# ---- block 1 ----
==> config.mk <==
export PLATFORM = sky130hd
export DESIGN_NAME = dpwm_flags_mc
export DESIGN_NICKNAME = d
export VERILOG_FILES = /design/src/rtl/dpwm_flags_mc.sv
export SDC_FILE = /design/constraint.sdc
export NUM_CORES = 1
export LEC_CHECK = 0
export ABC_AREA = 0
export CAP_MARGIN = 20
export CORE_UTILIZATION = 40
export DETAILED_ROUTE_END_ITERATION = 8
export GPL_ROUTABILITY_DRIVEN = 0
export HOLD_SLACK_MARGIN = 0.03
export PLACE_DENSITY = 0.64
export SLEW_MARGIN = 20
export SYNTH_ARGS = -nofsm -noshare
export SYNTH_HDL_FRONTEND = slang
export SYNTH_SLANG_ARGS = --single-unit
==> constraint.sdc <==
create_clock -name clk_base -period 6.5 [get_ports clk_base]
set_input_delay 1.625 -clock clk_base [delete_from_list [all_inputs] [get_ports clk_base]]
set_output_delay 1.625 -clock clk_base [all_outputs]
set_load 0.02 [all_outputs]
==> src/rtl/dpwm_flags_mc.sv <==
// Multi-channel dual-edge period counter for the DPWM: counts both clk_base edges per channel,
// restarts on each L_DPWM falling edge and captures the finished period behind a valid/ack handshake.
// Build option FLAGS_SATURATE_EN: counters saturate instead of wrapping.
module dpwm_flags_mc #(
    parameter int CH        = 4,
    parameter int DE_BITS   = 6,
    parameter int DC_LENGTH = 13
) (
    input  logic                                   clk_base,
    input  logic                                   reset_Flags,
    input  logic                                   en,
    input  logic [CH-1:0]                          l_dpwm,
    output logic [CH*(DC_LENGTH-DE_BITS+3)-1:0]    flags_out,
    output logic [CH*(DC_LENGTH-DE_BITS+3)-1:0]    cap_data,
    output logic [CH-1:0]                          cap_valid,
    input  logic [CH-1:0]                          cap_ack,
    output logic [CH-1:0]                          cap_overrun
);
    localparam int CNT_W = DC_LENGTH - DE_BITS;
    localparam int CW    = CNT_W + 2;
    localparam int OW    = CNT_W + 3;
    localparam logic [CW-1:0] C_MAX = '1;

    function automatic logic [CW-1:0] f_inc(input logic [CW-1:0] v);
`ifdef FLAGS_SATURATE_EN
        f_inc = (v == C_MAX) ? v : v + CW'(1);
`else
        f_inc = v + CW'(1);
`endif
    endfunction

    for (genvar k = 0; k < CH; k++) begin : g_ch
        logic          r_l_d;
        logic          r_rst_n_pend;
        logic          r_cap_valid;
        logic          r_cap_overrun;
        logic [CW-1:0] r_cnt_p;
        logic [CW-1:0] r_cnt_n;
        logic [OW-1:0] r_cap_data;
        logic [OW-1:0] w_sum;
        logic          w_fall;

        assign w_sum  = {1'b0, r_cnt_p} + {1'b0, r_cnt_n};
        assign w_fall = r_l_d & ~l_dpwm[k];

        always_ff @(posedge clk_base or posedge reset_Flags) begin
            if (reset_Flags) begin
                r_l_d         <= 1'b0;
                r_rst_n_pend  <= 1'b0;
                r_cnt_p       <= '0;
                r_cap_data    <= '0;
                r_cap_valid   <= 1'b0;
                r_cap_overrun <= 1'b0;
            end else begin
                r_l_d        <= l_dpwm[k];
                r_rst_n_pend <= w_fall;
                if (w_fall)
                    r_cnt_p <= '0;
                else if (en)
                    r_cnt_p <= f_inc(r_cnt_p);
                if (w_fall) begin
                    r_cap_data  <= w_sum;
                    r_cap_valid <= 1'b1;
                    if (r_cap_valid && !cap_ack[k])
                        r_cap_overrun <= 1'b1;
                end else if (cap_ack[k]) begin
                    r_cap_valid <= 1'b0;
                end
            end
        end

        // The negedge half of the restart is requested from the posedge domain,
        // so l_dpwm never reaches a counter through an asynchronous path.
        always_ff @(negedge clk_base or posedge reset_Flags) begin
            if (reset_Flags)
                r_cnt_n <= '0;
            else if (r_rst_n_pend)
                r_cnt_n <= '0;
            else if (en)
                r_cnt_n <= f_inc(r_cnt_n);
        end

        assign flags_out[k*OW +: OW] = w_sum;
        assign cap_data[k*OW +: OW]  = r_cap_data;
        assign cap_valid[k]          = r_cap_valid;
        assign cap_overrun[k]        = r_cap_overrun;
    end
endmodule

# ---- block 2 ----
<file path="config.mk">
export PLATFORM = sky130hd
export DESIGN_NAME = tictactoe_board_flat
export DESIGN_NICKNAME = d
export VERILOG_FILES = /design/src/rtl/tictactoe_board_pkg.sv /design/src/rtl/tictactoe_board_if.sv /design/src/rtl/tictactoe_board_end_game.sv /design/src/rtl/tictactoe_board.sv /design/src/flat_wrapper.sv
export SDC_FILE = /design/constraint.sdc
export NUM_CORES = 1
export LEC_CHECK = 0
export CORE_MARGIN = 4
export CORE_UTILIZATION = 51
export DETAILED_ROUTE_END_ITERATION = 16
export PLACE_DENSITY = 0.77
export SLEW_MARGIN = 25
export SYNTH_ARGS = -nofsm -noshare
export SYNTH_HDL_FRONTEND = slang
export SYNTH_SLANG_ARGS = --single-unit
</file>
<file path="constraint.sdc">
create_clock -name clk -period 2.3 [get_ports clk]
set_input_delay 0.46 -clock clk [delete_from_list [all_inputs] [get_ports clk]]
set_output_delay 0.46 -clock clk [all_outputs]
set_load 0.01 [all_outputs]
</file>
<file path="src/rtl/tictactoe_board_pkg.sv">
// Shared definitions for the tic-tac-toe board: cell codes, FSM states and
// board geometry constants.
package tictactoe_board_pkg;

  localparam logic [1:0] EMPTY  = 2'b00;
  localparam logic [1:0] MARK_X = 2'b01;
  localparam logic [1:0] MARK_O = 2'b10;

  localparam int         CELLS   = 9;
  localparam logic [3:0] POS_MIN = 4'd1;
  localparam logic [3:0] POS_MAX = 4'd9;

  typedef enum logic [1:0] {
    PLAY  = 2'b00,
    CHECK = 2'b01,
    OVER  = 2'b10
  } state_t;

  function automatic logic pos_in_range(input logic [3:0] pos);
    return (pos >= POS_MIN) && (pos <= POS_MAX);
  endfunction

endpackage

</file>
<file path="src/rtl/tictactoe_board_if.sv">
// Move handshake between a player front-end and the board, plus FSM state
// visibility for checkers.
interface tictactoe_board_if;
  import tictactoe_board_pkg::*;

  // play_valid/play_pos are sampled on every rising edge while ready is high;
  // a request seen with ready low is dropped silently. illegal is a one-cycle
  // pulse in the cycle after a rejected request. No back-pressure exists: the
  // requester observes ready and illegal to learn the outcome.
  logic       play_valid;
  logic [3:0] play_pos;
  logic       ready;
  logic       illegal;
  state_t     dbg_state;

  modport master (
    output play_valid,
    output play_pos,
    input  ready,
    input  illegal,
    input  dbg_state
  );

  modport slave (
    input  play_valid,
    input  play_pos,
    output ready,
    output illegal,
    output dbg_state
  );

endinterface

</file>
<file path="src/rtl/tictactoe_board_end_game.sv">
// Three-in-line detector. Only the mark in temp can have just completed a
// line, so only that mark is searched.
module end_game
  import tictactoe_board_pkg::*;
(
  input  logic [1:0] pos1,
  input  logic [1:0] pos2,
  input  logic [1:0] pos3,
  input  logic [1:0] pos4,
  input  logic [1:0] pos5,
  input  logic [1:0] pos6,
  input  logic [1:0] pos7,
  input  logic [1:0] pos8,
  input  logic [1:0] pos9,
  input  logic [1:0] temp,
  output logic       winner,
  output logic [1:0] who
);

  logic [7:0] line_hit;

  function automatic logic three(input logic [1:0] a, input logic [1:0] b,
                                 input logic [1:0] c, input logic [1:0] m);
    return (a == m) && (b == m) && (c == m);
  endfunction

  always_comb begin
    line_hit[0] = three(pos1, pos2, pos3, temp);
    line_hit[1] = three(pos4, pos5, pos6, temp);
    line_hit[2] = three(pos7, pos8, pos9, temp);
    line_hit[3] = three(pos1, pos4, pos7, temp);
    line_hit[4] = three(pos2, pos5, pos8, temp);
    line_hit[5] = three(pos3, pos6, pos9, temp);
    line_hit[6] = three(pos1, pos5, pos9, temp);
    line_hit[7] = three(pos3, pos5, pos7, temp);
    // An empty mark would otherwise match any empty line.
    winner = (temp != EMPTY) && (|line_hit);
    who    = winner ? temp : EMPTY;
  end

endmodule

</file>
<file path="src/rtl/tictactoe_board.sv">
// Tic-tac-toe board: accepts moves, writes the cell, then spends one CHECK
// cycle consulting the win detector before handing the turn over.
module tictactoe_board
  import tictactoe_board_pkg::*;
(
  input  logic              clk,
  input  logic              reset,
  input  logic              restart,
  tictactoe_board_if.slave  mv,
  output logic [1:0]        pos1,
  output logic [1:0]        pos2,
  output logic [1:0]        pos3,
  output logic [1:0]        pos4,
  output logic [1:0]        pos5,
  output logic [1:0]        pos6,
  output logic [1:0]        pos7,
  output logic [1:0]        pos8,
  output logic [1:0]        pos9,
  output logic [1:0]        turn,
  output logic [3:0]        move_count,
  output logic              game_over,
  output logic              win,
  output logic              draw,
  output logic [1:0]        who
);

  state_t     state_q, state_d;
  logic [1:0] cells_q [CELLS];
  logic [1:0] cells_d [CELLS];
  logic [1:0] turn_q, turn_d;
  logic [3:0] count_q, count_d;
  logic       illegal_q, illegal_d;
  logic       win_q, win_d;
  logic       draw_q, draw_d;
  logic [1:0] who_q, who_d;

  logic [3:0] idx;
  logic       pos_ok;
  logic       cell_free;
  logic       move_ok;
  logic       move_bad;
  logic       board_full;
  logic       det_winner;
  logic [1:0] det_who;

  end_game u_end_game (
    .pos1   (cells_q[0]),
    .pos2   (cells_q[1]),
    .pos3   (cells_q[2]),
    .pos4   (cells_q[3]),
    .pos5   (cells_q[4]),
    .pos6   (cells_q[5]),
    .pos7   (cells_q[6]),
    .pos8   (cells_q[7]),
    .pos9   (cells_q[8]),
    .temp   (turn_q),
    .winner (det_winner),
    .who    (det_who)
  );

  // Request decode; only meaningful while in PLAY.
  always_comb begin
    idx        = mv.play_pos - POS_MIN;
    pos_ok     = pos_in_range(mv.play_pos);
    cell_free  = pos_ok && (cells_q[idx] == EMPTY);
    move_ok    = (state_q == PLAY) && mv.play_valid && cell_free;
    move_bad   = (state_q == PLAY) && mv.play_valid && !cell_free;
    board_full = (count_q == 4'(CELLS));
  end

  always_ff @(posedge clk) begin
    if (reset) begin
      state_q   <= PLAY;
      for (int i = 0; i < CELLS; i++) cells_q[i] <= EMPTY;
      turn_q    <= MARK_X;
      count_q   <= 4'd0;
      illegal_q <= 1'b0;
      win_q     <= 1'b0;
      draw_q    <= 1'b0;
      who_q     <= EMPTY;
    end else begin
      state_q   <= state_d;
      for (int i = 0; i < CELLS; i++) cells_q[i] <= cells_d[i];
      turn_q    <= turn_d;
      count_q   <= count_d;
      illegal_q <= illegal_d;
      win_q     <= win_d;
      draw_q    <= draw_d;
      who_q     <= who_d;
    end
  end

  always_comb begin
    state_d = state_q;
    unique case (state_q)
      PLAY:    if (move_ok) state_d = CHECK;
      CHECK:   state_d = (det_winner || board_full) ? OVER : PLAY;
      OVER:    state_d = OVER;
      default: state_d = PLAY;
    endcase
    if (restart) state_d = PLAY;
  end

  // Board, turn and result registers.
  always_comb begin
    for (int i = 0; i < CELLS; i++) cells_d[i] = cells_q[i];
    turn_d    = turn_q;
    count_d   = count_q;
    illegal_d = move_bad;
    win_d     = win_q;
    draw_d    = draw_q;
    who_d     = who_q;

    if (move_ok) begin
      cells_d[idx] = turn_q;
      if (!board_full) count_d = count_q + 4'd1;
    end

    // The detector sees the board written on the previous edge; a win on the
    // ninth move is therefore tested before the full-board draw.
    if (state_q == CHECK) begin
      if (det_winner) begin
        win_d = 1'b1;
        who_d = det_who;
      end else if (board_full) begin
        draw_d = 1'b1;
      end else begin
        turn_d = (turn_q == MARK_X) ? MARK_O : MARK_X;
      end
    end

    if (restart) begin
      for (int i = 0; i < CELLS; i++) cells_d[i] = EMPTY;
      turn_d    = MARK_X;
      count_d   = 4'd0;
      illegal_d = 1'b0;
      win_d     = 1'b0;
      draw_d    = 1'b0;
      who_d     = EMPTY;
    end
  end

  always_comb begin
    mv.ready     = (state_q == PLAY);
    mv.illegal   = illegal_q;
    mv.dbg_state = state_q;
    game_over    = (state_q == OVER);
    win          = win_q;
    draw         = draw_q;
    who          = who_q;
    turn         = turn_q;
    move_count   = count_q;
    pos1         = cells_q[0];
    pos2         = cells_q[1];
    pos3         = cells_q[2];
    pos4         = cells_q[3];
    pos5         = cells_q[4];
    pos6         = cells_q[5];
    pos7         = cells_q[6];
    pos8         = cells_q[7];
    pos9         = cells_q[8];
  end

endmodule

</file>
<file path="src/flat_wrapper.sv">
// flat-port wrapper written by rule: the top's interface ports become plain ports
module tictactoe_board_flat import tictactoe_board_pkg::*;
  (clk, reset, restart, pos1, pos2, pos3, pos4, pos5, pos6, pos7, pos8, pos9, turn, move_count, game_over, win, draw, who, mv_play_valid, mv_play_pos, mv_ready, mv_illegal, mv_dbg_state);
  tictactoe_board_if mv_i ();
  input  logic clk;
  input  logic reset;
  input  logic restart;
  output logic [1:0] pos1;
  output logic [1:0] pos2;
  output logic [1:0] pos3;
  output logic [1:0] pos4;
  output logic [1:0] pos5;
  output logic [1:0] pos6;
  output logic [1:0] pos7;
  output logic [1:0] pos8;
  output logic [1:0] pos9;
  output logic [1:0] turn;
  output logic [3:0] move_count;
  output logic game_over;
  output logic win;
  output logic draw;
  output logic [1:0] who;
  input wire logic [$bits(mv_i.play_valid)-1:0] mv_play_valid;
  input wire logic [$bits(mv_i.play_pos)-1:0] mv_play_pos;
  output wire logic [$bits(mv_i.ready)-1:0] mv_ready;
  output wire logic [$bits(mv_i.illegal)-1:0] mv_illegal;
  output wire logic [$bits(mv_i.dbg_state)-1:0] mv_dbg_state;
  assign mv_i.play_valid = mv_play_valid;
  assign mv_i.play_pos = mv_play_pos;
  assign mv_ready = mv_i.ready;
  assign mv_illegal = mv_i.illegal;
  assign mv_dbg_state = mv_i.dbg_state;
  tictactoe_board u_core (.clk(clk), .reset(reset), .restart(restart), .mv(mv_i), .pos1(pos1), .pos2(pos2), .pos3(pos3), .pos4(pos4), .pos5(pos5), .pos6(pos6), .pos7(pos7), .pos8(pos8), .pos9(pos9), .turn(turn), .move_count(move_count), .game_over(game_over), .win(win), .draw(draw), .who(who));
endmodule
</file>
# ---- block 3 ----
<file path="config.mk">
export PLATFORM = sky130hd
export DESIGN_NAME = mips_regfile_sb_flat
export DESIGN_NICKNAME = d
export VERILOG_FILES = /design/src/rtl/mips_regfile_sb_if.sv /design/src/rtl/mips_regfile_sb.sv /design/src/flat_wrapper.sv
export SDC_FILE = /design/constraint.sdc
export NUM_CORES = 2
export LEC_CHECK = 0
export CORE_ASPECT_RATIO = 1.5
export CORE_MARGIN = 2
export CORE_UTILIZATION = 50
export DETAILED_ROUTE_END_ITERATION = 10
export GPL_TIMING_DRIVEN = 0
export PLACE_DENSITY = 0.65
export SYNTH_ARGS = -nofsm -noshare
export SYNTH_HDL_FRONTEND = slang
export SYNTH_SLANG_ARGS = --single-unit
export TNS_END_PERCENT = 10
</file>
<file path="constraint.sdc">
create_clock -name clk -period 100.1 [get_ports clk]
set_clock_uncertainty 0.1 [all_clocks]
set_input_delay 25.025 -clock clk [delete_from_list [all_inputs] [get_ports clk]]
set_output_delay 25.025 -clock clk [all_outputs]
set_load 0.01 [all_outputs]
</file>
<file path="src/rtl/mips_regfile_sb_if.sv">
// Decode/write-back bundle for the MIPS register file and its load scoreboard.
// The master side drives addresses, write-back and issue; the slave returns read data and stall.
interface mips_regfile_sb_if #(
   parameter int DATA_W = 32,
   parameter int ADDR_W = 5
);
   logic [ADDR_W-1:0]      RA1;
   logic [ADDR_W-1:0]      RA2;
   logic [DATA_W-1:0]      RD1;
   logic [DATA_W-1:0]      RD2;
   logic                   WE;
   logic [ADDR_W-1:0]      WA;
   logic [DATA_W-1:0]      WD;
   logic                   ISSUE;
   logic [ADDR_W-1:0]      IA;
   logic                   STALL;
   logic [2**ADDR_W-1:0]   PEND;

   modport master (
      output RA1, RA2, WE, WA, WD, ISSUE, IA,
      input  RD1, RD2, STALL, PEND
   );

   modport slave (
      input  RA1, RA2, WE, WA, WD, ISSUE, IA,
      output RD1, RD2, STALL, PEND
   );
endinterface

</file>
<file path="src/rtl/mips_regfile_sb.sv">
// 32x32 register file (2 async reads, 1 sync write) with a pending-load scoreboard driving STALL.
// Reads/STALL are zero-latency; never backpressures write-back. REGFILE_BYPASS_EN adds write-through.
module mips_regfile_sb #(
   parameter int DATA_W = 32,
   parameter int ADDR_W = 5
) (
   input  logic            clk,
   input  logic            rst,
   mips_regfile_sb_if.slave bus
);
   localparam int DEPTH = 2**ADDR_W;

   logic [DATA_W-1:0] r_regs [DEPTH];
   logic [DEPTH-1:0]  r_pend;

   logic              w_wr_en;
   logic [DEPTH-1:0]  w_set;
   logic [DEPTH-1:0]  w_clr;
   logic [DEPTH-1:0]  w_pend_vis;
   logic [DATA_W-1:0] w_rd1;
   logic [DATA_W-1:0] w_rd2;
   logic              w_stall;

   // Register 0 is hardwired: never written, never marked pending.
   assign w_wr_en = bus.WE && (bus.WA != '0);

   always_comb begin
      w_set = '0;
      w_clr = '0;
      if (bus.ISSUE && (bus.IA != '0)) begin
         w_set[bus.IA] = 1'b1;
      end
      if (bus.WE) begin
         w_clr[bus.WA] = 1'b1;
      end
   end

   always_ff @(posedge clk or posedge rst) begin
      if (rst) begin
         for (int i = 0; i < DEPTH; i++) begin
            r_regs[i] <= '0;
         end
      end else if (w_wr_en) begin
         r_regs[bus.WA] <= bus.WD;
      end
   end

   // Set is applied after clear so a re-issue in the retiring cycle keeps the register pending.
   always_ff @(posedge clk or posedge rst) begin
      if (rst) begin
         r_pend <= '0;
      end else begin
         r_pend <= (r_pend & ~w_clr) | w_set;
      end
   end

`ifdef REGFILE_BYPASS_EN
   logic [DEPTH-1:0] w_wr_hit;

   always_comb begin
      w_wr_hit = '0;
      if (w_wr_en) begin
         w_wr_hit[bus.WA] = 1'b1;
      end
   end

   // A register retiring this cycle is readable now, unless the same cycle re-issues it.
   assign w_pend_vis = r_pend & ~(w_wr_hit & ~w_set);

   always_comb begin
      w_rd1 = (bus.RA1 == '0) ? '0 : r_regs[bus.RA1];
      w_rd2 = (bus.RA2 == '0) ? '0 : r_regs[bus.RA2];
      if (w_wr_en && (bus.WA == bus.RA1)) begin
         w_rd1 = bus.WD;
      end
      if (w_wr_en && (bus.WA == bus.RA2)) begin
         w_rd2 = bus.WD;
      end
   end
`else
   assign w_pend_vis = r_pend;

   always_comb begin
      w_rd1 = (bus.RA1 == '0) ? '0 : r_regs[bus.RA1];
      w_rd2 = (bus.RA2 == '0) ? '0 : r_regs[bus.RA2];
   end
`endif

   assign w_stall = ((bus.RA1 != '0) && w_pend_vis[bus.RA1]) ||
                    ((bus.RA2 != '0) && w_pend_vis[bus.RA2]);

   assign bus.RD1   = w_rd1;
   assign bus.RD2   = w_rd2;
   assign bus.STALL = w_stall;
   assign bus.PEND  = r_pend;
endmodule
</file>
<file path="src/flat_wrapper.sv">
// flat-port wrapper written by rule: the top's interface ports become plain ports
module mips_regfile_sb_flat 
#(
   parameter int DATA_W = 32,
   parameter int ADDR_W = 5
)
  (clk, rst, bus_RA1, bus_RA2, bus_WE, bus_WA, bus_WD, bus_ISSUE, bus_IA, bus_RD1, bus_RD2, bus_STALL, bus_PEND);
  mips_regfile_sb_if #(.DATA_W(DATA_W), .ADDR_W(ADDR_W)) bus_i ();
  input  logic clk;
  input  logic rst;
  input wire logic [$bits(bus_i.RA1)-1:0] bus_RA1;
  input wire logic [$bits(bus_i.RA2)-1:0] bus_RA2;
  input wire logic [$bits(bus_i.WE)-1:0] bus_WE;
  input wire logic [$bits(bus_i.WA)-1:0] bus_WA;
  input wire logic [$bits(bus_i.WD)-1:0] bus_WD;
  input wire logic [$bits(bus_i.ISSUE)-1:0] bus_ISSUE;
  input wire logic [$bits(bus_i.IA)-1:0] bus_IA;
  output wire logic [$bits(bus_i.RD1)-1:0] bus_RD1;
  output wire logic [$bits(bus_i.RD2)-1:0] bus_RD2;
  output wire logic [$bits(bus_i.STALL)-1:0] bus_STALL;
  output wire logic [$bits(bus_i.PEND)-1:0] bus_PEND;
  assign bus_i.RA1 = bus_RA1;
  assign bus_i.RA2 = bus_RA2;
  assign bus_i.WE = bus_WE;
  assign bus_i.WA = bus_WA;
  assign bus_i.WD = bus_WD;
  assign bus_i.ISSUE = bus_ISSUE;
  assign bus_i.IA = bus_IA;
  assign bus_RD1 = bus_i.RD1;
  assign bus_RD2 = bus_i.RD2;
  assign bus_STALL = bus_i.STALL;
  assign bus_PEND = bus_i.PEND;
  mips_regfile_sb #(.DATA_W(DATA_W), .ADDR_W(ADDR_W)) u_core (.clk(clk), .rst(rst), .bus(bus_i));
endmodule
</file>
Block 2, I/O nets highlighted:
Bar = 20 um.
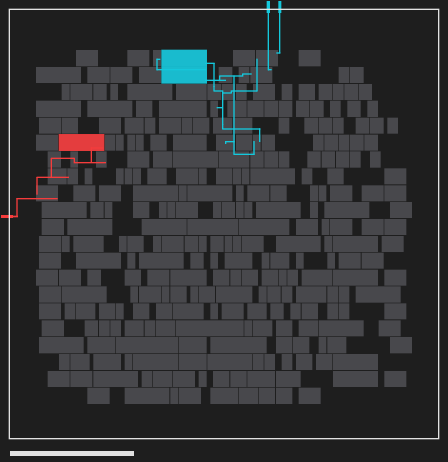
draw: marked red, bits 1, direction output, edge west, end cells 1, wire 34.5 um. pos3: marked cyan, bits 2, direction output, edge north, end cells 2, wire 89.0 um.
# IOs: 41
PortBufs: 40

Block 2, sequential cells coloured by netlist name:
Bar = 20 um. Other sequential cells in the stronger grey, the rest of the logic in the fainter grey.
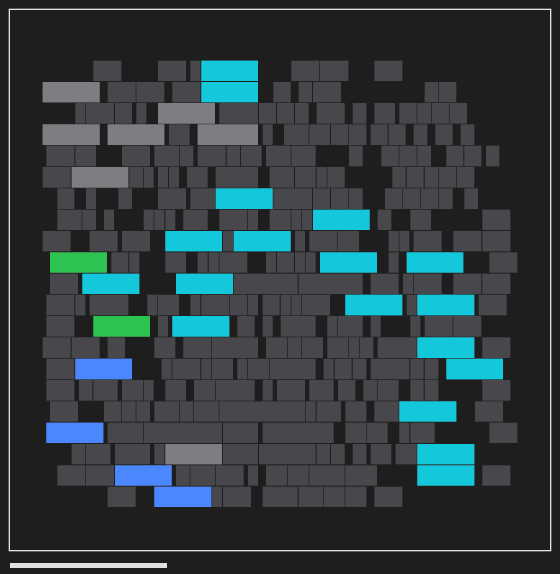
u_core.cells_q: marked cyan, sequential cells 18. u_core.move_count: marked blue, sequential cells 4, where south-west. u_core.mv.dbg_state: marked green, sequential cells 2.
Another 7 sequential cells are not coloured.
register area: 621.8 um2
core occupancy in the finished layout: 76.30%
Seq group: 0.549 mW

==> metrics.yaml, block 2 <==
clock_tree:
  htreeDepth: 2
  cts_tree: "yes"
  numCtsBuffers: 5
  cts_max_path_buffers: 2
global_route:
  grt_use_met3_pct: 5.348
  met2_usage_pct: 37.62
worst_hold_path:
  hold_path_depth: 2
pwr:
  sw_frac_of_total_pct: 24.23
  p_leak_nw: 1.050
layout:
  layout_top_cell: "clkdlybuf4s50_1"
  largest_reg_flops: 18
  clock_buffers: 6
  nNonClkInverters: 8
  buffer_area_share_pct: 21.70
  area_growth_pct: 39.60
  regMostFlops: "u_core.cells_q"
yosys:
  area_leaders: "dfxtp_1 (33%), mux2i_1 (8.4%), nor3_1 (6.1%)"
  async_flop_share_pct: 0
  ys_area_um2: 1896
  ys.flops: 31
detailed_routing:
  viasPerCell: 5.913
run_status:
  status: "finished, final reports clean"
timing:
  timing.final.crit_period_ns: 2.204
  period_used_pct: 95.85
  fin_ws_ns: 0.09554
critical_path:
  crit_path_max_incr_delay_ns: 0.45
  path_class: "in2reg"
job:
  tool_warnings: 31
[block 2: timing repair]
item,in CTS,in global routing
gates cloned,0,0
pin swaps,4,6
setup buffers,1,0
endpoints found under the setup margin,11,15
resized,9,3
[block 2: cell families (layout without fill, tap and decap cells)]
logic type               after synthesis  count (layout)
adder cells (fa/ha/maj)                7               7
buffers and inverters                 17              79
AND-OR/OR-AND                         33              33
flip-flops                            31              31
multiplexers                          18              18
AND/OR/NAND/NOR                      110             110
XOR/XNOR                              10              10
Block 3, I/O nets highlighted:
Bar = 100 um.
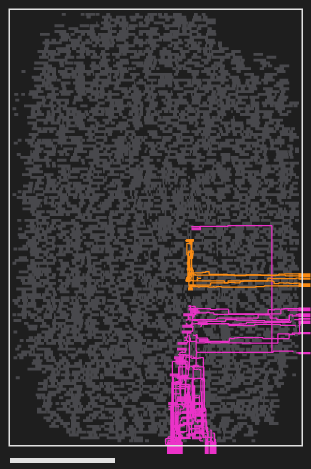
bus_PEND: marked magenta, bits 32, direction output, edge 23 south, 9 east, end cells 32, wire 3480 um. bus_WA: marked orange, bits 5, direction input, edge east, end cells 17, wire 836 um.
# IOs: 153
PortBufs: 147

Block 3, zoomed window:
Bar = 10 um. Window x 57 to 82, y 91 to 116 um. Cells in grey, sequential cells in the stronger grey; small squares are vias.
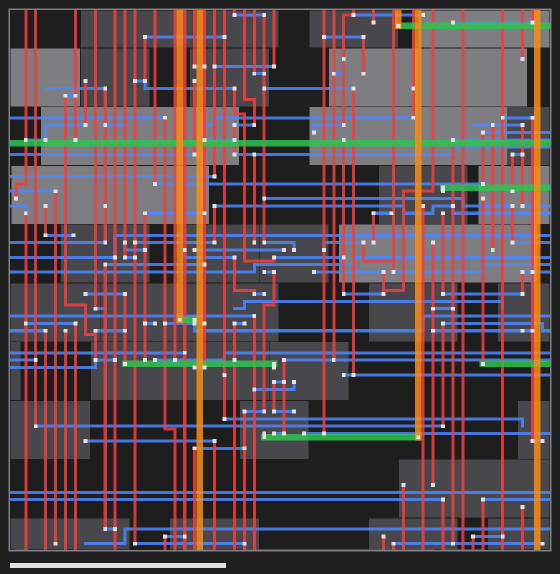
M3: marked green. M2: marked red. M1: marked blue. M4: marked orange.
25 logic cells have their middle in the window. Netlist names of flops here include u_core.r_regs (6). Most frequent: mux2_2 (7), dfrtp_1 (6), mux4_2 (4). Sequential cells in the window: 6.

==> metrics.yaml, block 3 <==
run_status:
  status: "finished with violations"
  violations: "capacitance limit, slew limit"
yosys:
  netlist_area_um2: 55880
critical_path:
  cp_max_fo: 10
  worst-r2r-setup-slack_ns: 98.94
  crit_top_cell: "clkdlybuf4s50_1"
  end_kind: "output pin"
  worstPathRequired_ns: 74.97
timing:
  maxSlewViolCount: 11
job:
  cap_viol_max_count: 2
worst_hold_path:
  hold_path_depth: 1
placed_design:
  place_ws_ns: 46.02
layout:
  clock_buffers: 150
floorplan:
  die-width_um: 277.0
pwr:
  p_int_mw: 0.9145
==> block 3: state kept, by name, summed over array words and instances (netlist names) <==
signal / flops
u_core.r_regs: 1024
u_core.bus.PEND: 32
==> block 3: routing by layer <==
layer | vias up | wire [um]
met3 | 565 | 14580
met1 | 19720 | 71910
met2 | 1714 | 96370
met5 | - | 30
met4 | 4 | 13640
li1 | 14340 | -
==> block 3: worst max-delay path: cells and delay by family <==
family                 cells  cell delay (ns)
AOI/OAI and AO/OA          1             0.60
muxes                      1             0.32
buffers and inverters      5             3.13
Block 1, zoomed window:
Bar = 10 um. Window x 21 to 46, y 21 to 46 um. Cells in grey, sequential cells in the stronger grey; small squares are vias.
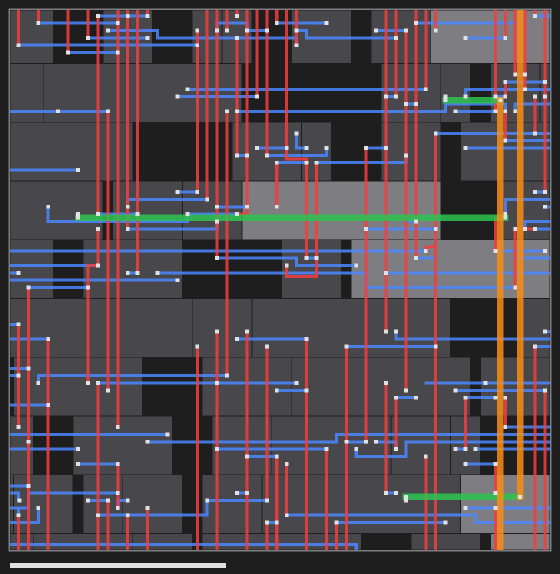
M1: marked blue. M3: marked green. M4: marked orange. M2: marked red.
Netlist names of flops here include g_ch.r_cnt_p (2), g_ch.r_cnt_n (1). Most frequent: buf_4 (12), nor2_1 (5). Sequential cells in the window: 3. 41 logic cells have their middle in the window.

==> metrics.yaml, block 1 <==
floorplan:
  core.rowCount: 47
  die-width_um: 133.0
  fp_util_pct: 41.11
timing:
  setup_viol: 34
  hold_ws_ns: 0.4715
  hold_viol: 0
  setup_tns_ns: -12.97
  fin_ws_ns: -0.6947
  worst_slew_margin_rel_pct: 60.04
pwr:
  power_mw: 3.513
  power_sequential_mw: 1.04
yosys:
  ys_area_um2: 6867
  ys_top_logic_family: "simple AND/OR/NAND/NOR gates"
  ys.warnings.count: 0
  synth_nets: 745
  ys_cells: 686
  synth_cell_types: 40
  common_cells: "nand2_1 (104), dfrtp_1 (92), nor2_1 (88), xor2_1 (52), ha_1 (44)"
  area_leaders: "dfrtp_1 (34%), dfrtn_1 (13%), ha_1 (8.0%)"
placed_design:
  placed_cell_area_um2: 8944
  placedCellCount: 1088
layout:
  largest_reg_flops: 40
  most-common-layout-cells: "buf_4 (152), nand2_1 (102), dfrtp_1 (92)"
global_route:
  gr-total-overflow: 0
  use_met1_pct: 23.69
  top_usage_layer: "met2"
critical_path:
  r2r_start: "g_ch[0].r_cnt_n[0]$_DFFE_NP0P_"
  r2r_cells: 9
  path_cells: "ha_2 -> inv_2 -> fa_2 -> nor2b_2 -> o31a_1 -> o221ai_2 -> xnor2_2 -> buf_4"
  endpoint: "flags_out[8]"
  worstPathRequired_ns: 4.88
clock_tree:
  worstSkewPairLatency_ns: 0.42
run_status:
  status: "finished with violations"
  violations: "setup timing"
detailed_routing:
  top_layer_used: "met4"
  viasPerCell: 5.021
  wl_met1_um: 7371
  drtPass1Iterations: 6
==> block 1: repair_timing <==
action                                  4_1_cts  5_1_grt
gates cloned                                  0        0
resized                                     275       49
pin swaps                                    70       47
setup buffers                                23       22
endpoints found under the setup margin       40       36
hold buffers                                  0        0
endpoints found under the hold margin         0        0
==> block 1: area by class of cell <==
cell class              count  area (um2)  share of cell area, %
multi-input cells         513        4138                  39.60
flip-flops and latches    128        3203                  30.65
repair buffers            244        2116                  20.25
clock inverters            12       142.6                  1.365
clock buffers              20       500.5                  4.789
inverters                  19       75.07                 0.7184
well taps                 220       275.3                  2.634

# ---- block 4 ----
$ cat src/rtl/dehaze_pkg.sv
// Shared types and constants for the frame-based dehaze blocks.
// Latency: n/a (declarations only).
// Backpressure: n/a (declarations only).
package dehaze_pkg;

  localparam int PIX_W = 8;

  localparam logic [PIX_W-1:0] A_INIT_DEF = 8'd255;
  localparam logic [PIX_W-1:0] A_MIN_DEF  = 8'd128;

  typedef enum logic [1:0] {
    WAIT_FRAME,
    ACCUM,
    COMMIT
  } frame_state_t;

endpackage

$ cat src/rtl/atmo_light_ctrl_if.sv
// Pixel-stream in / atmospheric-light out bundle for atmo_light_ctrl.
// Latency: n/a (wires only).
// Backpressure: none; the pixel stream is free-running, qualified by i_de.
// master: pixel source (drives dark_chanel_value, i_hsync, i_vsync, i_de)
// slave : controller  (drives a_out, a_valid, a_update, frame_err, max_dark)
interface atmo_light_ctrl_if;
  import dehaze_pkg::*;

  logic [PIX_W-1:0] dark_chanel_value;
  logic             i_hsync;
  logic             i_vsync;
  logic             i_de;
  logic [PIX_W-1:0] a_out;
  logic             a_valid;
  logic             a_update;
  logic             frame_err;
  logic [PIX_W-1:0] max_dark;

  modport master (
    output dark_chanel_value, i_hsync, i_vsync, i_de,
    input  a_out, a_valid, a_update, frame_err, max_dark
  );

  modport slave (
    input  dark_chanel_value, i_hsync, i_vsync, i_de,
    output a_out, a_valid, a_update, frame_err, max_dark
  );

endinterface

$ cat src/rtl/frame_edge_det.sv
// Vsync rising-edge detector shared by frame-based blocks.
// Latency: frame_edge is combinational in the cycle vsync first reads high.
// Backpressure: none.
// Ports: pixelclk, reset_n (async active-low), vsync in, frame_edge out.
module frame_edge_det (
  input  logic pixelclk,
  input  logic reset_n,
  input  logic vsync,
  output logic frame_edge
);

  logic vs_d;

  always_ff @(posedge pixelclk or negedge reset_n) begin
    if (!reset_n) vs_d <= 1'b0;
    else          vs_d <= vsync;
  end

  // A held-high vsync produces exactly one edge.
  assign frame_edge = vsync & ~vs_d;

endmodule

$ cat src/rtl/atmo_light_ctrl.sv
// Per-frame atmospheric light estimator: tracks the dark-channel maximum and
// commits a clamped (optionally IIR-smoothed) A at each vsync rising edge.
// Latency: a_update/frame_err in cycle N+1, new a_out in N+2 after edge cycle N.
// Backpressure: none; every i_de pixel is consumed in its cycle.
// Ports: pixelclk, reset_n (async active-low), bus (atmo_light_ctrl_if.slave).
// Build option: define ATMO_IIR_EN for temporal smoothing of committed A.
module atmo_light_ctrl
  import dehaze_pkg::*;
#(
  parameter logic [PIX_W-1:0] A_INIT     = A_INIT_DEF,
  parameter logic [PIX_W-1:0] A_MIN      = A_MIN_DEF,
  parameter int               CNT_W      = 24,
  parameter logic [CNT_W-1:0] MIN_PIXELS = CNT_W'(1024)
) (
  input  logic               pixelclk,
  input  logic               reset_n,
  atmo_light_ctrl_if.slave   bus
);

  frame_state_t     state;
  logic             frame_edge;
  logic [CNT_W-1:0] pix_cnt;
  logic [CNT_W-1:0] cnt_inc;
  logic [PIX_W-1:0] max_q;
  logic [PIX_W-1:0] max_inc;
  logic [PIX_W-1:0] a_q;
  logic [PIX_W-1:0] a_raw;
  logic [PIX_W-1:0] a_next;
  logic             a_valid_q;
  logic             a_update_q;
  logic             frame_err_q;
  logic             commit_ok;

  frame_edge_det u_frame_edge_det (
    .pixelclk   (pixelclk),
    .reset_n    (reset_n),
    .vsync      (bus.i_vsync),
    .frame_edge (frame_edge)
  );

  // Count/max including this cycle's pixel, so an edge-cycle pixel still
  // lands in the frame that is ending.
  always_comb begin
    cnt_inc = pix_cnt;
    max_inc = max_q;
    if (bus.i_de) begin
      if (~&pix_cnt) cnt_inc = pix_cnt + 1'b1;
      if (bus.dark_chanel_value > max_q) max_inc = bus.dark_chanel_value;
    end
    commit_ok = (cnt_inc >= MIN_PIXELS);
  end

  assign a_raw = (max_q < A_MIN) ? A_MIN : max_q;

`ifdef ATMO_IIR_EN
  // 3*a + raw + 2 peaks at 1022, so 10 bits never overflow.
  logic [9:0] iir_sum;
  assign iir_sum = {2'b00, a_q} + {1'b0, a_q, 1'b0} + {2'b00, a_raw} + 10'd2;
  assign a_next  = a_valid_q ? iir_sum[9:2] : a_raw;
`else
  assign a_next  = a_raw;
`endif

  always_ff @(posedge pixelclk or negedge reset_n) begin
    if (!reset_n) begin
      state       <= WAIT_FRAME;
      pix_cnt     <= '0;
      max_q       <= '0;
      a_q         <= A_INIT;
      a_valid_q   <= 1'b0;
      a_update_q  <= 1'b0;
      frame_err_q <= 1'b0;
    end else begin
      a_update_q  <= 1'b0;
      frame_err_q <= 1'b0;
      case (state)
        WAIT_FRAME: begin
          // The partial frame after reset is discarded.
          if (frame_edge) begin
            state   <= ACCUM;
            pix_cnt <= '0;
            max_q   <= '0;
          end
        end
        ACCUM: begin
          pix_cnt <= cnt_inc;
          max_q   <= max_inc;
          if (frame_edge) begin
            state       <= COMMIT;
            a_update_q  <= commit_ok;
            frame_err_q <= ~commit_ok;
          end
        end
        COMMIT: begin
          // a_update_q is high exactly in a COMMIT cycle whose frame qualified.
          if (a_update_q) begin
            a_q       <= a_next;
            a_valid_q <= 1'b1;
          end
          // A pixel in this cycle is the first pixel of the new frame.
          pix_cnt <= bus.i_de ? CNT_W'(1) : '0;
          max_q   <= bus.i_de ? bus.dark_chanel_value : '0;
          state   <= ACCUM;
        end
        default: state <= WAIT_FRAME;
      endcase
    end
  end

  assign bus.a_out     = a_q;
  assign bus.a_valid   = a_valid_q;
  assign bus.a_update  = a_update_q;
  assign bus.frame_err = frame_err_q;
  assign bus.max_dark  = max_q;

endmodule

$ cat src/flat_wrapper.sv
// flat-port wrapper written by rule: the top's interface ports become plain ports
module atmo_light_ctrl_flat import dehaze_pkg::*;
#(
  parameter logic [PIX_W-1:0] A_INIT     = A_INIT_DEF,
  parameter logic [PIX_W-1:0] A_MIN      = A_MIN_DEF,
  parameter int               CNT_W      = 24,
  parameter logic [CNT_W-1:0] MIN_PIXELS = CNT_W'(1024)
)
  (pixelclk, reset_n, bus_dark_chanel_value, bus_i_hsync, bus_i_vsync, bus_i_de, bus_a_out, bus_a_valid, bus_a_update, bus_frame_err, bus_max_dark);
  atmo_light_ctrl_if bus_i ();
  input  logic pixelclk;
  input  logic reset_n;
  input wire logic [$bits(bus_i.dark_chanel_value)-1:0] bus_dark_chanel_value;
  input wire logic [$bits(bus_i.i_hsync)-1:0] bus_i_hsync;
  input wire logic [$bits(bus_i.i_vsync)-1:0] bus_i_vsync;
  input wire logic [$bits(bus_i.i_de)-1:0] bus_i_de;
  output wire logic [$bits(bus_i.a_out)-1:0] bus_a_out;
  output wire logic [$bits(bus_i.a_valid)-1:0] bus_a_valid;
  output wire logic [$bits(bus_i.a_update)-1:0] bus_a_update;
  output wire logic [$bits(bus_i.frame_err)-1:0] bus_frame_err;
  output wire logic [$bits(bus_i.max_dark)-1:0] bus_max_dark;
  assign bus_i.dark_chanel_value = bus_dark_chanel_value;
  assign bus_i.i_hsync = bus_i_hsync;
  assign bus_i.i_vsync = bus_i_vsync;
  assign bus_i.i_de = bus_i_de;
  assign bus_a_out = bus_i.a_out;
  assign bus_a_valid = bus_i.a_valid;
  assign bus_a_update = bus_i.a_update;
  assign bus_frame_err = bus_i.frame_err;
  assign bus_max_dark = bus_i.max_dark;
  atmo_light_ctrl #(.A_INIT(A_INIT), .A_MIN(A_MIN), .CNT_W(CNT_W), .MIN_PIXELS(MIN_PIXELS)) u_core (.pixelclk(pixelclk), .reset_n(reset_n), .bus(bus_i));
endmodule
$ cat config.mk
export PLATFORM = sky130hd
export DESIGN_NAME = atmo_light_ctrl_flat
export DESIGN_NICKNAME = d
export VERILOG_FILES = /design/src/rtl/dehaze_pkg.sv /design/src/rtl/atmo_light_ctrl_if.sv /design/src/rtl/frame_edge_det.sv /design/src/rtl/atmo_light_ctrl.sv /design/src/flat_wrapper.sv
export SDC_FILE = /design/constraint.sdc
export NUM_CORES = 1
export LEC_CHECK = 0
export ABC_CLOCK_PERIOD_IN_PS = 2800
export CAP_MARGIN = 30
export CORE_MARGIN = 2
export CORE_UTILIZATION = 50
export CTS_CLUSTER_DIAMETER = 100
export DETAILED_ROUTE_END_ITERATION = 12
export PLACE_DENSITY = 0.75
export SLEW_MARGIN = 40
export SYNTH_ARGS = -nofsm -noshare
export SYNTH_HDL_FRONTEND = slang
export SYNTH_SLANG_ARGS = --single-unit
$ cat constraint.sdc
create_clock -name pixelclk -period 2.8 [get_ports pixelclk]
set_clock_uncertainty 0.1 [all_clocks]
set_input_delay 0.42 -clock pixelclk [delete_from_list [all_inputs] [get_ports pixelclk]]
set_output_delay 0.42 -clock pixelclk [all_outputs]
set_load 0.02 [all_outputs]
# ---- block 5 ----
==> src/rtl/serial_add_pkg.sv <==
// serial_add_pkg: shared state encoding and sizing helper for the bit-serial adder
package serial_add_pkg;
   localparam logic [1:0] S_IDLE = 2'd0;
   localparam logic [1:0] S_RUN  = 2'd1;
   localparam logic [1:0] S_DONE = 2'd2;
   function automatic int cnt_w(input int w);
      return (w > 2) ? $clog2(w) : 1;
   endfunction
endpackage

==> src/rtl/serial_adder_fa_cell.sv <==
// fa_cell: combinational one-bit full adder
module fa_cell (
   input  logic a,
   input  logic b,
   input  logic c,
   output logic sum,
   output logic cout
);
   assign sum  = a ^ b ^ c;
   assign cout = (a & b) | (c & (a ^ b));
endmodule

==> src/rtl/serial_adder.sv <==
// serial_adder: LSB-first bit-serial adder, one full-adder cell plus a carry flop,
// with a parallel registered result and a serial sum stream
module serial_adder #(
   parameter int WIDTH = 8
) (
   input  logic             clk,
   input  logic             rst,
   input  logic             start,
   input  logic [WIDTH-1:0] a_in,
   input  logic [WIDTH-1:0] b_in,
   input  logic             cin,
   output logic             busy,
   output logic             done,
   output logic [WIDTH-1:0] sum_out,
   output logic             cout,
   output logic             ser_sum,
   output logic             ser_valid
);
   import serial_add_pkg::*;
   localparam int CW = cnt_w(WIDTH);
   logic [1:0]       state_q, state_d;
   logic [WIDTH-1:0] a_sr_q, b_sr_q, sum_out_q, sum_sh;
   logic [WIDTH-2:0] sum_sr_q;
   logic [CW-1:0]    count_q;
   logic             carry_q, cout_q, fa_s, fa_c, last_step;
   fa_cell u_fa (
      .a   (a_sr_q[0]),
      .b   (b_sr_q[0]),
      .c   (carry_q),
      .sum (fa_s),
      .cout(fa_c)
   );
   // sum_sr keeps only the WIDTH-1 bits already produced; the live cell bit completes it
   assign sum_sh    = {fa_s, sum_sr_q};
   assign last_step = (state_q == S_RUN) && (count_q == CW'(WIDTH - 1));
   always_ff @(posedge clk) begin
      if (rst) state_q <= S_IDLE;
      else     state_q <= state_d;
   end
   always_comb begin
      state_d = (state_q == S_IDLE) ? (start ? S_RUN : S_IDLE) :
                (state_q == S_RUN)  ? (last_step ? S_DONE : S_RUN) : S_IDLE;
   end
   always_comb begin
      busy      = state_q != S_IDLE;
      done      = state_q == S_DONE;
      ser_valid = state_q == S_RUN;
      ser_sum   = (state_q == S_RUN) ? fa_s : 1'b0;
      sum_out   = sum_out_q;
      cout      = cout_q;
   end
   always_ff @(posedge clk) begin
      if (rst) begin
         a_sr_q    <= '0;
         b_sr_q    <= '0;
         sum_sr_q  <= '0;
         carry_q   <= 1'b0;
         count_q   <= '0;
         sum_out_q <= '0;
         cout_q    <= 1'b0;
      end else if (state_q == S_IDLE && start) begin
         a_sr_q  <= a_in;
         b_sr_q  <= b_in;
         carry_q <= cin;
         count_q <= '0;
      end else if (state_q == S_RUN) begin
         a_sr_q   <= a_sr_q >> 1;
         b_sr_q   <= b_sr_q >> 1;
         sum_sr_q <= sum_sh[WIDTH-1:1];
         carry_q  <= fa_c;
         count_q  <= count_q + CW'(1);
         if (last_step) begin
            sum_out_q <= sum_sh;
            cout_q    <= fa_c;
         end
      end
   end
endmodule

==> config.mk <==
export PLATFORM = sky130hd
export DESIGN_NAME = serial_adder
export DESIGN_NICKNAME = d
export VERILOG_FILES = /design/src/rtl/serial_add_pkg.sv /design/src/rtl/serial_adder_fa_cell.sv /design/src/rtl/serial_adder.sv
export SDC_FILE = /design/constraint.sdc
export NUM_CORES = 1
export LEC_CHECK = 0
export CELL_PAD_IN_SITES_DETAIL_PLACEMENT = 0
export CELL_PAD_IN_SITES_GLOBAL_PLACEMENT = 2
export CORE_MARGIN = 4
export CORE_UTILIZATION = 31
export CTS_CLUSTER_SIZE = 16
export DETAILED_ROUTE_END_ITERATION = 16
export GPL_ROUTABILITY_DRIVEN = 0
export MAX_ROUTING_LAYER = met4
export PLACE_DENSITY_LB_ADDON = 0.05
export SKIP_LAST_GASP = 1
export SLEW_MARGIN = 20
export SYNTH_ARGS = -nofsm -noshare
export SYNTH_HDL_FRONTEND = slang
export SYNTH_SLANG_ARGS = --single-unit
==> constraint.sdc <==
create_clock -name clk -period 2.79 [get_ports clk]
set_input_delay 0.6975 -clock clk [delete_from_list [all_inputs] [get_ports clk]]
set_output_delay 0.6975 -clock clk [all_outputs]
set_load 0.02 [all_outputs]
# ---- block 6 ----
==> src/rtl/vector_fifo_ctl.sv <==
// Vector word FIFO with occupancy, threshold flags, flush,
// sticky error flags and a show-ahead or registered read port.
module vector_fifo_ctl #(
  parameter int WIDTH     = 248,
  parameter int DEPTH     = 16,
  parameter int AFULL_TH  = 12,
  parameter int AEMPTY_TH = 4,
  parameter int OUT_REG   = 0
) (
  input  logic                     clk,
  input  logic                     rstn,
  input  logic                     i_flush,
  input  logic                     i_write,
  input  logic [WIDTH-1:0]         i_data,
  input  logic                     i_read,
  output logic [WIDTH-1:0]         o_data,
  output logic                     o_valid,
  output logic                     o_fifo_full,
  output logic                     o_fifo_empty,
  output logic                     o_almost_full,
  output logic                     o_almost_empty,
  output logic [$clog2(DEPTH):0]   o_count,
  output logic                     o_overflow,
  output logic                     o_underflow,
  input  logic                     i_clr_err
);

  localparam int AW = $clog2(DEPTH);
  localparam int PW = AW + 1;

  logic [PW-1:0]    wr_ptr;
  logic [PW-1:0]    rd_ptr;
  logic [PW-1:0]    count;
  logic [AW-1:0]    wr_addr;
  logic [AW-1:0]    rd_addr;
  logic [WIDTH-1:0] mem [DEPTH];
  logic             full;
  logic             empty;
  logic             rd_acc;
  logic             wr_acc;
  logic             ovf_set;
  logic             unf_set;
  logic             ovf_q;
  logic             unf_q;

  // Wrap bit in the MSB makes full/empty unambiguous.
  assign count   = wr_ptr - rd_ptr;
  assign wr_addr = wr_ptr[AW-1:0];
  assign rd_addr = rd_ptr[AW-1:0];
  assign full    = (count == PW'(DEPTH));
  assign empty   = (count == '0);

  assign rd_acc  = i_read & ~empty;
  assign wr_acc  = i_write & (~full | rd_acc);
  assign ovf_set = i_write & ~wr_acc & ~i_flush;
  assign unf_set = i_read & ~rd_acc & ~i_flush;

  assign o_count        = count;
  assign o_fifo_full    = full;
  assign o_fifo_empty   = empty;
  assign o_almost_full  = (count >= PW'(AFULL_TH));
  assign o_almost_empty = (count <= PW'(AEMPTY_TH));
  assign o_overflow     = ovf_q;
  assign o_underflow    = unf_q;

  always_ff @(posedge clk or negedge rstn) begin
    if (!rstn) begin
      wr_ptr <= '0;
      rd_ptr <= '0;
    end else if (i_flush) begin
      wr_ptr <= '0;
      rd_ptr <= '0;
    end else begin
      if (wr_acc) wr_ptr <= wr_ptr + 1'b1;
      if (rd_acc) rd_ptr <= rd_ptr + 1'b1;
    end
  end

  always_ff @(posedge clk) begin
    if (wr_acc && !i_flush) mem[wr_addr] <= i_data;
  end

  // A set in the same cycle as a clear keeps the flag high.
  always_ff @(posedge clk or negedge rstn) begin
    if (!rstn) begin
      ovf_q <= 1'b0;
      unf_q <= 1'b0;
    end else begin
      if (ovf_set)        ovf_q <= 1'b1;
      else if (i_clr_err) ovf_q <= 1'b0;
      if (unf_set)        unf_q <= 1'b1;
      else if (i_clr_err) unf_q <= 1'b0;
    end
  end

  generate
    if (OUT_REG != 0) begin : g_reg
      logic [WIDTH-1:0] data_q;
      logic             valid_q;

      always_ff @(posedge clk or negedge rstn) begin
        if (!rstn) begin
          data_q  <= '0;
          valid_q <= 1'b0;
        end else if (i_flush) begin
          valid_q <= 1'b0;
        end else if (rd_acc) begin
          data_q  <= mem[rd_addr];
          valid_q <= 1'b1;
        end else begin
          valid_q <= 1'b0;
        end
      end

      assign o_data  = data_q;
      assign o_valid = valid_q;
    end else begin : g_sa
      assign o_data  = mem[rd_addr];
      assign o_valid = ~empty;
    end
  endgenerate

endmodule

==> config.mk <==
export PLATFORM = sky130hd
export DESIGN_NAME = vector_fifo_ctl
export DESIGN_NICKNAME = d
export VERILOG_FILES = /design/src/rtl/vector_fifo_ctl.sv
export SDC_FILE = /design/constraint.sdc
export NUM_CORES = 2
export LEC_CHECK = 0
export CAP_MARGIN = 20
export CORE_MARGIN = 4
export CORE_UTILIZATION = 65
export CTS_CLUSTER_DIAMETER = 60
export DETAILED_ROUTE_END_ITERATION = 10
export MAX_ROUTING_LAYER = met4
export PLACE_DENSITY = 0.84
export SLEW_MARGIN = 20
export SYNTH_ARGS = -nofsm -noshare
export SYNTH_HDL_FRONTEND = slang
export SYNTH_SLANG_ARGS = --single-unit
==> constraint.sdc <==
create_clock -name clk -period 79.6 [get_ports clk]
set_clock_uncertainty 0.15 [all_clocks]
set_input_delay 7.96 -clock clk [delete_from_list [all_inputs] [get_ports clk]]
set_output_delay 7.96 -clock clk [all_outputs]
set_load 0.1 [all_outputs]
# ---- block 7 ----
[src/rtl/ws2812b_pkg.sv]
// Shared timing helpers, colour-order codes and FSM state encodings for the WS2812B chain driver.
package ws2812b_pkg;

  localparam longint unsigned DEF_CLK_HZ     = 64'd50_000_000;
  localparam longint unsigned DEF_T0H_NS     = 64'd400;
  localparam longint unsigned DEF_T0L_NS     = 64'd850;
  localparam longint unsigned DEF_T1H_NS     = 64'd800;
  localparam longint unsigned DEF_T1L_NS     = 64'd450;
  localparam longint unsigned DEF_T_RESET_NS = 64'd280_000;

  localparam int unsigned ORDER_GRB = 0;
  localparam int unsigned ORDER_RGB = 1;

  typedef enum logic [1:0] {
    ST_IDLE  = 2'd0,
    ST_HIGH  = 2'd1,
    ST_LOW   = 2'd2,
    ST_LATCH = 2'd3
  } state_t;

  // Rounds up so a requested pulse is never shorter than asked; never returns 0.
  function automatic longint unsigned ns_to_cycles(input longint unsigned ns,
                                                   input longint unsigned clk_hz);
    longint unsigned c;
    c = (ns * clk_hz + 64'd999_999_999) / 64'd1_000_000_000;
    return (c == 64'd0) ? 64'd1 : c;
  endfunction

  function automatic longint unsigned max2(input longint unsigned a, input longint unsigned b);
    return (a > b) ? a : b;
  endfunction

endpackage

[src/rtl/ws2812b_bit_encoder.sv]
// Turns one accepted bit into a high pulse followed by a low pulse of the configured lengths.
// A new bit may be offered in the same cycle bit_done pulses, giving gap-free back-to-back bits.
module ws2812b_bit_encoder
  import ws2812b_pkg::*;
#(
  parameter longint unsigned T0H_CYC = 20,
  parameter longint unsigned T0L_CYC = 43,
  parameter longint unsigned T1H_CYC = 40,
  parameter longint unsigned T1L_CYC = 23
) (
  input  logic clock,
  input  logic reset_n,
  input  logic bit_valid,
  input  logic bit_value,
  output logic data_out,
  output logic high_done,
  output logic bit_done
);

  localparam longint unsigned MAX_CYC = max2(max2(T0H_CYC, T0L_CYC), max2(T1H_CYC, T1L_CYC));
  localparam int CNT_W = $clog2(MAX_CYC + 1);

  state_t           r_state;
  logic [CNT_W-1:0] r_cnt;
  logic             r_val;
  logic             r_data_out;

  assign high_done = (r_state == ST_HIGH) && (r_cnt == '0);
  assign bit_done  = (r_state == ST_LOW)  && (r_cnt == '0);
  assign data_out  = r_data_out;

  always_ff @(posedge clock or negedge reset_n) begin
    if (!reset_n) begin
      r_state    <= ST_IDLE;
      r_cnt      <= '0;
      r_val      <= 1'b0;
      r_data_out <= 1'b0;
    end else if (bit_valid) begin
      r_state    <= ST_HIGH;
      r_data_out <= 1'b1;
      r_val      <= bit_value;
      r_cnt      <= bit_value ? CNT_W'(T1H_CYC - 1) : CNT_W'(T0H_CYC - 1);
    end else begin
      case (r_state)
        ST_HIGH: begin
          if (r_cnt == '0) begin
            r_state    <= ST_LOW;
            r_data_out <= 1'b0;
            r_cnt      <= r_val ? CNT_W'(T1L_CYC - 1) : CNT_W'(T0L_CYC - 1);
          end else begin
            r_cnt <= r_cnt - CNT_W'(1);
          end
        end
        ST_LOW: begin
          if (r_cnt == '0) r_state <= ST_IDLE;
          else             r_cnt   <= r_cnt - CNT_W'(1);
        end
        default: begin
          r_state    <= ST_IDLE;
          r_data_out <= 1'b0;
        end
      endcase
    end
  end

endmodule

[src/rtl/ws2812b_chain_driver.sv]
// Drives a WS2812B chain: snapshots pixels on start, streams GRB/RGB bytes MSB-first, then holds the latch gap.
// busy covers frame plus latch; done pulses once after it. WS2812B_BRIGHTNESS_EN adds per-frame byte scaling.
module ws2812b_chain_driver
  import ws2812b_pkg::*;
#(
  parameter int unsigned     NUM_LEDS    = 4,
  parameter longint unsigned CLK_HZ      = DEF_CLK_HZ,
  parameter longint unsigned T0H_NS      = DEF_T0H_NS,
  parameter longint unsigned T0L_NS      = DEF_T0L_NS,
  parameter longint unsigned T1H_NS      = DEF_T1H_NS,
  parameter longint unsigned T1L_NS      = DEF_T1L_NS,
  parameter longint unsigned T_RESET_NS  = DEF_T_RESET_NS,
  parameter int unsigned     COLOR_ORDER = ORDER_GRB
) (
  input  logic                    clock,
  input  logic                    reset_n,
  input  logic                    start,
  input  logic [NUM_LEDS*24-1:0]  pixels,
`ifdef WS2812B_BRIGHTNESS_EN
  input  logic [7:0]              brightness,
`endif
  output logic                    busy,
  output logic                    done,
  output logic                    data_out
);

  localparam int unsigned     FRAME_BITS = NUM_LEDS * 24;
  localparam int              IDX_W      = $clog2(FRAME_BITS);
  localparam longint unsigned T0H_CYC    = ns_to_cycles(T0H_NS, CLK_HZ);
  localparam longint unsigned T0L_CYC    = ns_to_cycles(T0L_NS, CLK_HZ);
  localparam longint unsigned T1H_CYC    = ns_to_cycles(T1H_NS, CLK_HZ);
  localparam longint unsigned T1L_CYC    = ns_to_cycles(T1L_NS, CLK_HZ);
  localparam longint unsigned RST_CYC    = ns_to_cycles(T_RESET_NS, CLK_HZ);
  localparam int              LAT_W      = $clog2(RST_CYC + 1);

  state_t                r_state;
  logic [FRAME_BITS-1:0] r_shift;
  logic [6:0]            r_rem;
  logic [IDX_W-1:0]      r_bit_idx;
  logic [LAT_W-1:0]      r_lat_cnt;
  logic                  r_busy;
  logic                  r_done;

  logic [FRAME_BITS-1:0] w_wire_frame;
  logic [7:0]            w_raw;
  logic [7:0]            w_scaled;
  logic                  w_last;
  logic                  w_byte_end;
  logic                  w_bit_valid;
  logic                  w_bit_value;
  logic                  w_high_done;
  logic                  w_bit_done;

  // Frame laid out in wire order with LED0's first byte at the MSB end.
  for (genvar g = 0; g < NUM_LEDS; g++) begin : g_order
    if (COLOR_ORDER == ORDER_RGB) begin : g_rgb
      assign w_wire_frame[(NUM_LEDS-1-g)*24 +: 24] = pixels[g*24 +: 24];
    end else begin : g_grb
      assign w_wire_frame[(NUM_LEDS-1-g)*24 +: 24] =
        {pixels[g*24+8 +: 8], pixels[g*24+16 +: 8], pixels[g*24 +: 8]};
    end
  end

  assign w_raw = (r_state == ST_IDLE) ? w_wire_frame[FRAME_BITS-1 -: 8]
                                      : r_shift[FRAME_BITS-1 -: 8];

`ifdef WS2812B_BRIGHTNESS_EN
  logic [7:0] r_brightness;
  logic [7:0] w_bri;
  logic [8:0] w_bri_p1;

  // The first byte is scaled by the live port value, which is the value captured on that same edge.
  assign w_bri    = (r_state == ST_IDLE) ? brightness : r_brightness;
  assign w_bri_p1 = {1'b0, w_bri} + 9'd1;
  assign w_scaled = 8'(({8'd0, w_raw} * {7'd0, w_bri_p1}) >> 8);

  always_ff @(posedge clock or negedge reset_n) begin
    if (!reset_n)                           r_brightness <= 8'd0;
    else if (r_state == ST_IDLE && start)   r_brightness <= brightness;
  end
`else
  assign w_scaled = w_raw;
`endif

  assign w_byte_end  = (r_bit_idx[2:0] == 3'd7);
  assign w_last      = (r_bit_idx == IDX_W'(FRAME_BITS - 1));
  assign w_bit_valid = ((r_state == ST_IDLE) && start) ||
                       ((r_state == ST_LOW) && w_bit_done && !w_last);
  assign w_bit_value = ((r_state == ST_IDLE) || w_byte_end) ? w_scaled[7] : r_rem[6];

  ws2812b_bit_encoder #(
    .T0H_CYC (T0H_CYC),
    .T0L_CYC (T0L_CYC),
    .T1H_CYC (T1H_CYC),
    .T1L_CYC (T1L_CYC)
  ) u_enc (
    .clock     (clock),
    .reset_n   (reset_n),
    .bit_valid (w_bit_valid),
    .bit_value (w_bit_value),
    .data_out  (data_out),
    .high_done (w_high_done),
    .bit_done  (w_bit_done)
  );

  always_ff @(posedge clock or negedge reset_n) begin
    if (!reset_n) begin
      r_state   <= ST_IDLE;
      r_shift   <= '0;
      r_rem     <= '0;
      r_bit_idx <= '0;
      r_lat_cnt <= '0;
      r_busy    <= 1'b0;
      r_done    <= 1'b0;
    end else begin
      case (r_state)
        ST_IDLE: begin
          r_done <= 1'b0;
          if (start) begin
            r_state   <= ST_HIGH;
            r_busy    <= 1'b1;
            r_shift   <= {w_wire_frame[FRAME_BITS-9:0], 8'h00};
            r_rem     <= w_scaled[6:0];
            r_bit_idx <= '0;
          end
        end
        ST_HIGH: begin
          if (w_high_done) r_state <= ST_LOW;
        end
        ST_LOW: begin
          if (w_bit_done) begin
            if (w_last) begin
              r_state   <= ST_LATCH;
              r_lat_cnt <= LAT_W'(RST_CYC - 1);
            end else begin
              r_state   <= ST_HIGH;
              r_bit_idx <= r_bit_idx + IDX_W'(1);
              if (w_byte_end) begin
                r_shift <= {r_shift[FRAME_BITS-9:0], 8'h00};
                r_rem   <= w_scaled[6:0];
              end else begin
                r_rem   <= {r_rem[5:0], 1'b0};
              end
            end
          end
        end
        ST_LATCH: begin
          if (r_lat_cnt == '0) begin
            r_state <= ST_IDLE;
            r_busy  <= 1'b0;
            r_done  <= 1'b1;
          end else begin
            r_lat_cnt <= r_lat_cnt - LAT_W'(1);
          end
        end
        default: r_state <= ST_IDLE;
      endcase
    end
  end

  assign busy = r_busy;
  assign done = r_done;

endmodule

[config.mk]
export PLATFORM = sky130hd
export DESIGN_NAME = ws2812b_chain_driver
export DESIGN_NICKNAME = d
export VERILOG_FILES = /design/src/rtl/ws2812b_pkg.sv /design/src/rtl/ws2812b_bit_encoder.sv /design/src/rtl/ws2812b_chain_driver.sv
export SDC_FILE = /design/constraint.sdc
export NUM_CORES = 1
export LEC_CHECK = 0
export CAP_MARGIN = 20
export CORE_MARGIN = 2
export CORE_UTILIZATION = 54
export CTS_CLUSTER_DIAMETER = 150
export DETAILED_ROUTE_END_ITERATION = 10
export GPL_TIMING_DRIVEN = 1
export PLACE_DENSITY = 0.8
export SYNTH_ARGS = -nofsm -noshare
export SYNTH_HDL_FRONTEND = slang
export SYNTH_SLANG_ARGS = --single-unit
[constraint.sdc]
create_clock -name clock -period 2.65 [get_ports clock]
set_clock_uncertainty 0.2 [all_clocks]
set_input_delay 0.53 -clock clock [delete_from_list [all_inputs] [get_ports clock]]
set_output_delay 0.53 -clock clock [all_outputs]
set_load 0.05 [all_outputs]
Block 7, sequential cells coloured by netlist name:
Bar = 20 um. Other sequential cells in the stronger grey, the rest of the logic in the fainter grey.
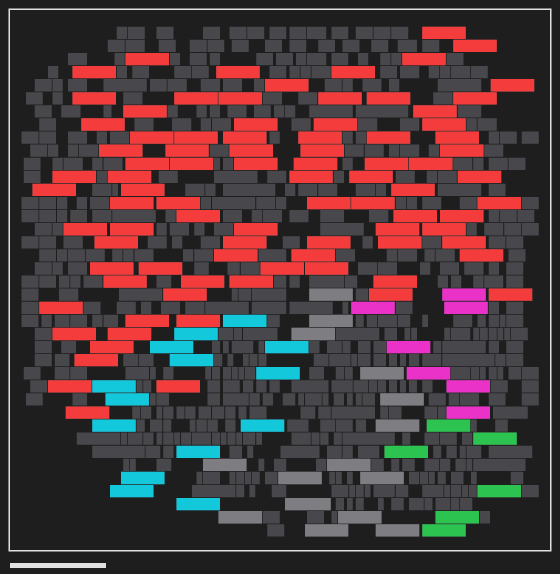
r_rem: marked magenta, sequential cells 7. r_shift: marked red, sequential cells 88. r_lat_cnt: marked cyan, sequential cells 14. u_enc.r_cnt: marked green, sequential cells 6, where south-east.
Another 15 sequential cells are not coloured.
register area: 3254 um2
Seq group: 2.38 mW
core occupancy in the finished layout: 71.42%

==> metrics.yaml, block 7 <==
floorplan:
  ios: 102
critical_path:
  worst-r2r-setup-slack_ns: 0.16
  r2r_start: "r_bit_idx[0]$_DFFE_PN0P_"
  critPathLaunchType: "register"
  crit_path_max_incr_delay_ns: 0.47
  end_kind: "register"
  crit_family: "simple AND/OR/NAND/NOR gates"
clock_tree:
  htreeDepth: 4
  ctsHoldBuffers: 1
  cts.sinks: 130
  cts_max_path_buffers: 2
timing:
  fmax_mhz: 401.0
  tightest_slew_ns: 0.5926
  hold_viol: 0
run_status:
  status: "finished, final reports clean"
yosys:
  synth_adder_area_share_pct: 1.188
  synth_top_flop_cell: "dfrtp_1"
  ys_cells: 552
  top_area_share_pct: 51.46
  ys.warnings.count: 0
  top_area_cell: "dfrtp_1"
  async_flop_share_pct: 100.0
layout:
  clkCellAreaFrac_pct: 8.300
  largest_reg_flops: 88
  non_clock_buffer_count: 123
  flops: 130
  final_nets: 754
  regMostFlops: "r_shift"
pwr:
  p_per_area_nw_per_um2: 686.4
  peakVddDrop_mv: 0.6314
  power_leader: "clock"
detailed_routing:
  dr_wl_met2_um: 7647
  wl_met1_um: 6803
  viasPerCell: 6.408
job:
  tool_warnings: 27
global_route:
  gr-total-overflow: 0
-- block 7: metrics by stage --
| step | hold WS (ns) | cells | area (um2) | power (mW) | util, % |
|---|---|---|---|---|---|
| after CTS | 0.3071 | 805 | 8153 | 5.634 | 71.40 |
| after global placement | 0.2848 | 772 | 7466 | 2.927 | 65.38 |
| after floorplan | 0.03441 | 552 | 6321 | 2.657 | - |
| final | 0.3030 | 806 | 8155 | 5.598 | 71.42 |
| after global routing | 0.3238 | 805 | 8153 | 5.803 | 71.40 |
| after detailed placement | 0.2950 | 772 | 7466 | 2.961 | 65.38 |
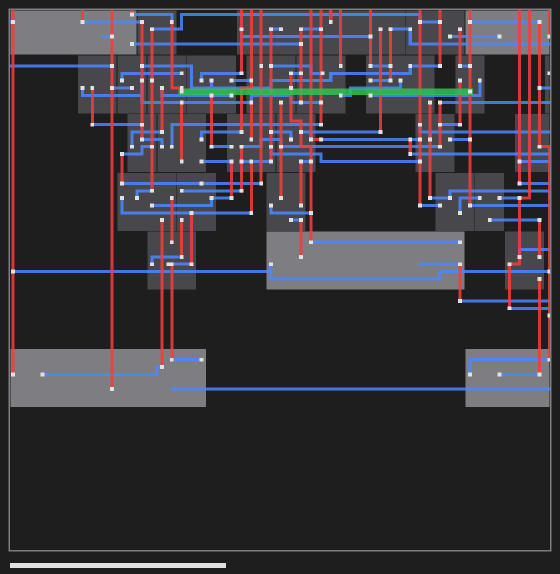
Block 4: zoomed window
Bar = 10 um. Window x 7 to 32, y 7 to 32 um. Cells in grey, sequential cells in the stronger grey; small squares are vias.
M1: marked blue. M2: marked red. M3: marked green.
27 logic cells have their middle in the window. Netlist names of flops here include u_core.pix_cnt (3). Most frequent: o21ai_0 (8), nand2_1 (4), dfrtp_1 (3). Sequential cells in the window: 3.

Block 4, selected gate families:
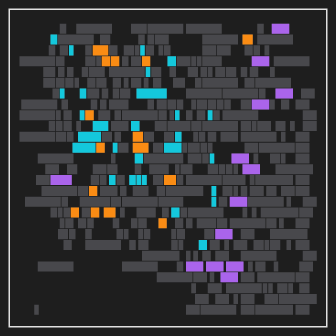
nor cells: marked cyan, cells 28. fa/ha/maj cells: marked purple, cells 13. and/or cells: marked orange, cells 15.
Comb/total area: 46.68%
most used logic cell in the final layout: nand2_1
fin cells: 427

==> metrics.yaml, block 4 <==
run_status:
  status: "finished, final reports clean"
yosys:
  async_flop_share_pct: 100.0
  yosysSeqAreaShare_pct: 39.80
  mux_share_pct: 3.949
  synthCells: 308
  netlist_area_um2: 2851
timing:
  setup_tns_ns: 0
  worst_slew_margin_rel_pct: 57.42
  fmax_mhz: 368.2
  hold_viol: 0
  period_used_pct: 96.99
  setup_viol: 0
  tightest_slew_ns: 0.6387
layout:
  regArea_um2: 1137
  seq_area_share_pct: 33.13
  flops: 45
  most-common-layout-cells: "nand2_1 (38), dfrtp_1 (36), clkdlybuf4s50_1 (28)"
  drive_gt1_share_pct: 18.31
  logic_gate_count: 235
  antenna_cells: 0
  final_nets: 380
pwr:
  sequentialPowerShare_pct: 34.1
  p_int_mw: 1.329
  p_per_area_nw_per_um2: 656.0
  peakVddDrop_mv: 0.4076
  pg_comb_mw: 1.08
global_route:
  grt_pass1_wl_um: 12050
  antenna_found_initial: 0
  use_met1_pct: 31.18
floorplan:
  core_area_um2: 5507
critical_path:
  path_class: "in2reg"
  r2r_start: "u_core.pix_cnt[0]$_DFFE_PN0P_"
placed_design:
  io_buffers: 29
  placedCellCount: 419
clock_tree:
  cts_max_path_buffers: 2
[block 4: state kept, by name (all words and copies together), names as in the netlist]
signal	cells
u_core.bus.a_out	7
u_core.bus.a_update	1
u_core.bus.a_valid	1
u_core.bus.frame_err	1
u_core.bus.max_dark	8
u_core.pix_cnt	24
u_core.state	2
u_core.u_frame_edge_det.vs_d	1
[block 4: worst max-delay path, stage by stage]
cell and delay [ns]:
clkdlybuf4s50_1 0.51, inv_2 0.05, or4_4 0.54, buf_4 0.17, a21oi_4 0.13, nand3_2 0.12
a2111oi_4 0.38, nand4_1 0.17, o311a_1 0.31
Block 6, zoomed window:
Bar = 10 um. Window x 109 to 134, y 109 to 134 um. Cells in grey, sequential cells in the stronger grey; small squares are vias.
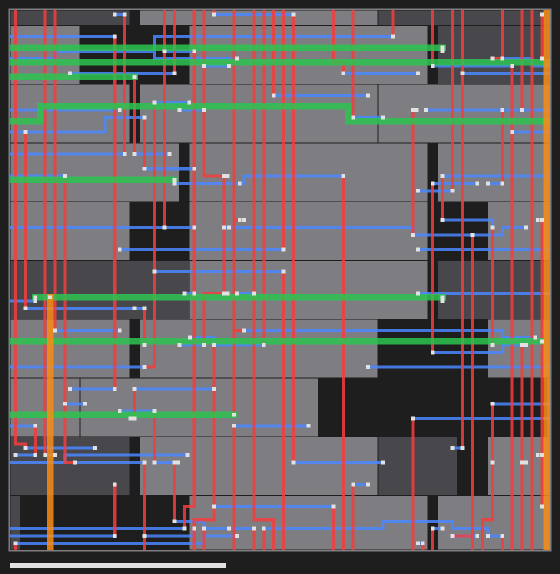
M3: marked green. M2: marked red. M4: marked orange. M1: marked blue.
Netlist names of flops here include mem (14). Most frequent: edfxtp_1 (14), mux4_2 (2), clkbuf_16 (2). Sequential cells in the window: 14. 19 logic cells have their middle in the window.

==> metrics.yaml, block 6 <==
critical_path:
  worst-path-stages: 7
  crit_top_cell: "buf_4"
  endpoint: "o_data[167]"
  critPathLaunchType: "register"
  path_cells: "buf_4 -> buf_12 -> buf_4 -> buf_4 -> mux4_2 -> mux4_2 -> clkdlybuf4s50_1"
  cp-startpoint: "rd_ptr[0]$_DFFE_PN0P_"
  crit_family: "buffers and inverters"
layout:
  layout_top_cell: "edfxtp_1"
  non_clock_buffer_count: 635
  fill_cells: 10910
  regArea_um2: 119500
  largest_reg_flops: 3968
placed_design:
  gp_congestion: 0.7781
  placedCellCount: 8996
pwr:
  p_per_area_nw_per_um2: 35.26
  power_mw: 6.047
clock_tree:
  cts.sinks: 3980
  post_cts_buffers: 0
  worstSkewPairLatency_ns: 1.00
  cts_tree: "yes"
  ctsHoldBuffers: 0
  ctsResizeCount: 0
  cts-root-buf: "clkbuf_16"
global_route:
  antenna_found_initial: 73
  grt_util_all_layers_pct: 35.28
  grt_pass1_wl_um: 568600
run_status:
  status: "finished, final reports clean"
floorplan:
  fp_util_pct: 65.60
  die_y_um: 487.9
timing:
  maxSlewViolCount: 0
  fin_ws_ns: 63.84
  timing.final.crit_period_ns: 15.76
  setup_viol: 0
  setup_tns_ns: 0
  rsz0062_at_grt: "false"
detailed_routing:
  wl_per_cell_um: 40.56
  viasPerCell: 7.184
worst_hold_path:
  hp-class: "reg2reg"
yosys:
  common_cells: "edfxtp_1 (3968), mux4_2 (1240), clkbuf_1 (160), buf_2 (49), buf_4 (41)"
  ys.flops: 3980
  ys_top_logic_family: "multiplexers"
-- block 6: power by group --
group          total [mW]  switching, mW  internal, mW
clock network        1.90          0.806          1.10
registers            2.39         0.0250          2.36
logic                1.76           1.12         0.633
-- block 6: routing by layer --
layer	up-vias	global-route usage (%)	routed length (um)
li1	26480	-	-
met1	37080	45.38	129500
met2	5805	56.77	206500
met3	856	6.807	44560
met4	0	14.43	15830
met5	-	-	0
-- block 6: cells by family after synthesis --
kind of cell    count (synthesis)
compound gates                 21
xor+xnor                        4
fa+ha+maj                      10
buf+inv                       299
flops                        3980
mux                          1246
simple gates                   80
Block 5, zoomed window:
Bar = 10 um. Window x 7 to 32, y 7 to 32 um. Cells in grey, sequential cells in the stronger grey; small squares are vias.
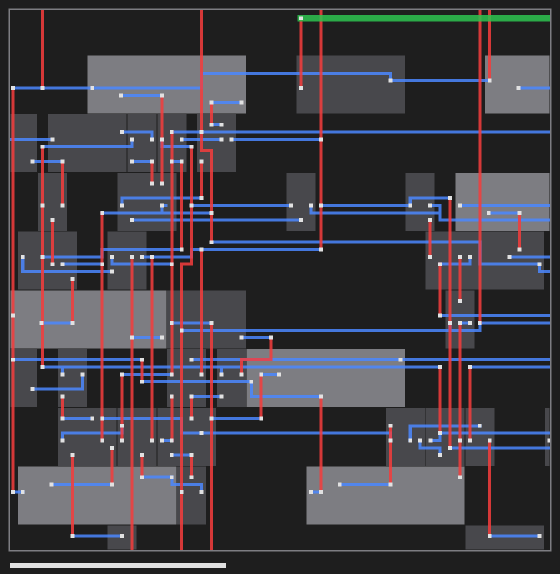
M1: marked blue. M2: marked red. M3: marked green.
30 logic cells have their middle in the window. Most frequent: nand2_1 (6), dfxtp_1 (6), a21oi_1 (5). Netlist names of flops here include b_sr_q (6). Sequential cells in the window: 6.

==> metrics.yaml, block 5 <==
run_status:
  status: "finished, final reports clean"
critical_path:
  end_kind: "output pin"
  endpoint: "ser_sum"
  slowest_stage: "clkdlybuf4s50_1"
  path_class: "reg2out"
  r2r_start: "count_q[0]$_SDFFE_PP0N_"
yosys:
  area_leaders: "dfxtp_1 (48%), nand2_1 (9.0%), a21oi_1 (8.9%)"
  synth_adder_area_share_pct: 2.855
  ys.warnings.count: 0
  ys_top_logic_family: "simple AND/OR/NAND/NOR gates"
floorplan:
  die-width_um: 79.34
  ios: 33
  chip_area_um2: 6295
clock_tree:
  ctsHoldBuffers: 0
  cts-root-buf: "clkbuf_8"
  cts_max_path_buffers: 2
detailed_routing:
  wl_met1_um: 1814
  ant_nets: 0
  viasPerCell: 4.748
timing:
  fin_skew_ns: 0.002490
  worst_slew_margin_rel_pct: 59.44
  hold_ws_ns: 0.4559
global_route:
  antenna_found_initial: 0
layout:
  most-common-layout-cells: "nand2_1 (38), dfxtp_1 (38), clkdlybuf4s50_1 (32)"
  area_growth_pct: 27.20
worst_hold_path:
  hp-start: "sum_out[3]$_SDFFE_PP0P_"
pwr:
  pg_comb_mw: 0.155
## block 5: worst min-delay path: stages, from the launching register on
cell     delay [ns]
dfxtp_1        0.31
nand2_1        0.05
a21oi_1        0.05
## block 5: area by class of cell
type | instances | area share, %
Inverter | 4 | 0.7481
Clock buffer | 6 | 4.115
Timing Repair Buffer | 37 | 17.83
Multi-Input combinational cell | 130 | 35.22
Tap cell | 67 | 4.177
Sequential cell | 38 | 37.91

==> screenshots <==
I/O nets highlighted.
picture 1
Bar = 20 um.
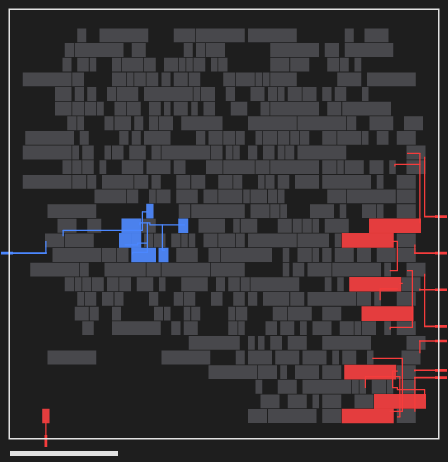
picture 2
Bar = 20 um.
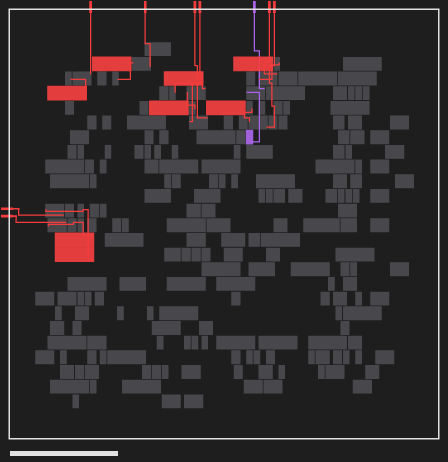
picture 3
Bar = 100 um.
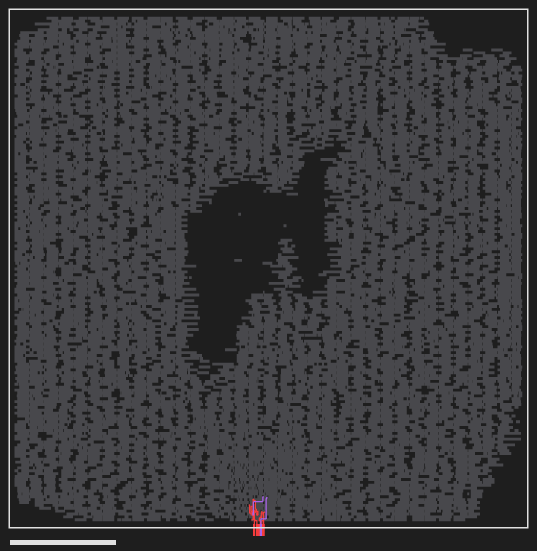
picture 4
Bar = 20 um.
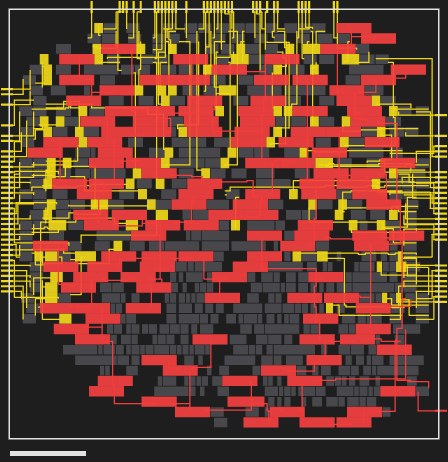
- picture 2 = block 5
- picture 3 = block 6
- picture 4 = block 7
- picture 1 = block 4
- largest die: picture 3



==> notes/layouts.md <==
Pictures saved along the way, in no particular order.

Routing congestion map.
Plate I
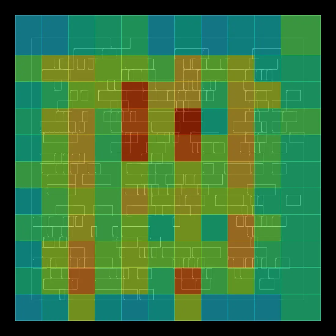
Plate II
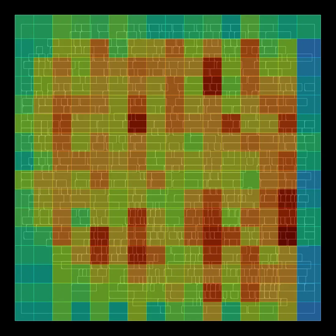
Plate III
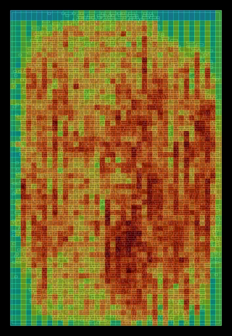
Plate IV
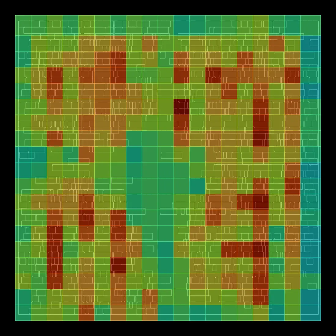
Plate V
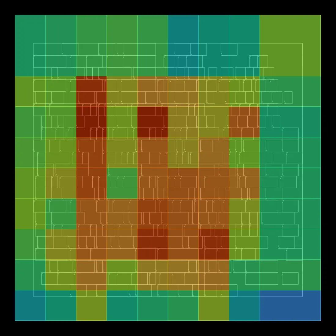
Plate VI
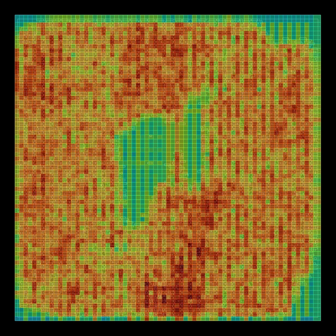
| picture | from |
|---|---|
| Plate II | block 7 |
| Plate IV | block 1 |
| Plate III | block 3 |
| Plate VI | block 6 |
| Plate V | block 2 |
| Plate I | block 5 |
- lowest track usage: Plate I
- lowest utilization: Plate I


==> gallery <==
Sequential cells coloured by netlist name.
shot_01.png
Bar = 20 um. Other sequential cells in the stronger grey, the rest of the logic in the fainter grey.
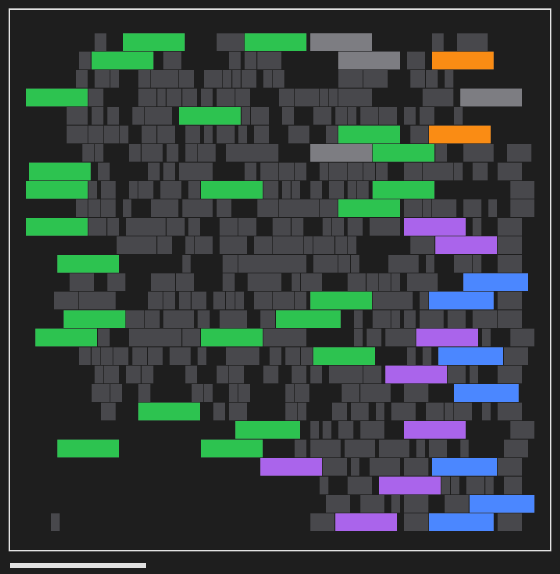
shot_02.png
Bar = 100 um. Other sequential cells in the stronger grey, the rest of the logic in the fainter grey.
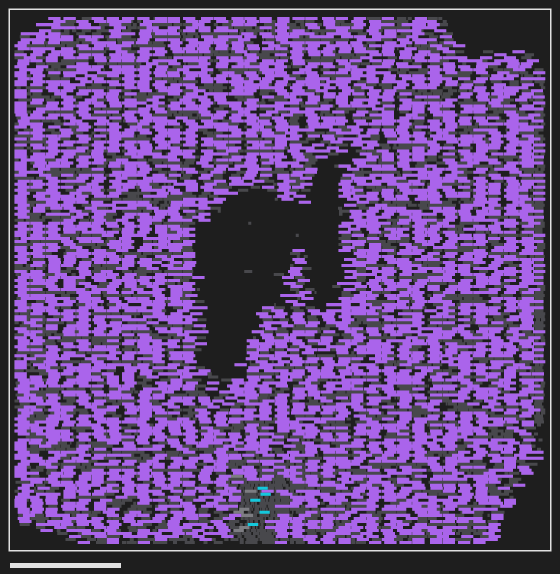
shot_03.png
Bar = 100 um. Other cells in grey.
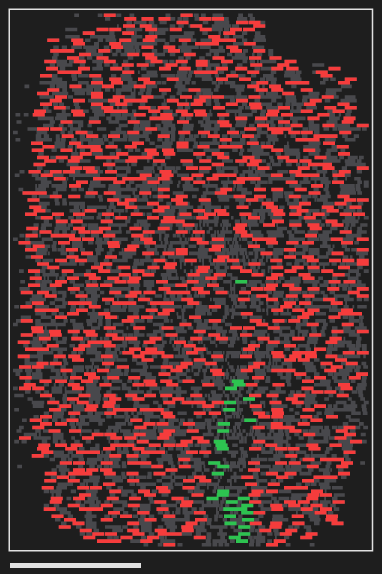
shot_04.png
Bar = 50 um. Other sequential cells in the stronger grey, the rest of the logic in the fainter grey.
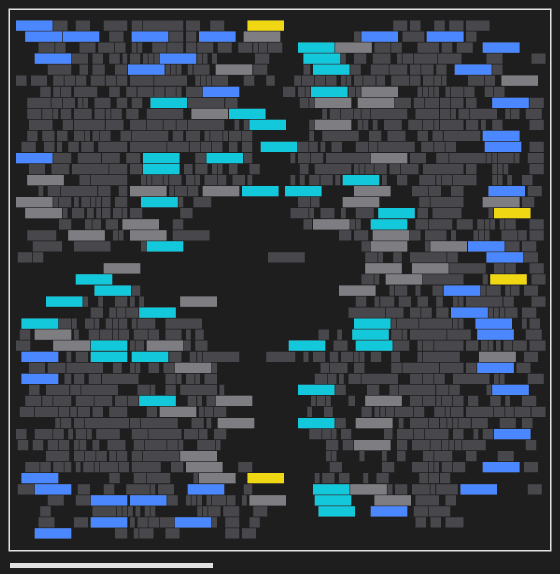
shot_05.png
Bar = 20 um. Other sequential cells in the stronger grey, the rest of the logic in the fainter grey.
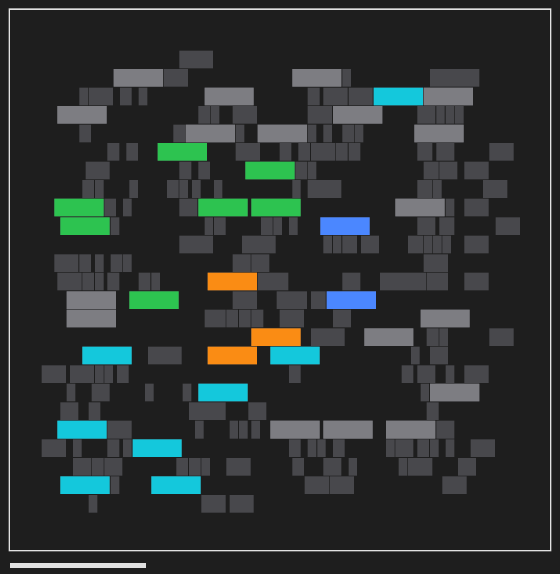
shot_04.png -> block 1
shot_02.png -> block 6
shot_03.png -> block 3
shot_01.png -> block 4
shot_05.png -> block 5
- largest die: shot_02.png
- fewest cells: shot_05.png

Power and IR drop assume default switching activity.
